=== polyphase_decimator ===
**polyphase_decimator: cell classes on the final placement**

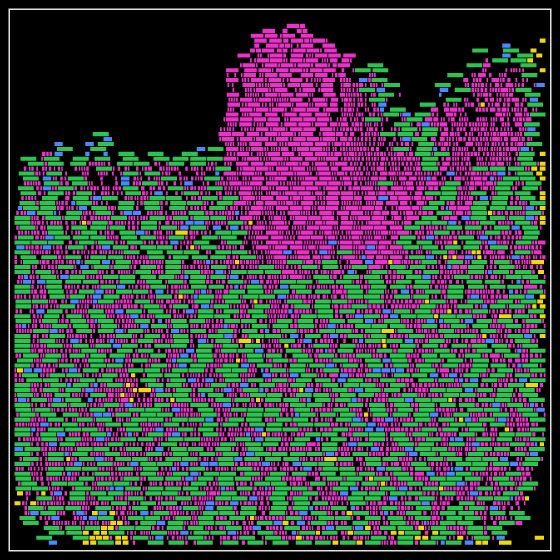

--- src/rtl/polyphase_decimator.sv ---
// Decimating polyphase FIR: RATE_CHANGE samples in, one sample out, single time-multiplexed signed MAC.
// Optional macro POLYPHASE_DECIMATOR_SATURATE_EN: saturate the output instead of two's-complement wrap.
module polyphase_decimator #(
  parameter int unsigned NUMBER_TAPS       = 32,
  parameter int unsigned DATA_IN_WIDTH     = 16,
  parameter int unsigned DATA_OUT_WIDTH    = 16,
  parameter int unsigned COEFFICIENT_WIDTH = 16,
  parameter int unsigned RATE_CHANGE       = 8,
  parameter int unsigned OUTPUT_SHIFT      = 15
) (
  input  logic                             aclk,
  input  logic                             aresetn,
  output logic                             data_in_tready,
  input  logic [DATA_IN_WIDTH-1:0]         data_in_tdata,
  input  logic                             data_in_tlast,
  input  logic                             data_in_tvalid,
  input  logic                             data_out_tready,
  output logic [DATA_OUT_WIDTH-1:0]        data_out_tdata,
  output logic                             data_out_tlast,
  output logic                             data_out_tvalid,
  input  logic                             coeffs_wren,
  input  logic [$clog2(NUMBER_TAPS)-1:0]   coeffs_addr,
  input  logic [COEFFICIENT_WIDTH-1:0]     coeffs_wdata
);
  localparam int unsigned TAP_W   = $clog2(NUMBER_TAPS);
  localparam int unsigned PHASE_W = $clog2(RATE_CHANGE);
  localparam int unsigned CNT_W   = TAP_W + 1;
  localparam int unsigned PROD_W  = DATA_IN_WIDTH + COEFFICIENT_WIDTH;
  localparam int unsigned ACC_W   = PROD_W + TAP_W;

  typedef enum logic [1:0] {S_FILL, S_MAC, S_OUT} state_e;

  state_e                                          state_q, state_d;
  logic [PHASE_W-1:0]                              phase_q, phase_d;
  logic                                            last_q, last_d;
  logic [CNT_W-1:0]                                mac_cnt_q, mac_cnt_d;
  logic [NUMBER_TAPS-1:0][DATA_IN_WIDTH-1:0]       hist_q, hist_d;
  logic [NUMBER_TAPS-1:0][COEFFICIENT_WIDTH-1:0]   coef_q, coef_d;
  logic signed [PROD_W-1:0]                        prod_q, prod_d;
  logic signed [ACC_W-1:0]                         acc_q, acc_d;
  logic [DATA_OUT_WIDTH-1:0]                       out_data_q, out_data_d;
  logic                                            out_last_q, out_last_d;
  logic                                            out_valid_q, out_valid_d;
  logic                                            in_ready_q, in_ready_d;

  logic [TAP_W-1:0]                                tap_idx_c;
  logic signed [ACC_W-1:0]                         final_acc_c;
  logic signed [DATA_OUT_WIDTH-1:0]                reduced_c;

  // Product is pipelined one cycle, so the accumulator trails the tap counter by one.
  assign tap_idx_c   = mac_cnt_q[TAP_W-1:0];
  assign final_acc_c = acc_q + ACC_W'(prod_q);

`ifdef POLYPHASE_DECIMATOR_SATURATE_EN
  logic signed [ACC_W-1:0] hi_c;
  assign hi_c = final_acc_c >>> (OUTPUT_SHIFT + DATA_OUT_WIDTH - 1);

  always_comb begin
    if ((&hi_c) || !(|hi_c)) begin
      reduced_c = DATA_OUT_WIDTH'(final_acc_c >>> OUTPUT_SHIFT);
    end else if (hi_c[ACC_W-1]) begin
      reduced_c = {1'b1, {(DATA_OUT_WIDTH-1){1'b0}}};
    end else begin
      reduced_c = {1'b0, {(DATA_OUT_WIDTH-1){1'b1}}};
    end
  end
`else
  assign reduced_c = DATA_OUT_WIDTH'(final_acc_c >>> OUTPUT_SHIFT);
`endif

  always_comb begin
    state_d    = state_q;
    phase_d    = phase_q;
    last_d     = last_q;
    mac_cnt_d  = mac_cnt_q;
    hist_d     = hist_q;
    coef_d     = coef_q;
    prod_d     = prod_q;
    acc_d      = acc_q;
    out_data_d = out_data_q;
    out_last_d = out_last_q;

    if (coeffs_wren) begin
      coef_d[coeffs_addr] = coeffs_wdata;
    end

    unique case (state_q)
      S_FILL: begin
        if (data_in_tvalid && in_ready_q) begin
          hist_d = {hist_q[NUMBER_TAPS-2:0], data_in_tdata};
          if ((phase_q == PHASE_W'(RATE_CHANGE - 1)) || data_in_tlast) begin
            phase_d   = '0;
            last_d    = data_in_tlast;
            mac_cnt_d = '0;
            acc_d     = '0;
            prod_d    = '0;
            state_d   = S_MAC;
          end else begin
            phase_d = phase_q + PHASE_W'(1);
          end
        end
      end
      S_MAC: begin
        acc_d = final_acc_c;
        if (mac_cnt_q == CNT_W'(NUMBER_TAPS)) begin
          out_data_d = reduced_c;
          out_last_d = last_q;
          state_d    = S_OUT;
        end else begin
          prod_d    = PROD_W'($signed(hist_q[tap_idx_c])) * PROD_W'($signed(coef_q[tap_idx_c]));
          mac_cnt_d = mac_cnt_q + CNT_W'(1);
        end
      end
      S_OUT: begin
        if (data_out_tready) begin
          state_d = S_FILL;
          if (last_q) begin
            hist_d = '0;
            last_d = 1'b0;
          end
        end
      end
      default: state_d = S_FILL;
    endcase

    out_valid_d = (state_d == S_OUT);
    in_ready_d  = (state_d == S_FILL);
  end

  always_ff @(posedge aclk or negedge aresetn) begin
    if (!aresetn) begin
      state_q     <= S_FILL;
      phase_q     <= '0;
      last_q      <= 1'b0;
      mac_cnt_q   <= '0;
      hist_q      <= '0;
      coef_q      <= '0;
      prod_q      <= '0;
      acc_q       <= '0;
      out_data_q  <= '0;
      out_last_q  <= 1'b0;
      out_valid_q <= 1'b0;
      in_ready_q  <= 1'b1;
    end else begin
      state_q     <= state_d;
      phase_q     <= phase_d;
      last_q      <= last_d;
      mac_cnt_q   <= mac_cnt_d;
      hist_q      <= hist_d;
      coef_q      <= coef_d;
      prod_q      <= prod_d;
      acc_q       <= acc_d;
      out_data_q  <= out_data_d;
      out_last_q  <= out_last_d;
      out_valid_q <= out_valid_d;
      in_ready_q  <= in_ready_d;
    end
  end

  assign data_in_tready  = in_ready_q;
  assign data_out_tdata  = out_data_q;
  assign data_out_tlast  = out_last_q;
  assign data_out_tvalid = out_valid_q;

endmodule
--- config.mk ---
export PLATFORM = sky130hd
export DESIGN_NAME = polyphase_decimator
export DESIGN_NICKNAME = d
export VERILOG_FILES = /design/src/rtl/polyphase_decimator.sv
export SDC_FILE = /design/constraint.sdc
export NUM_CORES = 2
export LEC_CHECK = 0
export ABC_AREA = 1
export CAP_MARGIN = 10
export CORE_MARGIN = 2
export CORE_UTILIZATION = 70
export CTS_BUF_LIST = sky130_fd_sc_hd__clkbuf_2 sky130_fd_sc_hd__clkbuf_4 sky130_fd_sc_hd__clkbuf_8
export DETAILED_ROUTE_END_ITERATION = 12
export GPL_ROUTABILITY_DRIVEN = 0
export MAX_ROUTING_LAYER = met4
export PLACE_DENSITY = 0.94
export SETUP_SLACK_MARGIN = 0.1
export SYNTH_ARGS = -nofsm -noshare
export SYNTH_HDL_FRONTEND = slang
export SYNTH_SLANG_ARGS = --single-unit
export TNS_END_PERCENT = 30
--- constraint.sdc ---
create_clock -name aclk -period 11.5 [get_ports aclk]
set_input_delay 2.875 -clock aclk [delete_from_list [all_inputs] [get_ports aclk]]
set_output_delay 2.875 -clock aclk [all_outputs]
set_load 0.01 [all_outputs]
=== wb_cmd_master ===
$ cat config.mk
export PLATFORM = sky130hd
export DESIGN_NAME = wb_cmd_master
export DESIGN_NICKNAME = d
export VERILOG_FILES = /design/src/rtl/wb_cmd_master.sv
export SDC_FILE = /design/constraint.sdc
export NUM_CORES = 1
export LEC_CHECK = 0
export ABC_AREA = 1
export CORE_MARGIN = 5
export CORE_UTILIZATION = 45
export CTS_BUF_LIST = sky130_fd_sc_hd__clkbuf_2
export DETAILED_ROUTE_END_ITERATION = 8
export GPL_TIMING_DRIVEN = 0
export PLACE_DENSITY = 0.83
export SYNTH_ARGS = -nofsm -noshare
export SYNTH_HDL_FRONTEND = slang
export SYNTH_SLANG_ARGS = --single-unit
export TNS_END_PERCENT = 30
$ cat constraint.sdc
create_clock -name clk_i -period 2.3 [get_ports clk_i]
set_clock_uncertainty 0.15 [all_clocks]
set_input_delay 0.46 -clock clk_i [delete_from_list [all_inputs] [get_ports clk_i]]
set_output_delay 0.46 -clock clk_i [all_outputs]
set_load 0.1 [all_outputs]
$ cat src/rtl/wb_cmd_master.sv
// Command-driven Wishbone pipelined initiator with one outstanding access at a time.
// Re-issues an access when the slave answers RTY, and bounds every access with a timeout.
module wb_cmd_master #(
    parameter int unsigned ADDR_WIDTH = 32,
    parameter int unsigned TIMEOUT    = 255,
    parameter int unsigned MAX_RETRY  = 3
) (
    input  logic                  clk_i,
    input  logic                  rst_n_i,

    input  logic                  cmd_valid_i,
    output logic                  cmd_ready_o,
    input  logic                  cmd_we_i,
    input  logic [ADDR_WIDTH-1:0] cmd_adr_i,
    input  logic [3:0]            cmd_sel_i,
    input  logic [31:0]           cmd_dat_i,

    output logic                  rsp_valid_o,
    input  logic                  rsp_ready_i,
    output logic [31:0]           rsp_dat_o,
    output logic [1:0]            rsp_sts_o,

    output logic                  wb_cyc_o,
    output logic                  wb_stb_o,
    output logic [ADDR_WIDTH-1:0] wb_adr_o,
    output logic [3:0]            wb_sel_o,
    output logic                  wb_we_o,
    output logic [31:0]           wb_dat_o,
    input  logic                  wb_ack_i,
    input  logic                  wb_err_i,
    input  logic                  wb_rty_i,
    input  logic                  wb_stall_i,
    input  logic [31:0]           wb_dat_i
);

    localparam int unsigned TMO_W = $clog2(TIMEOUT + 1);
    localparam int unsigned RTY_W = (MAX_RETRY > 0) ? $clog2(MAX_RETRY + 1) : 1;

    localparam logic [TMO_W-1:0] TMO_LAST = TMO_W'(TIMEOUT - 1);
    localparam logic [RTY_W-1:0] RTY_MAX  = RTY_W'(MAX_RETRY);

    localparam logic [1:0] STS_OK  = 2'b00;
    localparam logic [1:0] STS_ERR = 2'b01;
    localparam logic [1:0] STS_RTY = 2'b10;
    localparam logic [1:0] STS_TMO = 2'b11;

    typedef enum logic [2:0] {
        S_IDLE,
        S_REQ,
        S_WAIT,
        S_GAP,
        S_RSP
    } state_t;

    state_t                  state_q,     state_d;
    logic                    cyc_q,       cyc_d;
    logic                    stb_q,       stb_d;
    logic [ADDR_WIDTH-1:0]   adr_q,       adr_d;
    logic [3:0]              sel_q,       sel_d;
    logic                    we_q,        we_d;
    logic [31:0]             dat_q,       dat_d;
    logic                    rsp_valid_q, rsp_valid_d;
    logic [31:0]             rsp_dat_q,   rsp_dat_d;
    logic [1:0]              rsp_sts_q,   rsp_sts_d;
    logic [RTY_W-1:0]        retry_cnt_q, retry_cnt_d;
    logic [TMO_W-1:0]        tmo_cnt_q,   tmo_cnt_d;

    logic                    term;
    logic                    tmo_hit;

    always_ff @(posedge clk_i or negedge rst_n_i) begin
        if (!rst_n_i) begin
            state_q     <= S_IDLE;
            cyc_q       <= 1'b0;
            stb_q       <= 1'b0;
            adr_q       <= '0;
            sel_q       <= '0;
            we_q        <= 1'b0;
            dat_q       <= '0;
            rsp_valid_q <= 1'b0;
            rsp_dat_q   <= '0;
            rsp_sts_q   <= STS_OK;
            retry_cnt_q <= '0;
            tmo_cnt_q   <= '0;
        end else begin
            state_q     <= state_d;
            cyc_q       <= cyc_d;
            stb_q       <= stb_d;
            adr_q       <= adr_d;
            sel_q       <= sel_d;
            we_q        <= we_d;
            dat_q       <= dat_d;
            rsp_valid_q <= rsp_valid_d;
            rsp_dat_q   <= rsp_dat_d;
            rsp_sts_q   <= rsp_sts_d;
            retry_cnt_q <= retry_cnt_d;
            tmo_cnt_q   <= tmo_cnt_d;
        end
    end

    assign term = wb_ack_i | wb_err_i | wb_rty_i;
    // >= rather than == so a retry taken on the last counted cycle still times out in the gap
    assign tmo_hit = (tmo_cnt_q >= TMO_LAST);

    always_comb begin
        state_d     = state_q;
        cyc_d       = cyc_q;
        stb_d       = stb_q;
        adr_d       = adr_q;
        sel_d       = sel_q;
        we_d        = we_q;
        dat_d       = dat_q;
        rsp_valid_d = rsp_valid_q;
        rsp_dat_d   = rsp_dat_q;
        rsp_sts_d   = rsp_sts_q;
        retry_cnt_d = retry_cnt_q;
        tmo_cnt_d   = tmo_cnt_q;

        case (state_q)
            S_IDLE: begin
                if (cmd_valid_i) begin
                    adr_d       = cmd_adr_i;
                    sel_d       = cmd_sel_i;
                    we_d        = cmd_we_i;
                    dat_d       = cmd_dat_i;
                    cyc_d       = 1'b1;
                    stb_d       = 1'b1;
                    retry_cnt_d = '0;
                    tmo_cnt_d   = '0;
                    state_d     = S_REQ;
                end
            end

            S_REQ, S_WAIT: begin
                if (term) begin
                    if (wb_err_i) begin
                        cyc_d       = 1'b0;
                        stb_d       = 1'b0;
                        rsp_valid_d = 1'b1;
                        rsp_dat_d   = '0;
                        rsp_sts_d   = STS_ERR;
                        state_d     = S_RSP;
                    end else if (wb_rty_i) begin
                        if (retry_cnt_q < RTY_MAX) begin
                            retry_cnt_d = retry_cnt_q + 1'b1;
                            tmo_cnt_d   = tmo_cnt_q + 1'b1;
                            cyc_d       = 1'b0;
                            stb_d       = 1'b0;
                            state_d     = S_GAP;
                        end else begin
                            cyc_d       = 1'b0;
                            stb_d       = 1'b0;
                            rsp_valid_d = 1'b1;
                            rsp_dat_d   = '0;
                            rsp_sts_d   = STS_RTY;
                            state_d     = S_RSP;
                        end
                    end else begin
                        cyc_d       = 1'b0;
                        stb_d       = 1'b0;
                        rsp_valid_d = 1'b1;
                        rsp_dat_d   = we_q ? 32'h0 : wb_dat_i;
                        rsp_sts_d   = STS_OK;
                        state_d     = S_RSP;
                    end
                end else if (tmo_hit) begin
                    cyc_d       = 1'b0;
                    stb_d       = 1'b0;
                    rsp_valid_d = 1'b1;
                    rsp_dat_d   = '0;
                    rsp_sts_d   = STS_TMO;
                    state_d     = S_RSP;
                end else begin
                    tmo_cnt_d = tmo_cnt_q + 1'b1;
                    if ((state_q == S_REQ) && !wb_stall_i) begin
                        stb_d   = 1'b0;
                        state_d = S_WAIT;
                    end
                end
            end

            // One idle cycle with cyc low before the access is re-issued
            S_GAP: begin
                if (tmo_hit) begin
                    rsp_valid_d = 1'b1;
                    rsp_dat_d   = '0;
                    rsp_sts_d   = STS_TMO;
                    state_d     = S_RSP;
                end else begin
                    tmo_cnt_d = tmo_cnt_q + 1'b1;
                    cyc_d     = 1'b1;
                    stb_d     = 1'b1;
                    state_d   = S_REQ;
                end
            end

            S_RSP: begin
                if (rsp_ready_i) begin
                    rsp_valid_d = 1'b0;
                    state_d     = S_IDLE;
                end
            end

            default: begin
                cyc_d       = 1'b0;
                stb_d       = 1'b0;
                rsp_valid_d = 1'b0;
                state_d     = S_IDLE;
            end
        endcase
    end

    assign cmd_ready_o = (state_q == S_IDLE);
    assign rsp_valid_o = rsp_valid_q;
    assign rsp_dat_o   = rsp_dat_q;
    assign rsp_sts_o   = rsp_sts_q;
    assign wb_cyc_o    = cyc_q;
    assign wb_stb_o    = stb_q;
    assign wb_adr_o    = adr_q;
    assign wb_sel_o    = sel_q;
    assign wb_we_o     = we_q;
    assign wb_dat_o    = dat_q;

    // Bus-protocol invariants; ignored by synthesis
    a_stb_in_cyc : assert property (@(posedge clk_i) disable iff (!rst_n_i)
        wb_stb_o |-> wb_cyc_o);

    a_rsp_hold : assert property (@(posedge clk_i) disable iff (!rst_n_i)
        (rsp_valid_o && !rsp_ready_i) |=> (rsp_valid_o && $stable(rsp_dat_o) && $stable(rsp_sts_o)));

endmodule
=== pipe_adder ===
--- src/rtl/pipe_adder.sv ---
// Pipelined add/subtract unit: WIDTH-bit add split into STAGES registered carry slices.
// Optional flags ovf/zero/neg are built when ADDER_FLAGS_EN is defined.
module pipe_adder #(
    parameter int WIDTH  = 32,
    parameter int STAGES = 4
) (
    input  logic             clk,
    input  logic             rst_n,
    input  logic             in_valid,
    output logic             in_ready,
    input  logic [WIDTH-1:0] a,
    input  logic [WIDTH-1:0] b,
    input  logic             cin,
    input  logic             sub,
    output logic             out_valid,
    input  logic             out_ready,
    output logic [WIDTH-1:0] sum,
    output logic             carry
`ifdef ADDER_FLAGS_EN
    ,
    output logic             ovf,
    output logic             zero,
    output logic             neg
`endif
);

    localparam int SW   = WIDTH / STAGES;
    localparam int LAST = STAGES - 1;

    logic             w_adv;
    logic [WIDTH-1:0] w_beff;
    logic             w_c0;

    assign w_adv    = !out_valid || out_ready;
    assign in_ready = w_adv;
    assign w_beff   = sub ? ~b : b;
    assign w_c0     = sub | cin;

    // Stage k keeps result bits [LW-1:0] and only the operand bits still to be added.
    for (genvar k = 0; k < STAGES; k++) begin : g_stage
        localparam int LW = (k + 1) * SW;
        localparam int UW = WIDTH - LW;

        logic [SW-1:0] w_as;
        logic [SW-1:0] w_bs;
        logic [SW-1:0] w_slice;
        logic          w_vin;
        logic          w_cin;
        logic          w_cout;
        logic [LW-1:0] w_sum_nx;
        logic          r_vld;
        logic          r_c;
        logic [LW-1:0] r_sum;

        if (k == 0) begin : g_src
            assign w_vin    = in_valid;
            assign w_cin    = w_c0;
            assign w_as     = a[SW-1:0];
            assign w_bs     = w_beff[SW-1:0];
            assign w_sum_nx = w_slice;
        end else begin : g_src
            assign w_vin    = g_stage[k-1].r_vld;
            assign w_cin    = g_stage[k-1].r_c;
            assign w_as     = g_stage[k-1].g_fwd.r_a[SW-1:0];
            assign w_bs     = g_stage[k-1].g_fwd.r_b[SW-1:0];
            assign w_sum_nx = {w_slice, g_stage[k-1].r_sum};
        end

        assign {w_cout, w_slice} = {1'b0, w_as} + {1'b0, w_bs} + {{SW{1'b0}}, w_cin};

        always_ff @(posedge clk or negedge rst_n) begin
            if (!rst_n) begin
                r_vld <= 1'b0;
                r_c   <= 1'b0;
                r_sum <= '0;
            end else if (w_adv) begin
                r_vld <= w_vin;
                r_c   <= w_cout;
                r_sum <= w_sum_nx;
            end
        end

        if (UW > 0) begin : g_fwd
            logic [UW-1:0] r_a;
            logic [UW-1:0] r_b;
            logic [UW-1:0] w_a_up;
            logic [UW-1:0] w_b_up;

            if (k == 0) begin : g_up
                assign w_a_up = a[WIDTH-1:SW];
                assign w_b_up = w_beff[WIDTH-1:SW];
            end else begin : g_up
                assign w_a_up = g_stage[k-1].g_fwd.r_a[UW+SW-1:SW];
                assign w_b_up = g_stage[k-1].g_fwd.r_b[UW+SW-1:SW];
            end

            always_ff @(posedge clk or negedge rst_n) begin
                if (!rst_n) begin
                    r_a <= '0;
                    r_b <= '0;
                end else if (w_adv) begin
                    r_a <= w_a_up;
                    r_b <= w_b_up;
                end
            end
        end
    end

    assign out_valid = g_stage[LAST].r_vld;
    assign sum       = g_stage[LAST].r_sum;
    assign carry     = g_stage[LAST].r_c;

`ifdef ADDER_FLAGS_EN
    logic             r_ovf;
    logic             r_zero;
    logic             r_neg;
    logic             w_a_msb;
    logic             w_b_msb;
    logic [WIDTH-1:0] w_fsum;

    // The top slice holds the operand MSBs, so flags are formed alongside the final sum.
    assign w_a_msb = g_stage[LAST].w_as[SW-1];
    assign w_b_msb = g_stage[LAST].w_bs[SW-1];
    assign w_fsum  = g_stage[LAST].w_sum_nx;

    always_ff @(posedge clk or negedge rst_n) begin
        if (!rst_n) begin
            r_ovf  <= 1'b0;
            r_zero <= 1'b0;
            r_neg  <= 1'b0;
        end else if (w_adv) begin
            r_ovf  <= (w_a_msb == w_b_msb) && (w_fsum[WIDTH-1] != w_a_msb);
            r_zero <= (w_fsum == '0);
            r_neg  <= w_fsum[WIDTH-1];
        end
    end

    assign ovf  = r_ovf;
    assign zero = r_zero;
    assign neg  = r_neg;
`endif

endmodule

--- config.mk ---
export PLATFORM = sky130hd
export DESIGN_NAME = pipe_adder
export DESIGN_NICKNAME = d
export VERILOG_FILES = /design/src/rtl/pipe_adder.sv
export SDC_FILE = /design/constraint.sdc
export NUM_CORES = 1
export LEC_CHECK = 0
export CORE_MARGIN = 10
export CORE_UTILIZATION = 50
export DETAILED_ROUTE_END_ITERATION = 10
export PLACE_DENSITY = 0.75
export RECOVER_POWER = 25
export SETUP_SLACK_MARGIN = 0.2
export SLEW_MARGIN = 20
export SYNTH_ARGS = -nofsm -noshare
export SYNTH_HDL_FRONTEND = slang
export SYNTH_SLANG_ARGS = --single-unit
--- constraint.sdc ---
create_clock -name clk -period 2.66 [get_ports clk]
set_clock_uncertainty 0.1 [all_clocks]
set_input_delay 0.665 -clock clk [delete_from_list [all_inputs] [get_ports clk]]
set_output_delay 0.665 -clock clk [all_outputs]
set_load 0.1 [all_outputs]
**polyphase_decimator: PDN straps and rails**

Pins as bars on the die edge. Tap cells in grey.
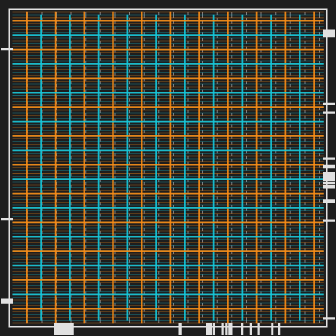
Key: cyan = VDD; orange = VSS
62 signal pins sit on the boundary. 1,155 tap cells. 21 straps on met4. The core has 108 rows.
area of the core: 86,300 sq um
horizontal die dimension: 298 um
die height: 298 um

Notes on 'cell classes on the final placement' of polyphase_decimator above:
Key: magenta = combinational and other logic [cells 5,597]; yellow = other buffers and delay cells [cells 117]; green = flops [cells 1,117]; blue = clock drivers and dummy loads [cells 301]
floorplan row count: 108
share of the core filled with cells in the final layout: 0.750
flop share of the area: 0.432
post-route cell area: 64,800 sq um

==> results.txt, polyphase_decimator <==
Status of the implementation.

- Of the total synthesized cell area, the portion taken by full adders, half adders and majority gates is 0.108.
- The worst setup path is of the register to register kind.
- The number of buffer and inverter stages on the critical path is 9, for reference.
- The critical path crosses 31 cells after its start point.
- The classification of the worst-slack hold path is register to register, for reference.
- The logic share of the area is 0.412, for reference.
- Adding up every negative setup slack in the final design gives 0 ns.
- At the later pin of the worst-skew pair, clock insertion delay measures 0.87 ns.
- The detailed router reports a met2 wire length of 80.4 mm.
- The routed metal-1 wirelength is 60.4 mm, for reference.
- The cell-mix breakdown from Yosys lists the compound-gate area share as 0.195.
- The flow ran to the end, and the final reports show no timing, DRC or antenna violations.
- The combined flip-flop and latch cell area is 28,000 sq um, for reference.
- The most common logic cells in the final layout are sky130_fd_sc_hd__nand2_1 (1,298), sky130_fd_sc_hd__dfrtp_1 (1,113), sky130_fd_sc_hd__o21ai_0 (1,083).
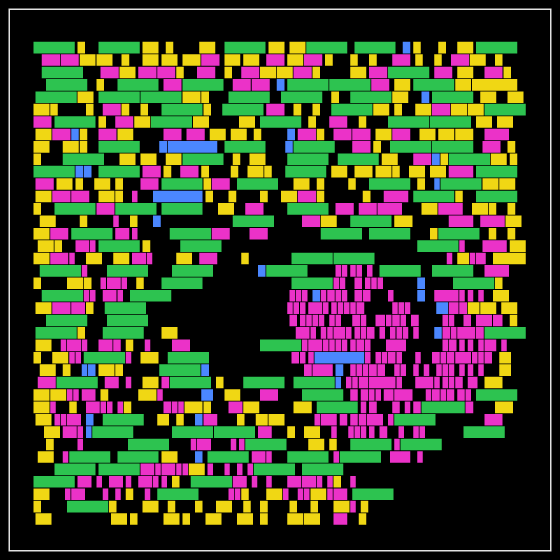
**Above:** wb_cmd_master (cell classes on the final placement).
Key: green = flops [cells 119]; magenta = combinational and other logic [cells 345]; yellow = other buffers and delay cells [cells 237]; blue = clock drivers and dummy loads [cells 31]
share of the core filled with cells in the final layout: 0.649
flop share of the area: 0.400
post-route cell area: 7440 sq um

==> results.txt, wb_cmd_master <==
Status of the implementation.

- The run finished with clean final reports.
- The most critical setup path has its endpoint at cmd_ready_o.
- Counting instances in the post-synthesis netlist gives the leading cell types as sky130_fd_sc_hd__dfrtp_1 (119), sky130_fd_sc_hd__nand2_1 (102), sky130_fd_sc_hd__mux2_2 (59).
- The layer carrying the most global-route usage is met2, for reference.
- The signal arrival time at the worst endpoint is 1.66 ns, for reference.
- The initial utilization of the core area, before any placement, comes to 0.461.
- The count of inverters other than clock inverters in the layout is 61, for reference.
- The report counts max-capacitance violations totalling 0.
- The tool warning count for the run is 31.
- The layout overhead on the synthesized area is 40.7%, for reference.
- Detailed placement finished with a half-perimeter wire length of 11.2 mm.
- The classification of the worst-slack hold path is input port to register, for reference.
- The count of library flops with an enable pin is 0, for reference.
- By area, flip-flops and latches come first.
- The final layout report lists a clock buffer count of 19.
- The number of buffer and inverter stages on the critical path is 3, for reference.
- Of the post-synthesis cell area, the dominant cell type holds 0.563.
- Along the worst hold path, the cell count comes to 3.
- The start point of the worst min-delay path is wb_dat_i[23], for reference.
- The final cycle utilization of the critical path is 0.987, for reference.
- According to the tapcell log, the count of inserted taps is 143.
- The tally of unique sky130hd cells used after synthesis is 28, for reference.
- The sort of element at the start of the critical path is a register, for reference.
- The capture endpoint of the worst hold path is rsp_dat_o[23], for reference.
- The setup slack of the worst register-to-register path is 0.34 ns, for reference.
- For this run, the detailed router reports a per-instance via density of 4.89.
- The registers of the reported paths see a clock transition of 0.18 ns.
- A synthesized cell averages 11.0 sq um.
- The report lists the cells along the critical path as buf_6 -> nor2_4 -> nand2_2 -> inv_2 -> buf_12.
- The shortest clock period the worst path allows after layout is 2.27 ns, for reference.
- The largest non-sequential cell family by area is multiplexers, for reference.
- The number of buffers inserted during clock tree synthesis is 17, for reference.
- The layout contains a multi-input combinational cell count of 284.
- The number of antenna violations at the first check in global routing came to 1.
- The endpoint of the lowest-slack register-to-register path is rsp_dat_o[19], for reference.
- The most common logic cells in the final layout are sky130_fd_sc_hd__dfrtp_1 (118), sky130_fd_sc_hd__clkdlybuf4s50_1 (107), sky130_fd_sc_hd__buf_2 (105).
- The Yosys chip area is 5290 sq um, for reference.
- Once the clock tree was built, the setup fixing pass inserted 0 buffers.
- Looking at the reg2reg group, the worst path starts from state_q[1].
- The global route stage reports its total congestion overflow as 0.
- Of the total synthesized cell area, the portion taken by AND, OR, NAND and NOR gates is 0.135.
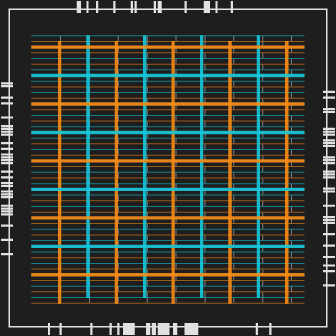
**Above:** pipe_adder (PDN straps and rails).
Pins as bars on the die edge. Tap cells in grey.
Key: cyan = VDD; orange = VSS
The core has 47 rows. 105 signal pins sit on the boundary. 9 straps on met5. 220 tap cells.

==> results.txt, pipe_adder <==
Status of the implementation.

- According to the report, the first pass of detailed routing completed in 5 iterations.
- The count of library flops with an enable pin is 0, for reference.
- Per the cell usage report, the commonest logic cell in the layout is sky130_fd_sc_hd__nand2_1.
- The hold buffer count at cts is 0, for reference.
- Once layout is complete, the utilization of the core stands at 0.626.
- The number of global-route vias before repair is 6,478, for reference.
- The final max-slew violation count recorded for this run is 60.
- The actual transition at the worst max-transition pin is 1.59 ns, for reference.
- In the final design database the tool counted 1,132 nets.
- Routing resource usage on met1 recorded by global route was 0.222.
- The script parses the final routing iteration and logs DRC violations as 0.
- The final reports fail on capacitance limit, slew limit.
- The final-layout clock-cell area share is 0.0589, for reference.
- The most frequently used cell type in the post-synthesis netlist is sky130_fd_sc_hd__nand2_1, for reference.
- The tightest hold path in the finished design has a slack of 0.366 ns.
- The worst path meets setup with 0.320 ns of slack.
- Looking at the area split, the leading class of cells is flip-flops and latches.
- Measured on the final layout, buffering overhead outside the clock network stands at 0.113.
- For this run, the detailed router reports a per-instance via density of 5.08.
- The cell count after synthesis came out at 929.
- Once detail routing completed, the nets flagged for antenna violations numbered 0.
- The sort of element at the start of the critical path is a register, for reference.
- The register area share after synthesis is 0.537, for reference.
- The non-clock buffer total of the final layout is 125, for reference.
- After its last routability iteration, the placer logged a weighted congestion of 0.864.
- Max-cap violations in this run came to 1.
- The total core area is 16,700 sq um, for reference.
- The worst path required time is 2.87 ns, for reference.
- The capture endpoint of the worst hold path is sum[0], for reference.
- Yosys reports that the most numerous cell types are sky130_fd_sc_hd__nand2_1 (430), sky130_fd_sc_hd__dfrtp_1 (184), sky130_fd_sc_hd__o21ai_0 (52).
- The number of standard cells in the final layout excluding fillers is 1,259, for reference.
- Setup repair after global routing left no endpoint under its margin.
- OpenROAD emitted warnings numbering 27.
- The run finished, with violations left.
- Across the whole layout, storage elements account for 4610 sq um.
- The STA report counts the stages on the worst setup path as 6.
- The longest incremental delay of any stage on the critical path is reported as 0.43 ns.
- Timing would allow up to 427 MHz.
- The flow inserted 220 tap cells.
- The count of inverters other than clock inverters in the layout is 4, for reference.
- The number of rows created at floorplan is 47, for reference.
- The floorplan step defined a die boundary enclosing 22,800 sq um.
- The capturing element of the worst setup path is g_stage[1].r_c, for reference.
- The clock tree from TritonCTS is done, for reference.
- In the final layout, the registers with the most flip-flops are g_stage.g_fwd.r_a x48, g_stage.g_fwd.r_b x48, g_stage.r_sum x48.
- The met2 demand-to-capacity share in global routing is 0.255, for reference.
- Traced cell by cell, the critical path runs through fa_2 -> fa_2 -> a211oi_4 -> nor2_1 -> o31a_1 -> o31a_1.

## Gallery

Clock wires, drivers and flops.
(a)
The bar under the picture is 100 um long.
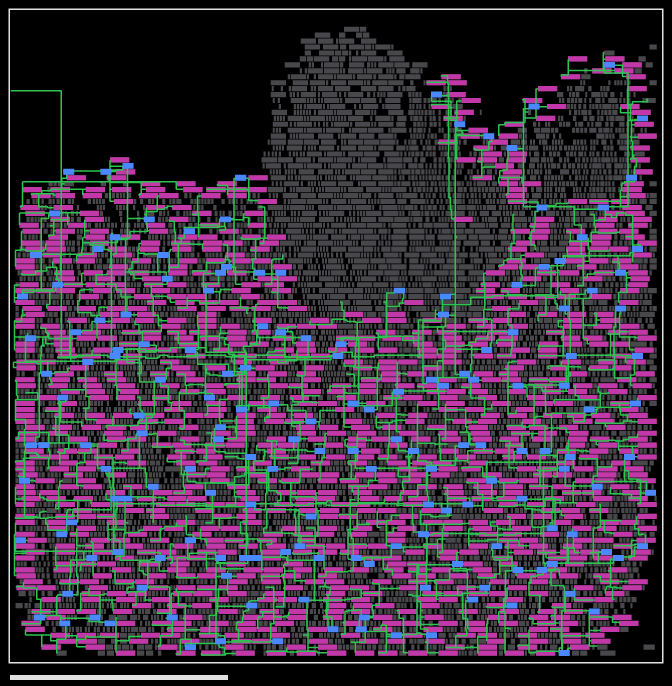
(b)
The bar under the picture is 20 um long.
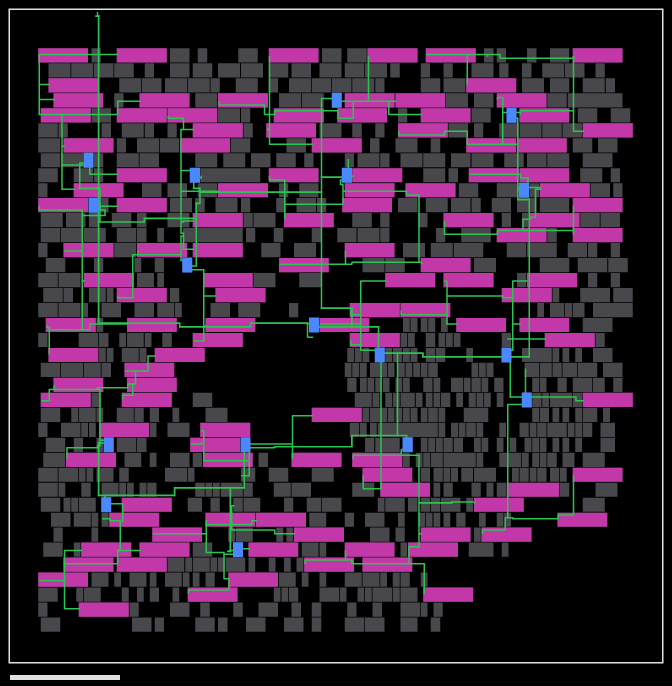
(c)
The bar under the picture is 50 um long.
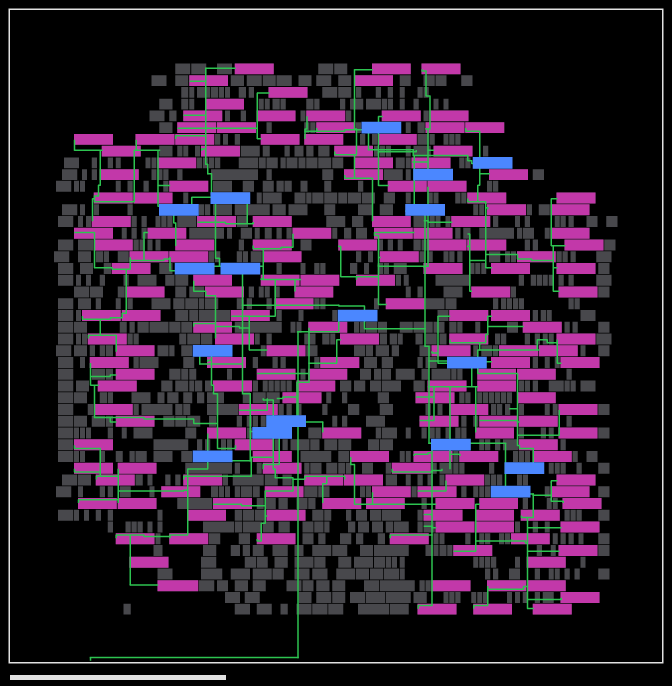
The one with the largest die is (a).
The one with the fewest sequential cells is (b).
(b) -> wb_cmd_master
(a) -> polyphase_decimator
(c) -> pipe_adder


=== pf_xcvr_ref_clk_mon ===
## src/rtl/pf_xcvr_ref_clk_mon.sv

```systemverilog
// Reference-clock monitor: per-channel toggle-rate measurement, tolerance qualification, preferred/failover select.
// Optional build macro REF_CLK_MON_REVERTIVE_EN: return to PREF_CH as soon as it requalifies.
module pf_xcvr_ref_clk_mon #(
  parameter int NUM_CH       = 2,
  parameter int WIN_CYCLES   = 4096,
  parameter int EXP_CNT      = 2048,
  parameter int TOL          = 16,
  parameter int GOOD_WINDOWS = 3,
  parameter int CNT_W        = 16
) (
  input  logic                    CLK,
  input  logic                    RESET,
  input  logic [NUM_CH-1:0]       REF_TGL_SYNC,
  input  logic [1:0]              PREF_CH,
  input  logic                    SEL_FORCE_EN,
  input  logic [1:0]              SEL_FORCE_CH,
  output logic [NUM_CH-1:0]       CH_VALID,
  output logic [1:0]              SEL_CH,
  output logic                    SEL_VALID,
  output logic                    SWITCH_PULSE,
  output logic [NUM_CH*CNT_W-1:0] MEAS_CNT,
  output logic                    MEAS_STB
);

  localparam int                     TMR_W    = $clog2(WIN_CYCLES);
  localparam logic [TMR_W-1:0]       TMR_LAST = TMR_W'(WIN_CYCLES - 1);
  localparam logic [CNT_W-1:0]       CNT_MAX  = '1;
  localparam logic signed [CNT_W:0]  EXP_S    = (CNT_W+1)'(EXP_CNT);
  localparam logic [CNT_W:0]         TOL_U    = (CNT_W+1)'(TOL);
  localparam logic [3:0]             GOOD_N   = 4'(GOOD_WINDOWS);

  typedef enum logic {S_NONE, S_LOCKED} sel_state_e;

  logic [NUM_CH-1:0]      prev_q;
  logic [TMR_W-1:0]       tmr_q;
  logic                   discard_q;
  logic [CNT_W-1:0]       cnt_q    [NUM_CH];
  logic [CNT_W-1:0]       meas_q   [NUM_CH];
  logic [3:0]             streak_q [NUM_CH];
  logic [NUM_CH-1:0]      ch_valid_q;
  logic                   stb_q;

  logic [NUM_CH-1:0]      tgl_edge;
  logic                   terminal;
  logic [CNT_W-1:0]       cnt_d    [NUM_CH];
  logic signed [CNT_W:0]  diff_s   [NUM_CH];
  logic [CNT_W:0]         mag      [NUM_CH];
  logic [3:0]             streak_d [NUM_CH];

  assign tgl_edge = REF_TGL_SYNC ^ prev_q;
  assign terminal = (tmr_q == TMR_LAST);

  // cnt_d already includes an edge seen on the terminal cycle, so it is the closing count.
  always_comb begin
    for (int ch = 0; ch < NUM_CH; ch++) begin
      cnt_d[ch]    = (tgl_edge[ch] && (cnt_q[ch] != CNT_MAX)) ? cnt_q[ch] + 1'b1 : cnt_q[ch];
      diff_s[ch]   = $signed({1'b0, cnt_d[ch]}) - EXP_S;
      mag[ch]      = diff_s[ch][CNT_W] ? unsigned'(-diff_s[ch]) : unsigned'(diff_s[ch]);
      streak_d[ch] = (mag[ch] > TOL_U) ? 4'd0 :
                     (streak_q[ch] >= GOOD_N) ? streak_q[ch] : streak_q[ch] + 4'd1;
    end
  end

  // NOTE: state registers use non-blocking assignments so every flop samples pre-edge values.
  always_ff @(posedge CLK) begin
    if (RESET) begin
      prev_q     <= '0;
      tmr_q      <= '0;
      discard_q  <= 1'b1;
      ch_valid_q <= '0;
      stb_q      <= 1'b0;
      // NOTE: the small per-channel arrays are reset explicitly; they are flops, not RAM.
      for (int ch = 0; ch < NUM_CH; ch++) begin
        cnt_q[ch]    <= '0;
        meas_q[ch]   <= '0;
        streak_q[ch] <= '0;
      end
    end else begin
      prev_q <= REF_TGL_SYNC;
      tmr_q  <= terminal ? '0 : tmr_q + 1'b1;
      stb_q  <= terminal && !discard_q;
      if (terminal) discard_q <= 1'b0;
      for (int ch = 0; ch < NUM_CH; ch++) begin
        cnt_q[ch] <= terminal ? '0 : cnt_d[ch];
        if (terminal && !discard_q) begin
          meas_q[ch]     <= cnt_d[ch];
          streak_q[ch]   <= streak_d[ch];
          ch_valid_q[ch] <= (streak_d[ch] >= GOOD_N);
        end
      end
    end
  end

  // Selection works on a zero-padded 4-entry view so any 2-bit index is safe.
  logic [3:0]  valid4;
  logic        lo_any;
  logic [1:0]  lo_idx;
  logic [1:0]  nxt_ch;
  logic        nxt_valid;
  sel_state_e  state_q;
  logic [1:0]  sel_ch_q;
  logic        sel_valid_q;
  logic        switch_q;

  always_comb begin
    valid4               = '0;
    valid4[NUM_CH-1:0]   = ch_valid_q;
    lo_any               = 1'b0;
    lo_idx               = 2'd0;
    for (int i = 3; i >= 0; i--) begin
      if (valid4[i]) begin
        lo_any = 1'b1;
        lo_idx = 2'(i);
      end
    end
  end

  always_comb begin
    nxt_ch    = sel_ch_q;
    nxt_valid = 1'b0;
    if (SEL_FORCE_EN) begin
      nxt_ch    = SEL_FORCE_CH;
      nxt_valid = valid4[SEL_FORCE_CH];
    end else if ((state_q == S_LOCKED) && valid4[sel_ch_q]) begin
      nxt_valid = 1'b1;
`ifdef REF_CLK_MON_REVERTIVE_EN
      if (valid4[PREF_CH] && (PREF_CH != sel_ch_q)) nxt_ch = PREF_CH;
`endif
    end else if (valid4[PREF_CH]) begin
      nxt_ch    = PREF_CH;
      nxt_valid = 1'b1;
    end else if (lo_any) begin
      nxt_ch    = lo_idx;
      nxt_valid = 1'b1;
    end
  end

  always_ff @(posedge CLK) begin
    if (RESET) begin
      state_q     <= S_NONE;
      sel_ch_q    <= 2'd0;
      sel_valid_q <= 1'b0;
      switch_q    <= 1'b0;
    end else begin
      state_q     <= nxt_valid ? S_LOCKED : S_NONE;
      sel_ch_q    <= nxt_ch;
      sel_valid_q <= nxt_valid;
      switch_q    <= (nxt_ch != sel_ch_q) || (nxt_valid && !sel_valid_q);
    end
  end

  always_comb begin
    MEAS_CNT = '0;
    for (int ch = 0; ch < NUM_CH; ch++) MEAS_CNT[ch*CNT_W +: CNT_W] = meas_q[ch];
  end

  assign CH_VALID     = ch_valid_q;
  assign MEAS_STB     = stb_q;
  assign SEL_CH       = sel_ch_q;
  assign SEL_VALID    = sel_valid_q;
  assign SWITCH_PULSE = switch_q;

endmodule

```

## config.mk

```make
export PLATFORM = sky130hd
export DESIGN_NAME = pf_xcvr_ref_clk_mon
export DESIGN_NICKNAME = d
export VERILOG_FILES = /design/src/rtl/pf_xcvr_ref_clk_mon.sv
export SDC_FILE = /design/constraint.sdc
export NUM_CORES = 1
export LEC_CHECK = 0
export CAP_MARGIN = 20
export CORE_ASPECT_RATIO = 1.1
export CORE_MARGIN = 2
export CORE_UTILIZATION = 40
export CTS_BUF_LIST = sky130_fd_sc_hd__clkbuf_4 sky130_fd_sc_hd__clkbuf_8
export CTS_CLUSTER_SIZE = 16
export DETAILED_ROUTE_END_ITERATION = 10
export GPL_ROUTABILITY_DRIVEN = 0
export PLACE_DENSITY = 0.57
export SKIP_CTS_REPAIR_TIMING = 1
export SYNTH_ARGS = -nofsm -noshare
export SYNTH_HDL_FRONTEND = slang
export SYNTH_SLANG_ARGS = --single-unit
```

## constraint.sdc

```tcl
create_clock -name CLK -period 4.5 [get_ports CLK]
set_input_delay 0.9 -clock CLK [delete_from_list [all_inputs] [get_ports CLK]]
set_output_delay 0.9 -clock CLK [all_outputs]
set_load 0.03 [all_outputs]
```

=== rm_serial_decoder ===
**config.mk**
```make
export PLATFORM = sky130hd
export DESIGN_NAME = rm_serial_decoder
export DESIGN_NICKNAME = d
export VERILOG_FILES = /design/src/rtl/rm_serial_decoder.sv
export SDC_FILE = /design/constraint.sdc
export NUM_CORES = 1
export LEC_CHECK = 0
export CORE_MARGIN = 3
export CORE_UTILIZATION = 52
export DETAILED_ROUTE_END_ITERATION = 16
export PLACE_DENSITY = 0.76
export SLEW_MARGIN = 15
export SYNTH_ARGS = -nofsm -noshare
export SYNTH_HDL_FRONTEND = slang
export SYNTH_SLANG_ARGS = --single-unit
```
**constraint.sdc**
```tcl
create_clock -name clk -period 4.2 [get_ports clk]
set_clock_uncertainty 0.05 [all_clocks]
set_input_delay 0.84 -clock clk [delete_from_list [all_inputs] [get_ports clk]]
set_output_delay 0.84 -clock clk [all_outputs]
set_load 0.02 [all_outputs]
```
**src/rtl/rm_serial_decoder.sv**
```systemverilog
// Serial 16-bit codeword receiver: shifts in data byte plus interleaved E/O parity,
// classifies the word as clean, parity-corrected or uncorrectable, and holds it until taken.
`timescale 1ns/1ps
module rm_serial_decoder #(
  parameter int unsigned TIMEOUT_CYCLES = 64
) (
  input  logic       clk,
  input  logic       rst_n,
  input  logic       flush,
  input  logic       bit_in,
  input  logic       bit_valid,
  output logic       bit_ready,
  output logic [7:0] data_out,
  output logic       data_valid,
  input  logic       data_ready,
  output logic       error_detected,
  output logic       error_corrected,
  output logic       frame_timeout,
  output logic [7:0] err_count
);

  localparam int unsigned CwW   = 16;
  localparam int unsigned CntW  = 4;
  localparam int unsigned IdleW = 16;

  typedef enum logic [1:0] {RECV, DECODE, HOLD} state_e;

  state_e            state_q, state_d;
  logic [CntW-1:0]   bit_cnt_q, bit_cnt_d;
  logic [IdleW-1:0]  idle_q, idle_d;
  logic [CwW-1:0]    cw_q, cw_d;
  logic [7:0]        data_out_q, data_out_d;
  logic              data_valid_q, data_valid_d;
  logic              err_det_q, err_det_d;
  logic              err_cor_q, err_cor_d;
  logic              timeout_q, timeout_d;
  logic [7:0]        err_count_q, err_count_d;
  logic              bit_ready_q, bit_ready_d;

  logic              par_e, par_o, bit_hs;
  logic [7:0]        syndrome;

  // Even-indexed parity bits carry E, odd-indexed carry O.
  assign par_e    = cw_q[0] ^ cw_q[2] ^ cw_q[4] ^ cw_q[6];
  assign par_o    = cw_q[1] ^ cw_q[3] ^ cw_q[5] ^ cw_q[7];
  assign syndrome = {par_o, par_e, par_o, par_e, par_o, par_e, par_o, par_e} ^ cw_q[15:8];
  assign bit_hs   = bit_valid && bit_ready_q;

  always_comb begin
    state_d      = state_q;
    bit_cnt_d    = bit_cnt_q;
    idle_d       = idle_q;
    cw_d         = cw_q;
    data_out_d   = data_out_q;
    data_valid_d = data_valid_q;
    err_det_d    = err_det_q;
    err_cor_d    = err_cor_q;
    timeout_d    = 1'b0;
    err_count_d  = err_count_q;

    unique case (state_q)
      RECV: begin
        if (bit_hs) begin
          cw_d[bit_cnt_q] = bit_in;
          bit_cnt_d       = bit_cnt_q + CntW'(1);
          idle_d          = '0;
          if (bit_cnt_q == CntW'(CwW - 1)) state_d = DECODE;
        end else if (bit_cnt_q != '0) begin
          // A bit arriving on the expiry cycle wins, so only idle cycles can time out.
          if (idle_q == IdleW'(TIMEOUT_CYCLES - 1)) begin
            bit_cnt_d = '0;
            idle_d    = '0;
            timeout_d = 1'b1;
          end else begin
            idle_d = idle_q + IdleW'(1);
          end
        end else begin
          idle_d = '0;
        end
      end
      DECODE: begin
        data_out_d   = cw_q[7:0];
        data_valid_d = 1'b1;
        err_det_d    = 1'b0;
        err_cor_d    = 1'b0;
        if (syndrome == '0) begin
          err_cor_d = 1'b0;
        end else if ($onehot(syndrome)) begin
          err_cor_d = 1'b1;
        end else begin
          err_det_d = 1'b1;
          if (err_count_q != 8'hFF) err_count_d = err_count_q + 8'd1;
        end
        state_d = HOLD;
      end
      HOLD: begin
        if (data_ready) begin
          data_valid_d = 1'b0;
          err_det_d    = 1'b0;
          err_cor_d    = 1'b0;
          bit_cnt_d    = '0;
          idle_d       = '0;
          state_d      = RECV;
        end
      end
      default: state_d = RECV;
    endcase

    if (flush) begin
      state_d      = RECV;
      bit_cnt_d    = '0;
      idle_d       = '0;
      data_out_d   = '0;
      data_valid_d = 1'b0;
      err_det_d    = 1'b0;
      err_cor_d    = 1'b0;
      timeout_d    = 1'b0;
    end

    bit_ready_d = (state_d == RECV);
  end

  always_ff @(posedge clk or negedge rst_n) begin
    if (!rst_n) begin
      state_q      <= RECV;
      bit_cnt_q    <= '0;
      idle_q       <= '0;
      cw_q         <= '0;
      data_out_q   <= '0;
      data_valid_q <= 1'b0;
      err_det_q    <= 1'b0;
      err_cor_q    <= 1'b0;
      timeout_q    <= 1'b0;
      err_count_q  <= '0;
      bit_ready_q  <= 1'b1;
    end else begin
      state_q      <= state_d;
      bit_cnt_q    <= bit_cnt_d;
      idle_q       <= idle_d;
      cw_q         <= cw_d;
      data_out_q   <= data_out_d;
      data_valid_q <= data_valid_d;
      err_det_q    <= err_det_d;
      err_cor_q    <= err_cor_d;
      timeout_q    <= timeout_d;
      err_count_q  <= err_count_d;
      bit_ready_q  <= bit_ready_d;
    end
  end

  assign bit_ready       = bit_ready_q;
  assign data_out        = data_out_q;
  assign data_valid      = data_valid_q;
  assign error_detected  = err_det_q;
  assign error_corrected = err_cor_q;
  assign frame_timeout   = timeout_q;
  assign err_count       = err_count_q;

endmodule

```
=== lab5_mac_accel ===
### src/rtl/lab5_mac_pkg.sv
// Shared constants, register map and types for the lab5 MAC accelerator.
package lab5_mac_pkg;

   localparam int unsigned DATA_W       = 16;
   localparam int unsigned ACC_W        = 48;
   localparam int unsigned FIFO_DEPTH   = 16;
   localparam int unsigned PAIR_W       = 2 * DATA_W;
   localparam int unsigned PROD_W       = 2 * DATA_W;
   localparam int unsigned PTR_W        = $clog2(FIFO_DEPTH);
   localparam int unsigned LEVEL_W      = $clog2(FIFO_DEPTH) + 1;
   localparam int unsigned CNT_W        = 16;
   localparam int unsigned BUS_W        = 32;
   localparam int unsigned ADDR_W       = 3;
   localparam int unsigned DRAIN_CYCLES = 2;
   localparam int unsigned DRAIN_W      = 1;

   localparam logic [ADDR_W-1:0] ADDR_CTRL   = 3'd0;
   localparam logic [ADDR_W-1:0] ADDR_STATUS = 3'd1;
   localparam logic [ADDR_W-1:0] ADDR_XIN    = 3'd2;
   localparam logic [ADDR_W-1:0] ADDR_YIN    = 3'd3;
   localparam logic [ADDR_W-1:0] ADDR_RES_LO = 3'd4;
   localparam logic [ADDR_W-1:0] ADDR_RES_HI = 3'd5;
   localparam logic [ADDR_W-1:0] ADDR_COUNT  = 3'd6;

   localparam int unsigned CTRL_START  = 0;
   localparam int unsigned CTRL_CLEAR  = 1;
   localparam int unsigned CTRL_IRQ_EN = 2;

   localparam int unsigned STAT_BUSY     = 0;
   localparam int unsigned STAT_DONE     = 1;
   localparam int unsigned STAT_OVF      = 2;
   localparam int unsigned STAT_LEVEL_LO = 8;

   typedef enum logic [1:0] {
      ST_IDLE  = 2'd0,
      ST_RUN   = 2'd1,
      ST_DRAIN = 2'd2,
      ST_DONE  = 2'd3
   } state_e;

   typedef struct packed {
      logic [DATA_W-1:0] x;
      logic [DATA_W-1:0] y;
   } pair_t;

endpackage

### src/rtl/lab5_mac_accel_fifo.sv
// Show-ahead operand-pair FIFO; a push on a full FIFO is accepted only alongside a pop.
module lab5_pair_fifo
   import lab5_mac_pkg::*;
(
   input  logic               clk,
   input  logic               rst_n,
   input  logic               flush,
   input  logic               push,
   input  logic [PAIR_W-1:0]  wdata,
   input  logic               pop,
   output logic [PAIR_W-1:0]  rdata,
   output logic               full,
   output logic               empty,
   output logic [LEVEL_W-1:0] level
);

   logic [PAIR_W-1:0]  mem [FIFO_DEPTH];
   logic [PTR_W-1:0]   wr_ptr;
   logic [PTR_W-1:0]   rd_ptr;
   logic [LEVEL_W-1:0] count;
   logic [LEVEL_W-1:0] count_nxt;
   logic               do_push;
   logic               do_pop;

   assign do_pop  = pop && !empty && !flush;
   assign do_push = push && !flush && (!full || do_pop);
   assign rdata   = mem[rd_ptr];
   assign level   = count;

   always_comb begin
      count_nxt = count;
      case ({do_push, do_pop})
         2'b10:   count_nxt = count + LEVEL_W'(1);
         2'b01:   count_nxt = count - LEVEL_W'(1);
         default: count_nxt = count;
      endcase
   end

   // Storage is not reset; only pointers and occupancy are.
   always_ff @(posedge clk) begin
      if (do_push) mem[wr_ptr] <= wdata;
   end

   always_ff @(posedge clk) begin
      if (!rst_n || flush) begin
         wr_ptr <= '0;
         rd_ptr <= '0;
         count  <= '0;
         empty  <= 1'b1;
         full   <= 1'b0;
      end else begin
         if (do_push) wr_ptr <= wr_ptr + PTR_W'(1);
         if (do_pop)  rd_ptr <= rd_ptr + PTR_W'(1);
         count <= count_nxt;
         empty <= (count_nxt == '0);
         full  <= (count_nxt == LEVEL_W'(FIFO_DEPTH));
      end
   end

endmodule

### src/rtl/lab5_mac_accel.sv
// Avalon-MM MAC accelerator: operand FIFO, run/drain/done sequencer and a
// three-stage multiply-accumulate pipeline into a 48-bit accumulator.
module lab5_mac_accel
   import lab5_mac_pkg::*;
(
   input  logic              clk_clk,
   input  logic              reset_reset_n,
   input  logic [ADDR_W-1:0] avs_address,
   input  logic              avs_write,
   input  logic [BUS_W-1:0]  avs_writedata,
   input  logic              avs_read,
   output logic [BUS_W-1:0]  avs_readdata,
   output logic              irq
);

   state_e              state;
   logic [DRAIN_W-1:0]  drain_cnt;
   logic                done;
   logic                done_nxt;
   logic                irq_en;
   logic                irq_en_nxt;
   logic                overflow;
   logic [DATA_W-1:0]   x_latch;
   logic [BUS_W-1:0]    shadow;
   logic [BUS_W-1:0]    status_word;

   logic                wr_ctrl;
   logic                wr_x;
   logic                wr_y;
   logic                clear_req;
   logic                start_go;
   logic                busy;
   logic                pop;
   logic                push_drop;

   logic [PAIR_W-1:0]   fifo_rdata;
   pair_t               head;
   logic                fifo_full;
   logic                fifo_empty;
   logic [LEVEL_W-1:0]  fifo_level;

   logic                op_vld;
   logic signed [DATA_W-1:0] op_x;
   logic signed [DATA_W-1:0] op_y;
   logic                prod_vld;
   logic signed [PROD_W-1:0] prod;
   logic [ACC_W-1:0]    prod_ext;
   logic [ACC_W-1:0]    acc;
   logic [CNT_W-1:0]    mac_count;

   logic                unused_wdata;
   assign unused_wdata = ^avs_writedata[BUS_W-1:DATA_W];

   assign wr_ctrl   = avs_write && (avs_address == ADDR_CTRL);
   assign wr_x      = avs_write && (avs_address == ADDR_XIN);
   assign wr_y      = avs_write && (avs_address == ADDR_YIN);
   assign clear_req = wr_ctrl && avs_writedata[CTRL_CLEAR];
   assign busy      = (state != ST_IDLE);
   assign start_go  = wr_ctrl && avs_writedata[CTRL_START] && !avs_writedata[CTRL_CLEAR] && !busy;
   assign pop       = (state == ST_RUN) && !fifo_empty;
   assign push_drop = wr_y && fifo_full && !pop;
   assign head      = pair_t'(fifo_rdata);
   assign prod_ext  = {{(ACC_W - PROD_W){prod[PROD_W-1]}}, prod};

   lab5_pair_fifo u_fifo (
      .clk   (clk_clk),
      .rst_n (reset_reset_n),
      .flush (clear_req),
      .push  (wr_y),
      .wdata ({x_latch, avs_writedata[DATA_W-1:0]}),
      .pop   (pop),
      .rdata (fifo_rdata),
      .full  (fifo_full),
      .empty (fifo_empty),
      .level (fifo_level)
   );

   // Next values of done/irq_en so irq can be registered without extra lag.
   always_comb begin
      done_nxt   = done;
      irq_en_nxt = irq_en;
      if (clear_req || start_go) done_nxt = 1'b0;
      else if (state == ST_DONE) done_nxt = 1'b1;
      if (wr_ctrl) irq_en_nxt = avs_writedata[CTRL_IRQ_EN];
   end

   always_ff @(posedge clk_clk) begin
      if (!reset_reset_n) begin
         state     <= ST_IDLE;
         drain_cnt <= '0;
         done      <= 1'b0;
         irq_en    <= 1'b0;
         irq       <= 1'b0;
         overflow  <= 1'b0;
         x_latch   <= '0;
      end else begin
         done   <= done_nxt;
         irq_en <= irq_en_nxt;
         irq    <= done_nxt && irq_en_nxt;
         if (wr_x) x_latch <= avs_writedata[DATA_W-1:0];
         if (clear_req) begin
            state     <= ST_IDLE;
            drain_cnt <= '0;
            overflow  <= 1'b0;
         end else begin
            if (push_drop) overflow <= 1'b1;
            case (state)
               ST_IDLE:  if (start_go) state <= ST_RUN;
               ST_RUN:   if (fifo_empty) begin
                            state     <= ST_DRAIN;
                            drain_cnt <= '0;
                         end
               ST_DRAIN: if (drain_cnt == DRAIN_W'(DRAIN_CYCLES - 1)) state <= ST_DONE;
                         else drain_cnt <= drain_cnt + DRAIN_W'(1);
               ST_DONE:  state <= ST_IDLE;
               default:  state <= ST_IDLE;
            endcase
         end
      end
   end

   // Pop -> operand register -> product register -> accumulate.
   always_ff @(posedge clk_clk) begin
      if (!reset_reset_n || clear_req) begin
         op_vld    <= 1'b0;
         op_x      <= '0;
         op_y      <= '0;
         prod_vld  <= 1'b0;
         prod      <= '0;
         acc       <= '0;
         mac_count <= '0;
      end else begin
         op_vld <= pop;
         if (pop) begin
            op_x <= head.x;
            op_y <= head.y;
         end
         prod_vld <= op_vld;
         if (op_vld) prod <= PROD_W'(op_x) * PROD_W'(op_y);
         if (prod_vld) begin
            acc       <= acc + prod_ext;
            mac_count <= mac_count + CNT_W'(1);
         end
      end
   end

   always_comb begin
      status_word                              = '0;
      status_word[STAT_BUSY]                   = busy;
      status_word[STAT_DONE]                   = done;
      status_word[STAT_OVF]                    = overflow;
      status_word[STAT_LEVEL_LO +: LEVEL_W]    = fifo_level;
   end

   // Read port; a RES_LO read snapshots the upper accumulator bits for RES_HI.
   always_ff @(posedge clk_clk) begin
      if (!reset_reset_n) begin
         avs_readdata <= '0;
         shadow       <= '0;
      end else begin
         avs_readdata <= '0;
         if (clear_req) shadow <= '0;
         if (avs_read) begin
            case (avs_address)
               ADDR_STATUS: avs_readdata <= status_word;
               ADDR_RES_LO: begin
                  avs_readdata <= acc[BUS_W-1:0];
                  shadow       <= {{(2*BUS_W - ACC_W){acc[ACC_W-1]}}, acc[ACC_W-1:BUS_W]};
               end
               ADDR_RES_HI: avs_readdata <= shadow;
               ADDR_COUNT:  avs_readdata <= {{(BUS_W - CNT_W){1'b0}}, mac_count};
               default:     avs_readdata <= '0;
            endcase
         end
      end
   end

endmodule

### config.mk
export PLATFORM = sky130hd
export DESIGN_NAME = lab5_mac_accel
export DESIGN_NICKNAME = d
export VERILOG_FILES = /design/src/rtl/lab5_mac_pkg.sv /design/src/rtl/lab5_mac_accel_fifo.sv /design/src/rtl/lab5_mac_accel.sv
export SDC_FILE = /design/constraint.sdc
export NUM_CORES = 2
export LEC_CHECK = 0
export ABC_AREA = 1
export CAP_MARGIN = 10
export CORE_UTILIZATION = 55
export CTS_CLUSTER_SIZE = 12
export DETAILED_ROUTE_END_ITERATION = 7
export DONT_BUFFER_PORTS = 1
export GPL_ROUTABILITY_DRIVEN = 1
export PLACE_DENSITY = 0.7
export SLEW_MARGIN = 10
export SYNTH_ARGS = -nofsm -noshare
export SYNTH_HDL_FRONTEND = slang
export SYNTH_HIERARCHICAL = 1
export SYNTH_SLANG_ARGS = --single-unit
export TNS_END_PERCENT = 50
### constraint.sdc
create_clock -name clk_clk -period 11.35 [get_ports clk_clk]
set_clock_uncertainty 0.1 [all_clocks]
set_input_delay 2.8375 -clock clk_clk [delete_from_list [all_inputs] [get_ports clk_clk]]
set_output_delay 2.8375 -clock clk_clk [all_outputs]
set_load 0.05 [all_outputs]
**lab5_mac_accel: cell classes on the final placement**

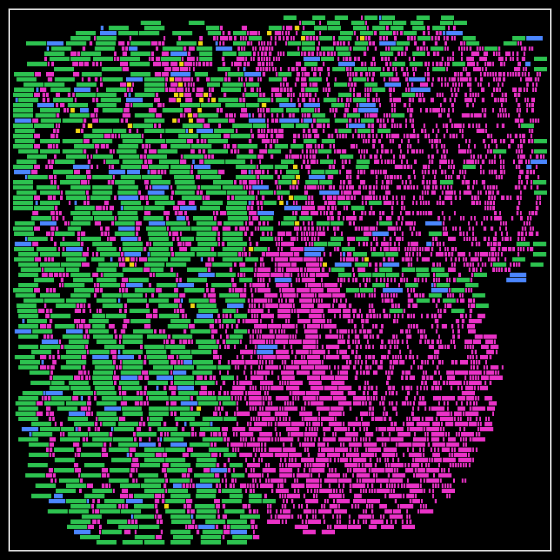
Key: magenta = combinational and other logic [cells 3,795]; blue = clock drivers and dummy loads [cells 144]; yellow = other buffers and delay cells [cells 39]; green = flops [cells 748]
area of the core: 79,300 sq um
floorplan row count: 103

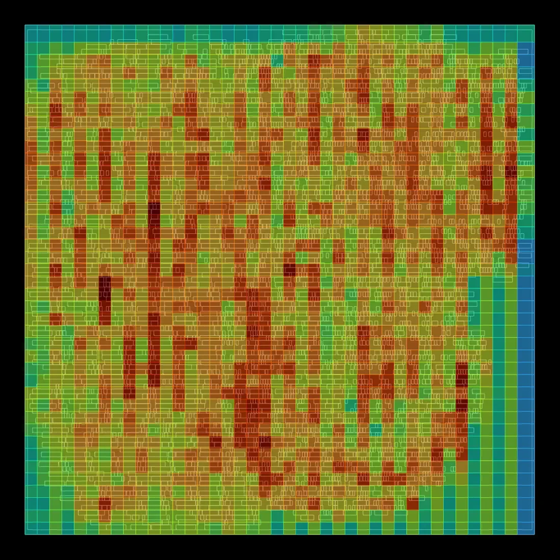
**Above:** lab5_mac_accel (track usage over the die).
met3 Track Usage GR: 0.0328
busiest layer in global routing: met2
global-route met1 utilization: 0.359
share of the core filled with cells in the final layout: 0.599
met2 demand-to-capacity share in global routing: 0.479

==> results.txt, lab5_mac_accel <==
Status of the implementation.

- The combined flip-flop and latch cell area is 20,100 sq um, for reference.
- The internal portion of the total power is 4440 uW.
- The full die area is 81,600 sq um, for reference.
- The STA report counts the stages on the worst setup path as 23.
- The number of warnings reported in the stage logs is 49.
- The ratio of cells with drive above 1 in the final layout is 0.0603, for reference.
- The detailed-placement wirelength estimate is 75.1 mm, for reference.
- The tally of clock buffers in the finished layout is 124, for reference.
- The largest fanout on the critical path is 17, for reference.
- For this design the top-level I/O count stands at 72.
- Looking at the group totals, the largest power group turns out to be sequential cells.
- The count of library flops with an enable pin is 512, for reference.
- Per STA, the library cell used most along the worst path is sky130_fd_sc_hd__inv_1.
- The switching power summed over all nets is 1230 uW, for reference.
- The tally of yosys warning messages is 6, for reference.
- The residual antenna-violating net count after detailed routing is 0, for reference.
- The highest layer touched by signal routing is met4.
- For this design the static power due to leakage is 0.0204 uW.
- The final timing report lists a max-slew violation count of 0.
- In the final report, the number of endpoints failing setup comes to 0.
- The number of global-route vias before repair is 31,000.
- The flow ran to the end, and the final reports show no timing, DRC or antenna violations.
- The placement-stage cell area is 44,900 sq um, for reference.
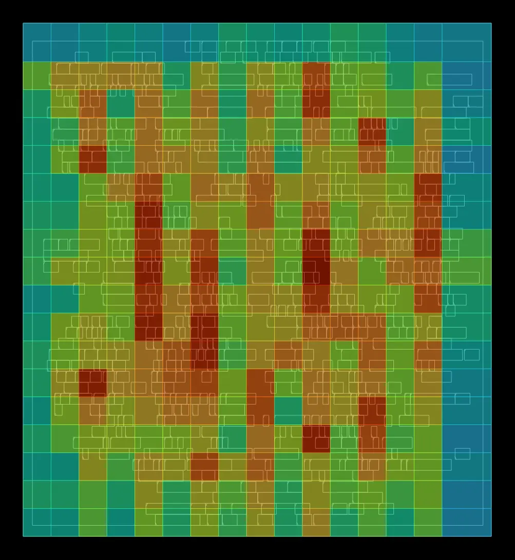
**Above:** pf_xcvr_ref_clk_mon (track usage over the die).
share of the core filled with cells in the final layout: 0.478
global-route met1 utilization: 0.228
busiest layer in global routing: met2
met3 Track Usage GR: 0.0363

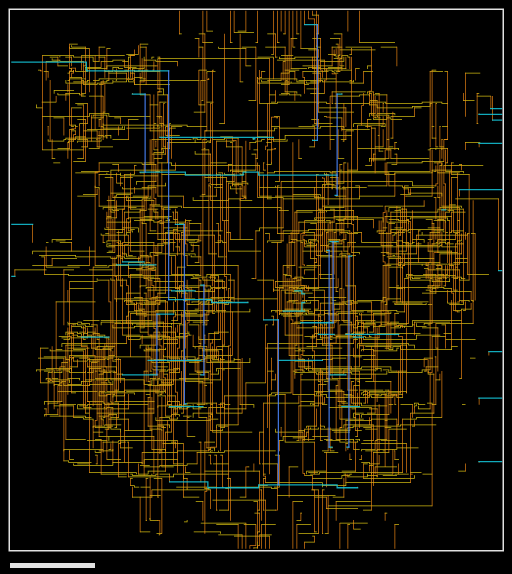
**Above:** pf_xcvr_ref_clk_mon (wiring by layer).
The bar under the picture is 20 um long.
Key: yellow = metal 1 [wire length 5,800 um]; cyan = metal 3 [wire length 359 um]; orange = metal 2 [wire length 6,960 um]; blue = metal 4 [wire length 350 um]
routed wire length per instance: 16.1 um
sum of routed wire length over all layers: 13.5 mm
routed via count: 4,661

==> results.txt, pf_xcvr_ref_clk_mon <==
Status of the implementation.

- Switching power as a fraction of the total was reported as 0.297.
- The number of global-route vias before repair is 4,660, for reference.
- The synthesized design spends more area on one cell type than any other, namely sky130_fd_sc_hd__edfxtp_1.
- The core region is 13,300 sq um.
- The cell depth of the worst flop-to-flop path is 14, for reference.
- The insertion delay at the late pin of the worst-skew pair is 0.39 ns, for reference.
- The global-route usage over all layers is 0.192, for reference.
- The post-synthesis share of cell area spent on and, or, nand and nor gates is 0.289, for reference.
- Summed over the clock group, the power is 612 uW.
- Of all flip-flops after synthesis, the portion carrying an async set or reset was 0.
- The flow ran to the end, and the final reports show no timing, DRC or antenna violations.
- The fraction of the mapped netlist area in adder cells is 0.0182, for reference.
- The worst-case reg-to-reg setup slack stands at 0.40 ns.
- The worst slack on hold paths is 0.473 ns, for reference.
- The largest cell class by area is logic gates, for reference.
- The net count of the finished layout is 662.
- Per the OpenROAD timing report, the critical path contains 14 cells.
- The via density per instance is 5.59, for reference.
- After layout, the setup clock skew is reported as 0.0136 ns.
- For the pin with the worst max-slew slack, the measured transition is 0.907 ns.
- Among all flip-flop cells after synthesis, the most frequent one is sky130_fd_sc_hd__dfxtp_1.
- After detailed routing, the met2 layer carries 6.96 mm of wire.
- The aggregate negative setup slack is 0 ns, for reference.
- Per the final report, the share of cell area in clock cells is 0.0330.
- The number of nets at floorplan is 622, for reference.
- Counting along the longest clock path gives a buffer depth of 2.
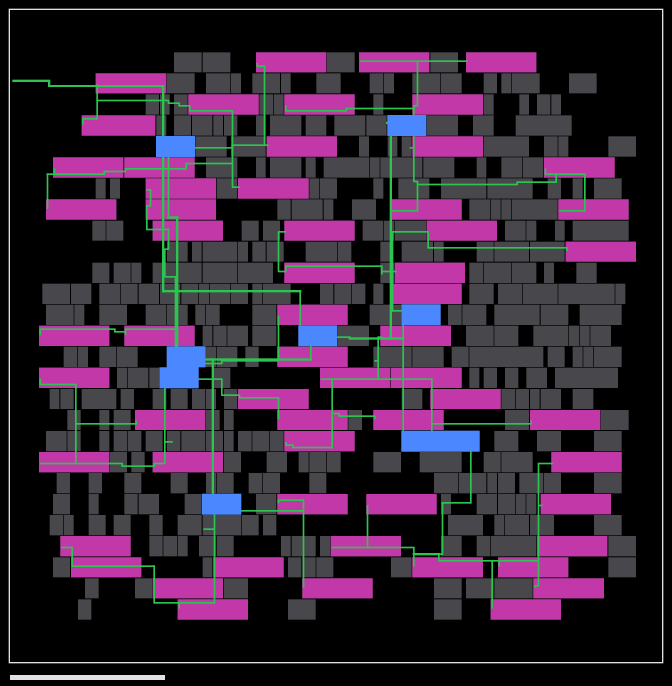
**Above:** rm_serial_decoder (clock wires, drivers and flops).
The bar under the picture is 20 um long.
Key: green = clock wires [length 799 um]; blue = clock drivers [count 9]; magenta = flip-flops [count 59]
Position of the flops: spread over the die. There are 10 routed clock nets.

==> results.txt, rm_serial_decoder <==
Status of the implementation.

- The run finished, with violations left.
- The checks that failed: setup timing.
- For met2 alone, demand over resource in global routing was 0.337.
- The shortest clock period the worst path allows after layout is 4.33 ns, for reference.
- The count of endpoints failing setup in the final report is 8, for reference.
- The post-route worst setup slack is -0.130 ns, for reference.
- The capture endpoint of the worst hold path is data_valid, for reference.
- The timing startpoint of the critical path is cw_q[7], for reference.
- The number of buffer and inverter stages on the critical path is 4, for reference.
- The largest individual stage delay along the critical path comes from the cell sky130_fd_sc_hd__fa_1.
- The library cell used most frequently in the layout, excluding fill and tap cells, is sky130_fd_sc_hd__dfrtp_1.
- The library cell with the largest summed area after synthesis is sky130_fd_sc_hd__dfrtp_1, for reference.
- The region available for standard cell placement spans 5710 sq um.
- The weighted congestion at the end of routability-driven global placement is 0.800, for reference.
- The number of buffers inserted by post-CTS setup repair is 6, for reference.
- The worst register-to-register path begins at cw_q[7].

=== ysyx_22040759_ifu ===
$ cat src/rtl/ysyx_22040759_ifu.sv
// rtl/ysyx_22040759_ifu.sv - instruction fetch unit: PC, one-outstanding imem fetch, decode handoff
// Redirects from execute override sequential flow and kill any fetch already in flight.
module ysyx_22040759_ifu #(
   parameter logic [63:0] RESET_PC = 64'h0000_0000_8000_0000,
   parameter logic [31:0] NOP_INST = 32'h0000_0013
) (
   input  logic        clk,
   input  logic        rst,
   output logic        imem_req_valid,
   input  logic        imem_req_ready,
   output logic [63:0] imem_req_addr,
   input  logic        imem_rsp_valid,
   input  logic [31:0] imem_rsp_data,
   output logic        inst_valid,
   input  logic        inst_ready,
   output logic [31:0] inst_o,
   output logic [63:0] pc_o,
   input  logic        redirect_valid,
   input  logic [63:0] redirect_pc
);

   localparam logic [1:0] S_IDLE = 2'd0;
   localparam logic [1:0] S_REQ  = 2'd1;
   localparam logic [1:0] S_WAIT = 2'd2;
   localparam logic [1:0] S_HOLD = 2'd3;

   logic [1:0]  state_q, state_d;
   logic [63:0] pc_q, pc_d;
   logic        kill_q, kill_d;
   logic        pend_vld_q, pend_vld_d;
   logic [63:0] pend_pc_q, pend_pc_d;
   logic [31:0] inst_q, inst_d;
   logic [63:0] pc_out_q, pc_out_d;

   logic [63:0] target;
   logic        req_hs;

   assign target = {redirect_pc[63:2], 2'b00};
   assign req_hs = (state_q == S_REQ) && imem_req_ready;

   always_comb begin
      state_d    = state_q;
      pc_d       = pc_q;
      kill_d     = kill_q;
      pend_vld_d = pend_vld_q;
      pend_pc_d  = pend_pc_q;
      inst_d     = inst_q;
      pc_out_d   = pc_out_q;

      case (state_q)
         S_IDLE: begin
            state_d = S_REQ;
            if (redirect_valid) begin
               pc_d = target;
            end
         end

         S_REQ: begin
            if (req_hs) begin
               state_d    = S_WAIT;
               pend_vld_d = 1'b0;
               if (redirect_valid) begin
                  pc_d   = target;
                  kill_d = 1'b1;
               end else if (pend_vld_q) begin
                  pc_d = pend_pc_q;
               end
            end else if (redirect_valid) begin
               // The address must stay stable until accepted, so park the target.
               pend_pc_d  = target;
               pend_vld_d = 1'b1;
               kill_d     = 1'b1;
            end
         end

         S_WAIT: begin
            if (redirect_valid) begin
               pc_d = target;
               if (imem_rsp_valid) begin
                  kill_d  = 1'b0;
                  state_d = S_REQ;
               end else begin
                  kill_d = 1'b1;
               end
            end else if (imem_rsp_valid) begin
               if (kill_q) begin
                  kill_d  = 1'b0;
                  state_d = S_REQ;
               end else begin
                  inst_d   = imem_rsp_data;
                  pc_out_d = pc_q;
                  state_d  = S_HOLD;
               end
            end
         end

         S_HOLD: begin
            if (redirect_valid) begin
               inst_d  = NOP_INST;
               pc_d    = target;
               state_d = S_REQ;
            end else if (inst_ready) begin
               inst_d  = NOP_INST;
               pc_d    = pc_q + 64'd4;
               state_d = S_REQ;
            end
         end

         default: begin
            state_d = S_IDLE;
         end
      endcase
   end

   always_ff @(posedge clk or posedge rst) begin
      if (rst) begin
         state_q    <= S_IDLE;
         pc_q       <= RESET_PC;
         kill_q     <= 1'b0;
         pend_vld_q <= 1'b0;
         pend_pc_q  <= RESET_PC;
         inst_q     <= NOP_INST;
         pc_out_q   <= RESET_PC;
      end else begin
         state_q    <= state_d;
         pc_q       <= pc_d;
         kill_q     <= kill_d;
         pend_vld_q <= pend_vld_d;
         pend_pc_q  <= pend_pc_d;
         inst_q     <= inst_d;
         pc_out_q   <= pc_out_d;
      end
   end

   assign imem_req_valid = (state_q == S_REQ);
   assign imem_req_addr  = pc_q;
   assign inst_valid     = (state_q == S_HOLD);
   assign inst_o         = inst_q;
   assign pc_o           = pc_out_q;

endmodule
$ cat config.mk
export PLATFORM = sky130hd
export DESIGN_NAME = ysyx_22040759_ifu
export DESIGN_NICKNAME = d
export VERILOG_FILES = /design/src/rtl/ysyx_22040759_ifu.sv
export SDC_FILE = /design/constraint.sdc
export NUM_CORES = 1
export LEC_CHECK = 0
export ABC_AREA = 1
export CORE_ASPECT_RATIO = 0.5
export CORE_MARGIN = 2
export CORE_UTILIZATION = 47
export CTS_CLUSTER_SIZE = 10
export DETAILED_ROUTE_END_ITERATION = 7
export MAX_ROUTING_LAYER = met4
export PLACE_DENSITY = 0.87
export SLEW_MARGIN = 20
export SYNTH_ARGS = -nofsm -noshare
export SYNTH_HDL_FRONTEND = slang
export SYNTH_SLANG_ARGS = --single-unit
$ cat constraint.sdc
create_clock -name clk -period 7.87 [get_ports clk]
set_clock_uncertainty 0.15 [all_clocks]
set_input_delay 1.574 -clock clk [delete_from_list [all_inputs] [get_ports clk]]
set_output_delay 1.574 -clock clk [all_outputs]
set_load 0.03 [all_outputs]
=== clock_register_alarm ===
File: config.mk
export PLATFORM = sky130hd
export DESIGN_NAME = clock_register_alarm
export DESIGN_NICKNAME = d
export VERILOG_FILES = /design/src/rtl/clock_pkg.sv /design/src/rtl/wrap_counter.sv /design/src/rtl/clock_register_alarm.sv
export SDC_FILE = /design/constraint.sdc
export NUM_CORES = 1
export LEC_CHECK = 0
export CAP_MARGIN = 20
export CORE_MARGIN = 2
export CORE_UTILIZATION = 35
export DETAILED_ROUTE_END_ITERATION = 12
export GPL_ROUTABILITY_DRIVEN = 0
export PLACE_DENSITY = 0.59
export SETUP_SLACK_MARGIN = 0.1
export SLEW_MARGIN = 0
export SYNTH_ARGS = -nofsm -noshare
export SYNTH_HDL_FRONTEND = slang
export SYNTH_SLANG_ARGS = --single-unit
File: constraint.sdc
create_clock -name i_clk -period 4.92 [get_ports i_clk]
set_clock_uncertainty 0.15 [all_clocks]
set_input_delay 0.492 -clock i_clk [delete_from_list [all_inputs] [get_ports i_clk]]
set_output_delay 0.492 -clock i_clk [all_outputs]
set_load 0.01 [all_outputs]
File: src/rtl/clock_pkg.sv
// Shared constants, set-mode encoding and 12-hour display mapping for the
// clock/alarm block.
package clock_pkg;

    localparam int HOURS_MAX = 23;
    localparam int HOUR_W    = 5;
    localparam int MIN_W     = 6;
    localparam int SEC_W     = 6;

    localparam logic [HOUR_W-1:0] NOON_HOUR     = 5'd12;
    localparam logic [HOUR_W-1:0] DISP_MIDNIGHT = 5'd12;

    // Encoded as {set_minutes, set_hours}
    typedef enum logic [1:0] {
        SET_NONE    = 2'b00,
        SET_HOURS   = 2'b01,
        SET_MINUTES = 2'b10,
        SET_BOTH    = 2'b11
    } set_sel_t;

    function automatic logic [HOUR_W-1:0] to_12h(input logic [HOUR_W-1:0] hours);
        if (hours == '0)
            return DISP_MIDNIGHT;
        else if (hours > NOON_HOUR)
            return hours - NOON_HOUR;
        else
            return hours;
    endfunction

endpackage

File: src/rtl/wrap_counter.sv
// Modulo-(MAX+1) counter with increment, synchronous clear and a carry that
// flags the increment which wraps MAX back to zero.
module wrap_counter #(
    parameter int WIDTH = 6,
    parameter int MAX   = 59
) (
    input  logic             clk,
    input  logic             rst,
    input  logic             inc,
    input  logic             clr,
    output logic [WIDTH-1:0] value,
    output logic             carry
);

    localparam logic [WIDTH-1:0] MAX_V = WIDTH'(MAX);

    assign carry = inc && !clr && (value == MAX_V);

    always_ff @(posedge clk or posedge rst) begin
        if (rst)
            value <= '0;
        else if (clr)
            value <= '0;
        else if (inc)
            value <= carry ? '0 : value + 1'b1;
    end

endmodule

File: src/rtl/clock_register_alarm.sv
// 24-hour time-of-day register with set controls, optional alarm compare,
// midnight pulse and a 12-hour display view.
module clock_register_alarm
    import clock_pkg::*;
#(
    parameter int SEC_MAX  = 59,
    parameter int MIN_MAX  = 59,
    parameter int ALARM_EN = 1
) (
    input  logic              i_clk,
    input  logic              i_reset,
    input  logic              i_1hz_stb,
    input  logic              i_set_stb,
    input  logic              i_set_hours,
    input  logic              i_set_minutes,
    input  logic              i_alarm_sel,
    input  logic              i_alarm_en,
    input  logic              i_mode_12h,
    output logic [HOUR_W-1:0] o_hours,
    output logic [MIN_W-1:0]  o_minutes,
    output logic [SEC_W-1:0]  o_seconds,
    output logic [HOUR_W-1:0] o_disp_hours,
    output logic [0:0]        o_pm,
    output logic [HOUR_W-1:0] o_alarm_hours,
    output logic [MIN_W-1:0]  o_alarm_minutes,
    output logic              o_alarm_stb,
    output logic              o_day_stb
);

    set_sel_t          set_sel;
    logic              time_set;
    logic              run_mode;
    logic              sec_inc, sec_clr, sec_carry;
    logic              min_inc, min_carry;
    logic              hr_inc, hr_carry;
    logic [SEC_W-1:0]  seconds_q;
    logic [MIN_W-1:0]  minutes_q;
    logic [HOUR_W-1:0] hours_q;
    logic [MIN_W-1:0]  minutes_next;
    logic [HOUR_W-1:0] hours_next;
    logic              day_stb_reg;

    assign set_sel  = set_sel_t'({i_set_minutes, i_set_hours});
    assign time_set = !i_alarm_sel && (set_sel != SET_NONE);
    assign run_mode = !time_set;

    // In time-set the seconds tick is ignored and minute edits never carry.
    assign sec_inc = run_mode && i_1hz_stb;
    assign sec_clr = time_set && (set_sel == SET_BOTH) && i_set_stb;
    assign min_inc = run_mode ? sec_carry
                              : ((set_sel == SET_MINUTES) && i_set_stb);
    assign hr_inc  = run_mode ? min_carry
                              : ((set_sel == SET_HOURS) && i_set_stb);

    wrap_counter #(.WIDTH(SEC_W), .MAX(SEC_MAX)) u_seconds (
        .clk(i_clk), .rst(i_reset), .inc(sec_inc), .clr(sec_clr),
        .value(seconds_q), .carry(sec_carry)
    );

    wrap_counter #(.WIDTH(MIN_W), .MAX(MIN_MAX)) u_minutes (
        .clk(i_clk), .rst(i_reset), .inc(min_inc), .clr(1'b0),
        .value(minutes_q), .carry(min_carry)
    );

    wrap_counter #(.WIDTH(HOUR_W), .MAX(HOURS_MAX)) u_hours (
        .clk(i_clk), .rst(i_reset), .inc(hr_inc), .clr(1'b0),
        .value(hours_q), .carry(hr_carry)
    );

    // Time after a seconds wrap; only meaningful when sec_carry is set.
    assign minutes_next = min_carry ? '0 : minutes_q + 1'b1;
    assign hours_next   = hr_carry  ? '0 : (min_carry ? hours_q + 1'b1 : hours_q);

    always_ff @(posedge i_clk or posedge i_reset) begin
        if (i_reset)
            day_stb_reg <= 1'b0;
        else
            day_stb_reg <= run_mode && hr_carry;
    end

    generate
        if (ALARM_EN != 0) begin : g_alarm
            logic              alarm_stb_reg;
            logic              ah_inc, am_inc;
            logic              ah_carry_unused, am_carry_unused;
            logic [HOUR_W-1:0] alarm_hours_q;
            logic [MIN_W-1:0]  alarm_minutes_q;

            assign ah_inc = i_alarm_sel && i_set_stb && (set_sel == SET_HOURS);
            assign am_inc = i_alarm_sel && i_set_stb && (set_sel == SET_MINUTES);

            wrap_counter #(.WIDTH(HOUR_W), .MAX(HOURS_MAX)) u_alarm_hours (
                .clk(i_clk), .rst(i_reset), .inc(ah_inc), .clr(1'b0),
                .value(alarm_hours_q), .carry(ah_carry_unused)
            );

            wrap_counter #(.WIDTH(MIN_W), .MAX(MIN_MAX)) u_alarm_minutes (
                .clk(i_clk), .rst(i_reset), .inc(am_inc), .clr(1'b0),
                .value(alarm_minutes_q), .carry(am_carry_unused)
            );

            // Only a running tick that lands on hh:mm:00 can fire the alarm.
            always_ff @(posedge i_clk or posedge i_reset) begin
                if (i_reset)
                    alarm_stb_reg <= 1'b0;
                else
                    alarm_stb_reg <= i_alarm_en && sec_carry
                                     && (hours_next == alarm_hours_q)
                                     && (minutes_next == alarm_minutes_q);
            end

            assign o_alarm_hours   = alarm_hours_q;
            assign o_alarm_minutes = alarm_minutes_q;
            assign o_alarm_stb     = alarm_stb_reg;
        end else begin : g_no_alarm
            assign o_alarm_hours   = '0;
            assign o_alarm_minutes = '0;
            assign o_alarm_stb     = 1'b0;
        end
    endgenerate

    assign o_hours      = hours_q;
    assign o_minutes    = minutes_q;
    assign o_seconds    = seconds_q;
    assign o_day_stb    = day_stb_reg;
    assign o_pm         = (hours_q >= NOON_HOUR);
    assign o_disp_hours = i_mode_12h ? to_12h(hours_q) : hours_q;

endmodule
=== pipe_stage_buf ===
--- config.mk ---
export PLATFORM = sky130hd
export DESIGN_NAME = pipe_stage_buf
export DESIGN_NICKNAME = d
export VERILOG_FILES = /design/src/rtl/pipe_stage_buf.sv
export SDC_FILE = /design/constraint.sdc
export NUM_CORES = 1
export LEC_CHECK = 0
export CORE_ASPECT_RATIO = 1.4
export CORE_MARGIN = 3
export CORE_UTILIZATION = 50
export CTS_CLUSTER_SIZE = 16
export DETAILED_ROUTE_END_ITERATION = 10
export PLACE_DENSITY = 0.81
export SYNTH_ARGS = -nofsm -noshare
export SYNTH_HDL_FRONTEND = slang
export SYNTH_SLANG_ARGS = --single-unit
--- constraint.sdc ---
create_clock -name CLK -period 3.25 [get_ports CLK]
set_clock_uncertainty 0.05 [all_clocks]
set_input_delay 0.325 -clock CLK [delete_from_list [all_inputs] [get_ports CLK]]
set_output_delay 0.325 -clock CLK [all_outputs]
set_load 0.01 [all_outputs]
--- src/rtl/pipe_stage_buf.sv ---
`default_nettype none
// ============================================================================
// Module   : pipe_stage_buf
// Purpose  : Parametrised pipeline stage register with a valid/ready
//            handshake, freeze/flush controls and a global enable. It has an
//            optional one-entry skid buffer. Empty entries read as all-zero,
//            so an empty stage presents a NOP downstream.
// Revision : 1.0 - initial release
// ----------------------------------------------------------------------------
// Parameters
//   DATA_W : payload width in bits
//   SKID   : 1 = main + skid entries, in_ready registered; 0 = single entry
//   CNT_W  : width of the saturating flush-drop counter
// Ports
//   CLK        in   1       clock, rising edge
//   nRST       in   1       asynchronous active-low reset
//   en         in   1       global enable (0 freezes all state)
//   freeze     in   1       hold contents (qualified by en)
//   flush      in   1       discard contents (qualified by en, loses to freeze)
//   in_valid   in   1       upstream payload valid
//   in_data    in   DATA_W  upstream payload
//   in_ready   out  1       stage accepts a payload this cycle
//   out_valid  out  1       out_data is valid
//   out_data   out  DATA_W  head payload, zero when out_valid=0
//   out_ready  in   1       downstream accepts the head payload
//   drop_cnt   out  CNT_W   valid entries discarded by flush (saturating)
// ============================================================================
module pipe_stage_buf #(
  parameter int DATA_W = 96,
  parameter int SKID   = 1,
  parameter int CNT_W  = 16
) (
  input  logic              CLK,
  input  logic              nRST,
  input  logic              en,
  input  logic              freeze,
  input  logic              flush,
  input  logic              in_valid,
  input  logic [DATA_W-1:0] in_data,
  output logic              in_ready,
  output logic              out_valid,
  output logic [DATA_W-1:0] out_data,
  input  logic              out_ready,
  output logic [CNT_W-1:0]  drop_cnt
);

  typedef enum logic [1:0] {
    ST_EMPTY = 2'd0,
    ST_ONE   = 2'd1,
    ST_TWO   = 2'd2
  } state_t;

  state_t            state_q;
  state_t            state_d;
  logic [DATA_W-1:0] md_q;
  logic [DATA_W-1:0] md_d;
  logic [DATA_W-1:0] sd_q;
  logic [DATA_W-1:0] sd_d;
  logic [CNT_W-1:0]  drop_q;
  logic [CNT_W-1:0]  drop_d;

  logic              mv;
  logic              sv;
  logic              act;
  logic              push;
  logic              pop;
  logic [CNT_W:0]    drop_sum;

  assign mv   = (state_q != ST_EMPTY);
  assign sv   = (state_q == ST_TWO);
  assign act  = en & ~freeze & ~flush;
  assign push = act & in_valid & in_ready;
  assign pop  = act & mv & out_ready;

  generate
    if (SKID != 0) begin : g_skid
      // Depends only on registered state: no path from out_ready.
      assign in_ready = (state_q != ST_TWO);
    end else begin : g_noskid
      // Combinational path out_ready -> in_ready: a full single-entry stage
      // can accept only when the head leaves in the same cycle.
      assign in_ready = ~mv | (out_ready & act);
    end
  endgenerate

  // One extra bit catches overflow so the counter can saturate.
  assign drop_sum = {1'b0, drop_q} + {{CNT_W{1'b0}}, mv} + {{CNT_W{1'b0}}, sv};

  always_comb begin
    state_d = state_q;
    md_d    = md_q;
    sd_d    = sd_q;
    drop_d  = drop_q;
    if (en && !freeze) begin
      if (flush) begin
        state_d = ST_EMPTY;
        md_d    = '0;
        sd_d    = '0;
        drop_d  = drop_sum[CNT_W] ? {CNT_W{1'b1}} : drop_sum[CNT_W-1:0];
      end else begin
        case (state_q)
          ST_EMPTY: begin
            if (push) begin
              state_d = ST_ONE;
              md_d    = in_data;
            end
          end
          ST_ONE: begin
            if (push && pop) begin
              md_d = in_data;
            end else if (push && (SKID != 0)) begin
              // Head stalled: park the new payload behind it.
              state_d = ST_TWO;
              sd_d    = in_data;
            end else if (pop) begin
              state_d = ST_EMPTY;
              md_d    = '0;
            end
          end
          ST_TWO: begin
            if (pop) begin
              state_d = ST_ONE;
              md_d    = sd_q;
              sd_d    = '0;
            end
          end
          default: begin
            state_d = ST_EMPTY;
            md_d    = '0;
            sd_d    = '0;
          end
        endcase
      end
    end
  end

  always_ff @(posedge CLK or negedge nRST) begin
    if (!nRST) begin
      state_q <= ST_EMPTY;
      md_q    <= '0;
      sd_q    <= '0;
      drop_q  <= '0;
    end else begin
      state_q <= state_d;
      md_q    <= md_d;
      sd_q    <= sd_d;
      drop_q  <= drop_d;
    end
  end

  assign out_valid = mv;
  assign out_data  = md_q;
  assign drop_cnt  = drop_q;

endmodule
`default_nettype wire

**pipe_stage_buf: track usage over the die**

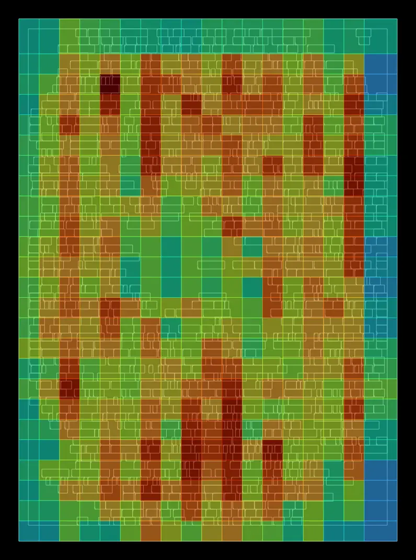
routed wire length per instance: 19.5 um
met3 Track Usage GR: 0.0346
share of the core filled with cells in the final layout: 0.663
global-route met1 utilization: 0.295

==> results.txt, pipe_stage_buf <==
Status of the implementation.

- The run finished with clean final reports.
- The tally of unique sky130hd cells used after synthesis is 43, for reference.
- The mapped cell area is 10,500 sq um, for reference.
- The sequential share of power is 0.403, for reference.
- STA classifies the critical path endpoint as a primary output.
- The detailed-routing iteration count for the pre-antenna-repair pass is 5, for reference.
- The number of nets in the synthesized netlist is 1,062.
- The met3 layer wire length in the routed design is 1.33 mm, for reference.
- The met2 demand-to-capacity share in global routing is 0.417, for reference.
- Per the placement report, the placed cell count is 1,366.
- The count of boundary I/O pins is 217, for reference.
- The total power after layout is 8860 uW, for reference.
- Yosys mapped a number of flops with a built-in enable equal to 0.
- The endpoint of the lowest-slack register-to-register path is drop_cnt[13], for reference.
- For the pin with the worst max-slew slack, the measured transition is 1.20 ns.
- The most critical min-delay path falls under input port to asynchronous set/reset pin.
- Timing would allow up to 352 MHz.
- Logged for this run, the post-placement worst setup slack is 0.532 ns.
- The logic share of the area is 0.336, for reference.
- Looking at the reg2reg group, the worst path starts from state_q[1].
- The script parses the final routing iteration and logs DRC violations as 0.
- The routed wire length is 27.4 mm, for reference.
- The worst path required time is 2.87 ns, for reference.
- The main area contributors are sky130_fd_sc_hd__dfrtp_1 (50%), sky130_fd_sc_hd__mux2i_1 (18%), sky130_fd_sc_hd__a22o_1 (8.2%).
- Summing all placed instances gives a cell area of 12,900 sq um.
- Gates resized during post-CTS repair numbered 0.
- Yosys reports the multiplexer fraction of the synthesized area as 0.185.
- The aggregate negative setup slack is 0 ns, for reference.
- Registers represent a cell area share of 0.386.
- The largest net degree at the start of global routing is 97, for reference.
- During tapcell insertion the tool placed 256 well taps.
- Headroom to the max-slew limit came out at 0.202.
- Yosys printed 0 warnings.
- The flow reported a cell area power density of 650 nW/um^2.
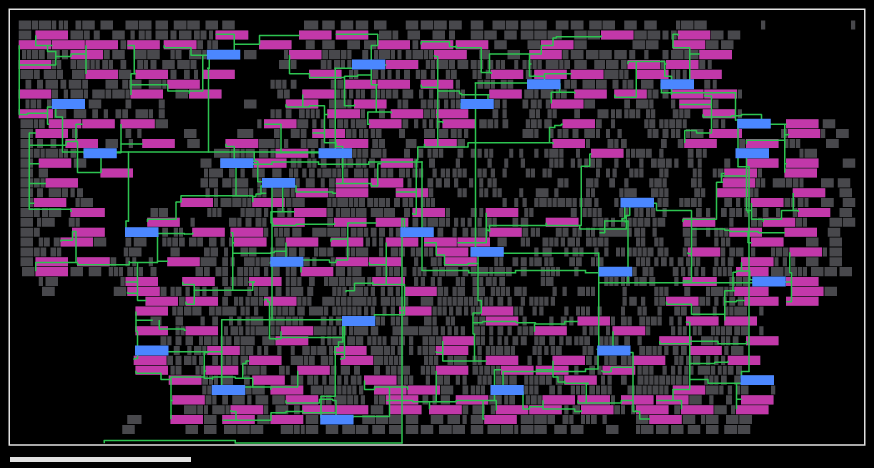
**Above:** ysyx_22040759_ifu (clock wires, drivers and flops).
The bar under the picture is 50 um long.
Key: magenta = flip-flops [count 222]; green = clock wires [length 3,200 um]; blue = clock drivers [count 26]
Position of the flops: spread over the die. There are 27 routed clock nets.

==> results.txt, ysyx_22040759_ifu <==
Status of the implementation.

- The share of synthesized area in the top cell type comes to 0.429.
- The combinational power share is 0.513, for reference.
- Of all the cell area in the finished design, the clock network holds 0.0471.
- The switching power summed over all nets is 3300 uW, for reference.
- The synthesized design contains 0 enable-type register cells.
- In this run the core area contains 42 standard-cell rows.
- Of the post-synthesis cell area, the part taken by muxes is 0.00527.
- In the routed layout, each cell is associated on average with a via count of 5.77.
- The area used by multi-input combinational logic is 6010 sq um, for reference.
- The layer carrying the most global-route usage is met2, for reference.
- The worst stage delay on the critical path is 0.63 ns, for reference.
- The synthesis report lists the most area-consuming cells as sky130_fd_sc_hd__dfrtp_1 (43%), sky130_fd_sc_hd__nand2_1 (15%), sky130_fd_sc_hd__o21ai_0 (8.8%).
- The top cell types in the final layout, fill and taps aside, are sky130_fd_sc_hd__nand2_1 (502), sky130_fd_sc_hd__clkdlybuf4s50_1 (256), sky130_fd_sc_hd__o21ai_0 (222).
- The die is 236 um wide.
- The buffer levels on the longest clock path is 3, for reference.
- The insertion delay at the late pin of the worst-skew pair is 0.56 ns, for reference.
- The final layout report lists a clock buffer count of 47.
- The clock transition at the register clock pins on the worst setup and hold paths after CTS is 0.06 ns, for reference.
- Setup slack on the critical path of the routed design comes to 3.01 ns.
- The number of global-route vias before repair came to 12,500.
- The tally of yosys warning messages is 0, for reference.
- The highest supply drop recorded on VDD is 0.000246 V.
- In this run the post-CTS setup repair buffer count came out at 0.
- The total sequential power is 2180 uW, for reference.
- Yosys shows that the main logic family after synthesis is simple AND/OR/NAND/NOR gates.
- According to the timing report, the data required time at the worst endpoint equals 8.12 ns.
- The number of cells on the critical path is 9, for reference.
- The shortest clock period the worst path allows after layout is 4.86 ns, for reference.
- By startpoint and endpoint, the worst setup path is classified as input port to register.
- The largest share of the power goes to combinational logic.
- The met2 demand-to-capacity share in global routing is 0.474, for reference.
- The share of total power dissipated in sequential elements is 0.321.
- The tally of unique sky130hd cells used after synthesis is 37, for reference.
- The synthesis stat section lists a flop and latch total of 222.
- The run finished with clean final reports.
- In this run the number of H-tree levels came out at 1.
- Of the total synthesized cell area, the portion taken by AND, OR, NAND and NOR gates is 0.280.
- The leakage component of the power was reported as 0.00735 uW.
- STA lists the maximum fanout along the critical path as 54.
- STA classifies the critical path startpoint as an input port.
- In the final report, the number of pins over their slew limit comes to 0.
- The internal power is 3500 uW, for reference.
- The fraction of the mapped netlist area in adder cells is 0.00596, for reference.
- In the synthesized netlist, the cells that appear most often are sky130_fd_sc_hd__nand2_1 (503), sky130_fd_sc_hd__o21ai_0 (222), sky130_fd_sc_hd__dfrtp_1 (216).
- After floorplanning, the die was sized to cover 28,200 sq um.
- Per the synthesis report, the XOR/XNOR share of the synthesized area is 0.
- For this run, asynchronously set or reset flops after synthesis account for 1.00.
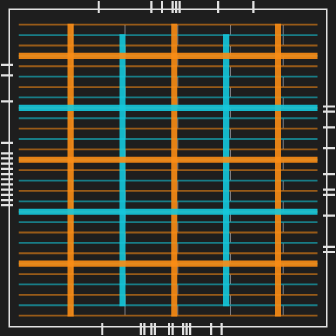
**Above:** clock_register_alarm (PDN straps and rails).
Pins as bars on the die edge. Tap cells in grey.
Key: cyan = VDD; orange = VSS
29 met1 rails follow the rows. 5 straps on met5. 45 signal pins sit on the boundary.
die height: 82.7 um
area of the core: 5960 sq um
maximum VDD drop: 0.000165 V
horizontal die dimension: 82.7 um

==> results.txt, clock_register_alarm <==
Status of the implementation.

- The fraction of the mapped netlist area in adder cells is 0.0519, for reference.
- The capturing element of the worst setup path is o_alarm_stb, for reference.
- For hold timing, the worst endpoint is u_minutes.value[1].
- For this configuration, the core starts out at a cell density of 0.364.
- Of the total power, combinational logic draws 0.462.
- The sum of met2 wire segment lengths after detailed routing is 2.28 mm, for reference.
- The worst slack on hold paths is 0.402 ns, for reference.
- The share of async-settable or async-resettable flops after synthesis is 1.00, for reference.
- The classification of the worst-slack hold path is register to register, for reference.
- The largest cell class by area is logic gates, for reference.
- The worst register-to-register path begins at u_seconds.value[0].
- The flow ran to the end, and the final reports show no timing, DRC or antenna violations.
- Sequential cells consume a total of 436 uW.
- The largest net degree at the start of global routing is 31, for reference.
- The count of library flops with an enable pin is 0, for reference.
- The shortest clock period the worst path allows after layout is 3.21 ns, for reference.
- The maximum frequency from static timing analysis is 311 MHz, for reference.
- The count of nets left with antenna violations once routing finished came out at 0.
- The xor/xnor share of the synthesized area is 0.0606, for reference.
- Data arrives at the worst endpoint at 3.28 ns.
- Warnings reported by Yosys during synthesis add up to 0.
- Looking at the worst setup and hold paths, the clock pins of their registers show a slew of 0.06 ns.
- The number of global-route vias before repair is 1,844.
- Sorting the synthesized cells by how often they occur yields sky130_fd_sc_hd__nand2_1 (41), sky130_fd_sc_hd__dfrtp_1 (30), sky130_fd_sc_hd__nor2_1 (20).
- The register area share after synthesis is 0.346, for reference.
- The highest signal layer in the routed design is met4, for reference.
- The number of antenna violations at the first check in global routing came to 0.
- The placed instances occupy a cell area of 2640 sq um.
- In the final routing, the length of wire on met1 measures 2.47 mm.
- The number of cells on the critical path is 8, for reference.
- The count of max-cap constraint violations is 0, for reference.
- The number of flip-flops and latches is 30, for reference.
- The worst path required time is 4.98 ns, for reference.
- In this run, the synthesized area fraction spent on and/or/nand/nor cells is recorded as 0.261.
- For this design, the sink count on the clock tree is 30.
- The clock power share is 0.164, for reference.
- STA lists the maximum fanout along the critical path as 11.
- Summed over all instances, the cell type with the most area after synthesis is sky130_fd_sc_hd__dfrtp_1.
- The HPWL after detailed placement is 3.84 mm.
- Logic depth along the worst register-to-register path is recorded as 8.
- The report gives the cell count of the worst hold path as 2.
- TritonCTS built the clock tree.
- By area, the combinational part of the netlist is dominated by simple AND/OR/NAND/NOR gates.
- After detailed routing, the met3 layer carries 258 um of wire.
- Leaving out filler cells and counting taps, the final layout contains 373.

==> gallery <==
Wiring by layer.
image #1
The bar under the picture is 50 um long.
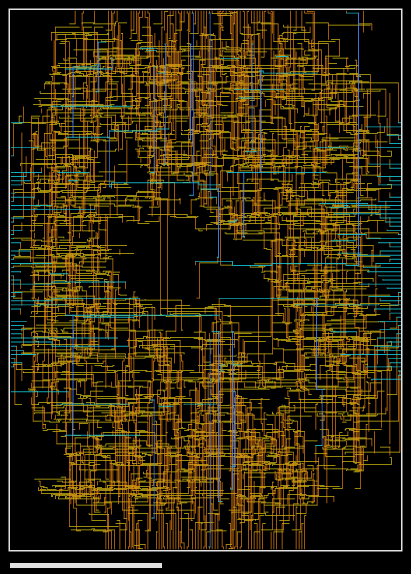
image #2
The bar under the picture is 20 um long.
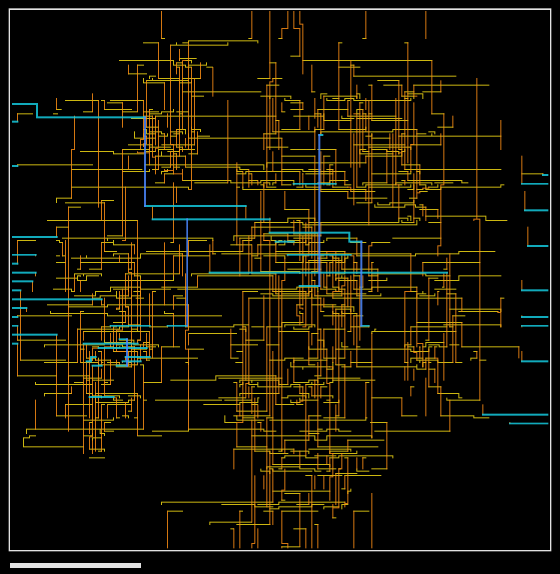
image #3
The bar under the picture is 50 um long.
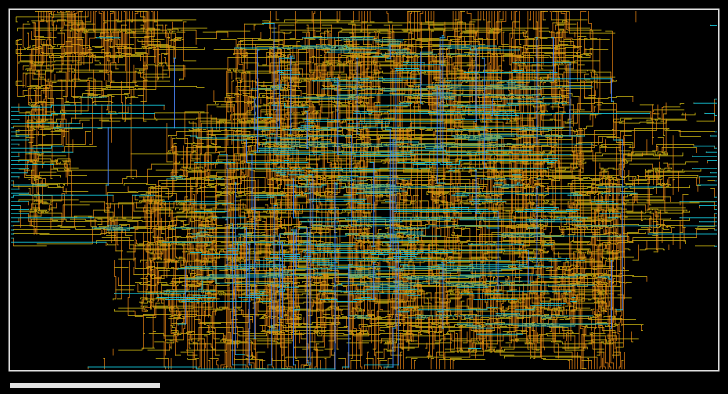
| from | picture |
|---|---|
| clock_register_alarm | image #2 |
| pipe_stage_buf | image #1 |
| ysyx_22040759_ifu | image #3 |

Key to image #1:
Key: cyan = metal 3 [wire length 1,330 um]; blue = metal 4 [wire length 810 um]; yellow = metal 1 [wire length 11,400 um]; orange = metal 2 [wire length 13,800 um]


=== ep2_port_demux ===
File: src/rtl/ep2_port_demux_pkg.sv
// rtl/ep2_port_demux_pkg.sv - EP2 demux parameters, header layout and state encoding shared with the arbitrator
package ep2_port_demux_pkg;

  localparam int EP2_NUM_PORTS  = 4;
  localparam int EP2_ADDR_WIDTH = 11;
  localparam int COUNT_WIDTH    = 32;

  localparam int HDR_PORT_OFS   = 0;
  localparam int HDR_LEN_HI_OFS = 1;
  localparam int HDR_LEN_LO_OFS = 2;
  localparam int HDR_BYTES      = 3;

  // Header states are numbered by the byte offset they consume.
  typedef enum logic [2:0] {
    ST_HEADER  = 3'(HDR_PORT_OFS),
    ST_LEN_HI  = 3'(HDR_LEN_HI_OFS),
    ST_LEN_LO  = 3'(HDR_LEN_LO_OFS),
    ST_PAYLOAD = 3'(HDR_BYTES),
    ST_DISCARD = 3'(HDR_BYTES + 1)
  } demux_state_e;

endpackage

File: src/rtl/ep2_header_parser.sv
// rtl/ep2_header_parser.sv - EP2 packet sequencing: header fields, payload length and bad-packet discard
module ep2_header_parser
  import ep2_port_demux_pkg::*;
#(
  parameter int NUM_PORTS = EP2_NUM_PORTS,
  parameter int PORT_W    = (NUM_PORTS > 1) ? $clog2(NUM_PORTS) : 1
) (
  input  logic              clk,
  input  logic              reset,
  input  logic [7:0]        in_data,
  input  logic              xfer,
  output demux_state_e      state,
  output logic [PORT_W-1:0] port,
  output logic              payload_xfer,
  output logic [7:0]        err_count
);

  localparam logic [8:0] PORT_LIMIT = 9'(NUM_PORTS);

  demux_state_e state_next;
  logic         bad;
  logic [7:0]   len_hi;
  logic [15:0]  remaining;

  always_ff @(posedge clk) begin
    if (reset) begin
      state <= ST_HEADER;
    end else begin
      state <= state_next;
    end
  end

  always_comb begin
    state_next = state;
    if (xfer) begin
      unique case (state)
        ST_HEADER: state_next = ST_LEN_HI;
        ST_LEN_HI: state_next = ST_LEN_LO;
        ST_LEN_LO: begin
          if ({len_hi, in_data} == 16'd0) begin
            state_next = ST_HEADER;
          end else if (bad) begin
            state_next = ST_DISCARD;
          end else begin
            state_next = ST_PAYLOAD;
          end
        end
        ST_PAYLOAD, ST_DISCARD: begin
          if (remaining == 16'd1) begin
            state_next = ST_HEADER;
          end
        end
        default: state_next = ST_HEADER;
      endcase
    end
  end

  always_comb begin
    payload_xfer = xfer && (state == ST_PAYLOAD);
  end

  always_ff @(posedge clk) begin
    if (reset) begin
      port      <= '0;
      bad       <= 1'b0;
      len_hi    <= 8'd0;
      remaining <= 16'd0;
      err_count <= 8'd0;
    end else if (xfer) begin
      case (state)
        ST_HEADER: begin
          port <= in_data[PORT_W-1:0];
          bad  <= {1'b0, in_data} >= PORT_LIMIT;
        end
        ST_LEN_HI: len_hi <= in_data;
        ST_LEN_LO: begin
          remaining <= {len_hi, in_data};
          // Counted here so a bad zero-length packet is still reported.
          if (bad && (err_count != 8'hFF)) begin
            err_count <= err_count + 8'd1;
          end
        end
        ST_PAYLOAD, ST_DISCARD: remaining <= remaining - 16'd1;
        default: ;
      endcase
    end
  end

endmodule

File: src/rtl/ep2_port_demux.sv
// rtl/ep2_port_demux.sv - routes EP2 packet payloads into per-port FIFO RAMs with pointer and byte-count tracking
module ep2_port_demux
  import ep2_port_demux_pkg::*;
#(
  parameter int NUM_PORTS  = EP2_NUM_PORTS,
  parameter int ADDR_WIDTH = EP2_ADDR_WIDTH
) (
  input  logic                             clk,
  input  logic                             reset,
  input  logic [7:0]                       in_data,
  input  logic                             in_valid,
  output logic                             in_ready,
  output logic [NUM_PORTS-1:0]             fifo_we,
  output logic [ADDR_WIDTH-1:0]            fifo_waddr,
  output logic [7:0]                       fifo_wdata,
  output logic [NUM_PORTS*ADDR_WIDTH-1:0]  fifo_in_addrs,
  input  logic [NUM_PORTS*ADDR_WIDTH-1:0]  fifo_out_addrs,
  output logic [NUM_PORTS*COUNT_WIDTH-1:0] byte_counts,
  output logic [7:0]                       err_count
);

  localparam int                   PORT_W = (NUM_PORTS > 1) ? $clog2(NUM_PORTS) : 1;
  localparam logic [NUM_PORTS-1:0] WE_ONE = NUM_PORTS'(1);

  demux_state_e      state;
  logic [PORT_W-1:0] port;
  logic              xfer;
  logic              payload_xfer;
  logic              full;

  logic [ADDR_WIDTH-1:0]  wptr     [NUM_PORTS];
  logic [ADDR_WIDTH-1:0]  in_addr  [NUM_PORTS];
  logic [ADDR_WIDTH-1:0]  out_addr [NUM_PORTS];
  logic [COUNT_WIDTH-1:0] byte_cnt [NUM_PORTS];

  for (genvar g = 0; g < NUM_PORTS; g++) begin : g_pack
    assign out_addr[g] = fifo_out_addrs[g*ADDR_WIDTH +: ADDR_WIDTH];
    assign fifo_in_addrs[g*ADDR_WIDTH +: ADDR_WIDTH] = in_addr[g];
    assign byte_counts[g*COUNT_WIDTH +: COUNT_WIDTH] = byte_cnt[g];
  end

  // One slot is kept empty so that wptr == out_addr always means empty.
  assign full     = (wptr[port] + ADDR_WIDTH'(1)) == out_addr[port];
  assign in_ready = (state != ST_PAYLOAD) || !full;
  assign xfer     = in_valid && in_ready;

  ep2_header_parser #(
    .NUM_PORTS (NUM_PORTS),
    .PORT_W    (PORT_W)
  ) u_parser (
    .clk          (clk),
    .reset        (reset),
    .in_data      (in_data),
    .xfer         (xfer),
    .state        (state),
    .port         (port),
    .payload_xfer (payload_xfer),
    .err_count    (err_count)
  );

  always_ff @(posedge clk) begin
    if (reset) begin
      fifo_we    <= '0;
      fifo_waddr <= '0;
      fifo_wdata <= 8'd0;
      for (int g = 0; g < NUM_PORTS; g++) begin
        wptr[g]     <= '0;
        in_addr[g]  <= '0;
        byte_cnt[g] <= '0;
      end
    end else begin
      fifo_we <= '0;
      // Published a cycle late so the RAM write lands before the arbitrator sees it.
      for (int g = 0; g < NUM_PORTS; g++) begin
        in_addr[g] <= wptr[g];
      end
      if (payload_xfer) begin
        fifo_we        <= WE_ONE << port;
        fifo_waddr     <= wptr[port];
        fifo_wdata     <= in_data;
        wptr[port]     <= wptr[port] + ADDR_WIDTH'(1);
        byte_cnt[port] <= byte_cnt[port] + COUNT_WIDTH'(1);
      end
    end
  end

endmodule
File: config.mk
export PLATFORM = sky130hd
export DESIGN_NAME = ep2_port_demux
export DESIGN_NICKNAME = d
export VERILOG_FILES = /design/src/rtl/ep2_port_demux_pkg.sv /design/src/rtl/ep2_header_parser.sv /design/src/rtl/ep2_port_demux.sv
export SDC_FILE = /design/constraint.sdc
export NUM_CORES = 1
export LEC_CHECK = 0
export CAP_MARGIN = 20
export CORE_ASPECT_RATIO = 0.9
export CORE_UTILIZATION = 35
export CTS_CLUSTER_SIZE = 14
export DETAILED_ROUTE_END_ITERATION = 8
export PLACE_DENSITY_LB_ADDON = 0.05
export SYNTH_ARGS = -nofsm -noshare
export SYNTH_HDL_FRONTEND = slang
export SYNTH_HIERARCHICAL = 1
export SYNTH_SLANG_ARGS = --single-unit
export TNS_END_PERCENT = 5
File: constraint.sdc
create_clock -name clk -period 5 [get_ports clk]
set_input_delay 0.75 -clock clk [delete_from_list [all_inputs] [get_ports clk]]
set_output_delay 0.75 -clock clk [all_outputs]
set_load 0.01 [all_outputs]
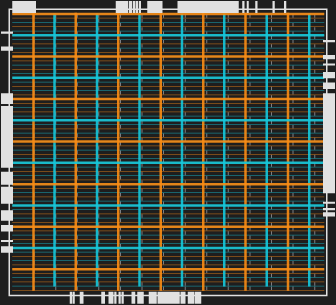
**Above:** ep2_port_demux (PDN straps and rails).
Pins as bars on the die edge. Tap cells in grey.
Key: cyan = VDD; orange = VSS
259 signal pins sit on the boundary. 13 straps on met5. The core has 65 rows. 469 tap cells.
area of the core: 35,300 sq um
horizontal die dimension: 202 um
die height: 182 um
maximum VDD drop: 0.000296 V

==> results.txt <==
Status of the implementation.

- The flow ran to the end, and the final reports show no timing, DRC or antenna violations.
- Once placement completed, the tool counted placed cells totaling 1,731.
- In this run, the synthesized area fraction spent on adder and majority cells is recorded as 0.00496.
- The library cell appearing most often on the critical path is sky130_fd_sc_hd__xnor2_1, for reference.
- The area used by multi-input combinational logic is 5170 sq um, for reference.
- Yosys reports a chip area of 12,600 sq um.
- According to the timing report, the critical path is launched from u_parser/port[0].
- Ranked by total area, the top cell class in this layout is flip-flops and latches.
- The library cells used most frequently in the layout, excluding fill and tap cells, are sky130_fd_sc_hd__clkdlybuf4s50_1 (257), sky130_fd_sc_hd__nor2_1 (164), sky130_fd_sc_hd__edfxtp_1 (139).
- The insertion delay at the late pin of the worst-skew pair is 0.57 ns, for reference.
- The clock tree from TritonCTS is done, for reference.
- The detailed-placement wirelength estimate is 25.3 mm, for reference.
- In the final routing, the length of wire on met1 measures 16.8 mm.
- The tally of yosys warning messages is 6, for reference.
- For this run, the number of standard cells in the final layout without fillers is 1,787.
- The area fraction in compound gates after synthesis is 0.0596, for reference.
- For reference, the most critical setup path is categorized as register to primary output.
- sky130_fd_sc_hd__edfxtp_1 takes more of the synthesized area than any other cell.
- Non-clock buffers in the final layout number 278.
- Of the total synthesized cell area, the portion taken by AND, OR, NAND and NOR gates is 0.171.
- The total non-filler cell area in the finished layout is 16,700 sq um, for reference.
- The routed layout has 9,284 vias.
- The xor/xnor share of the synthesized area is 0.0405, for reference.
- The mux contribution to synthesized area is 0.132, for reference.
- Summed over all nets, wire length on met2 after detailed routing comes to 18.0 mm.
- The congestion estimate from routability-driven global placement came to 0.808.
- The maximum frequency from static timing analysis is 213 MHz, for reference.
- Of the total standard cell area in the layout, the multi-input combinational portion is 0.310.
- Entering global routing, the biggest net connects 61 pins.
- The post-layout net count is 1,354, for reference.
- The count of inverters other than clock inverters in the layout is 30, for reference.
- Across the placement rows, the number of tap cells is 469.
- The combined flip-flop and latch cell area is 6940 sq um, for reference.
- The final-layout clock-cell area share is 0.0662, for reference.
- In the final layout, the registers with the most flip-flops are byte_cnt x128, in_addr x44, wptr x44.
- The kind of end point of the critical path is a primary output, for reference.
- The combinational power share is 0.101, for reference.
- The met3 capacity usage during global routing is 0.0496, for reference.
- Counting the clock-network buffers in the layout gives 48.
- The worst hold path cell count is 1, for reference.
- The capture endpoint of the worst hold path is in_addr[1][10], for reference.
- The floorplan utilization is 0.357, for reference.
- Power spread over the standard cell area amounts to 328 nW/um^2.
- The main power-consuming group is sequential cells, for reference.
- The commonest register cell is sky130_fd_sc_hd__edfxtp_1.
- Setup repair after global routing left no endpoint under its margin.
- The number of global-route vias before repair was 9,400.
- The largest non-sequential cell family by area is simple AND/OR/NAND/NOR gates, for reference.


## Gallery

Cell classes on the final placement.
shot_01.png
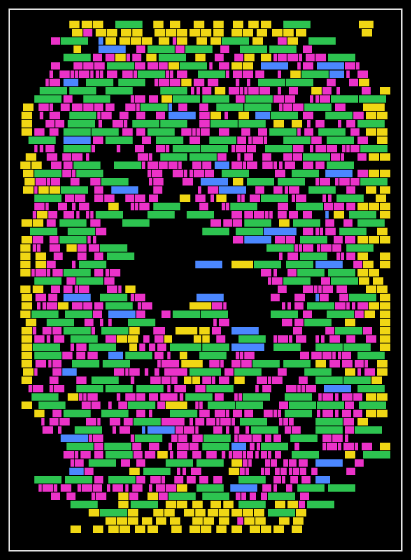
shot_02.png
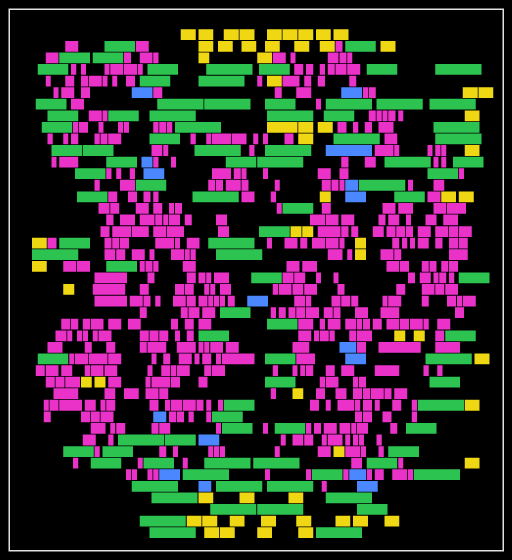
shot_03.png
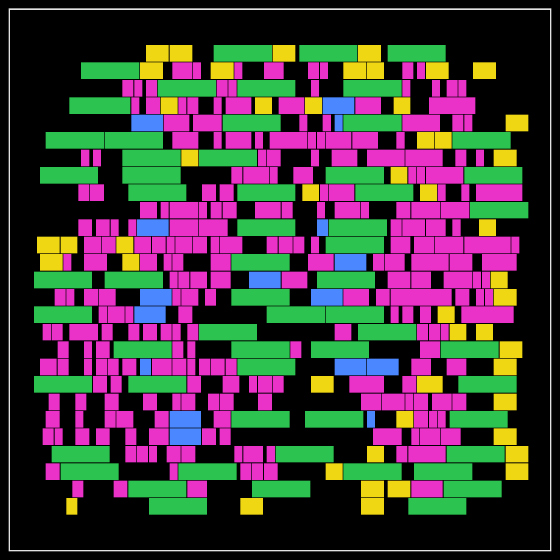
shot_04.png
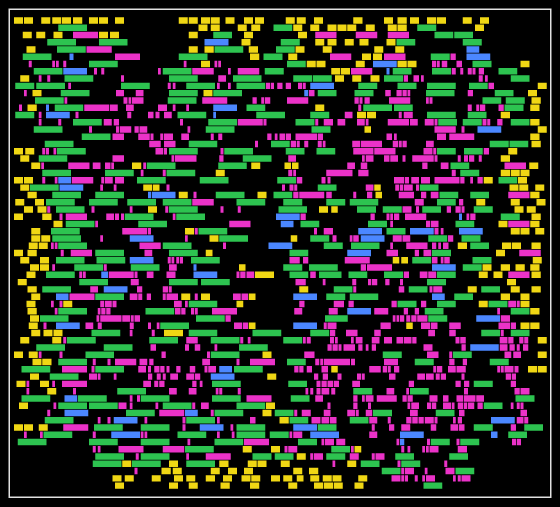
shot_05.png
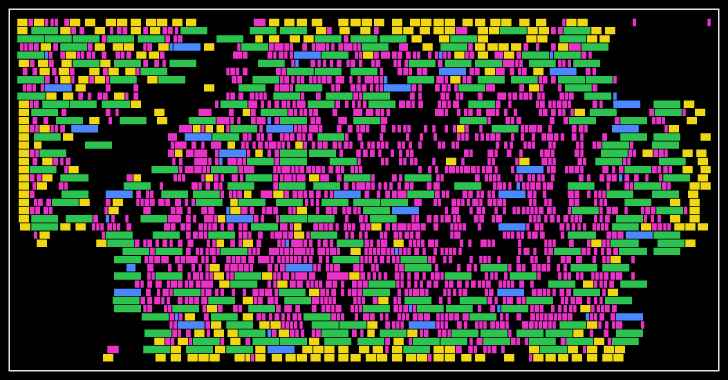
shot_06.png
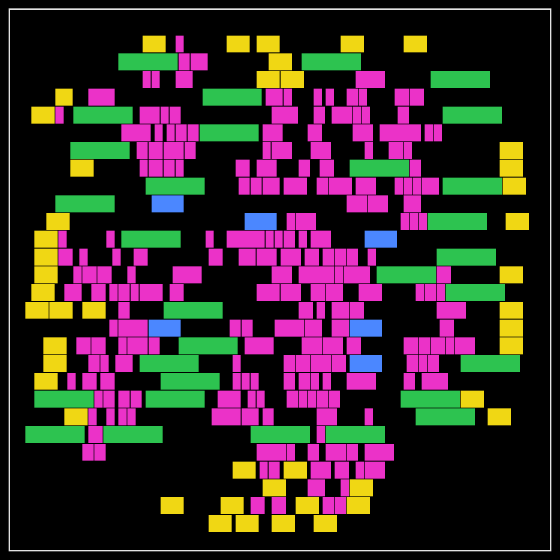
shot_03.png: rm_serial_decoder
shot_01.png: pipe_stage_buf
shot_06.png: clock_register_alarm
shot_05.png: ysyx_22040759_ifu
shot_02.png: pf_xcvr_ref_clk_mon
shot_04.png: ep2_port_demux
The one with the fewest cells is shot_06.png.
The one with the fewest sequential cells is shot_06.png.

Key to shot_01.png:
Key: green = flops [cells 210]; yellow = other buffers and delay cells [cells 231]; magenta = combinational and other logic [cells 670]; blue = clock drivers and dummy loads [cells 37]


==> screenshots <==
PDN straps and rails.
Pins as bars on the die edge. Tap cells in grey.
panel A
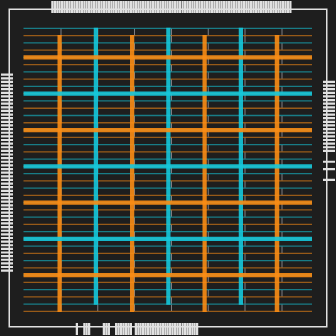
panel B
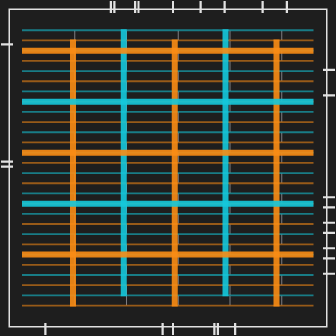
panel C
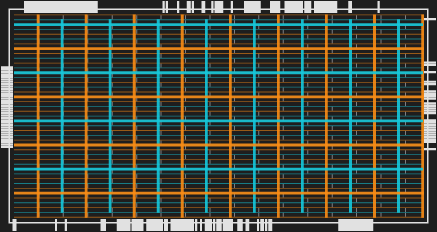
panel D
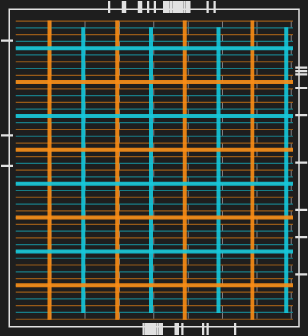
panel E
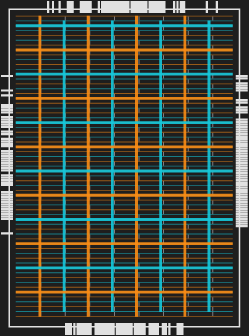
panel F
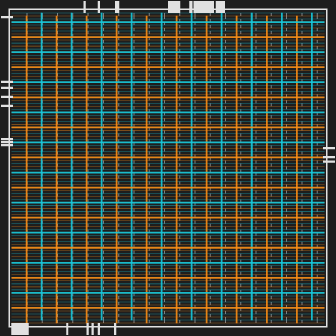
| picture | from |
|---|---|
| panel A | wb_cmd_master |
| panel B | rm_serial_decoder |
| panel C | ysyx_22040759_ifu |
| panel D | pf_xcvr_ref_clk_mon |
| panel F | lab5_mac_accel |
| panel E | pipe_stage_buf |
Of these, largest die: panel F
Of these, smallest die: panel B

Key to panel D:
Key: orange = VSS; cyan = VDD
48 signal pins sit on the boundary. 184 tap cells. 8 straps on met4. 8 straps on met5. 45 met1 rails follow the rows.

Power and IR drop assume default switching activity.
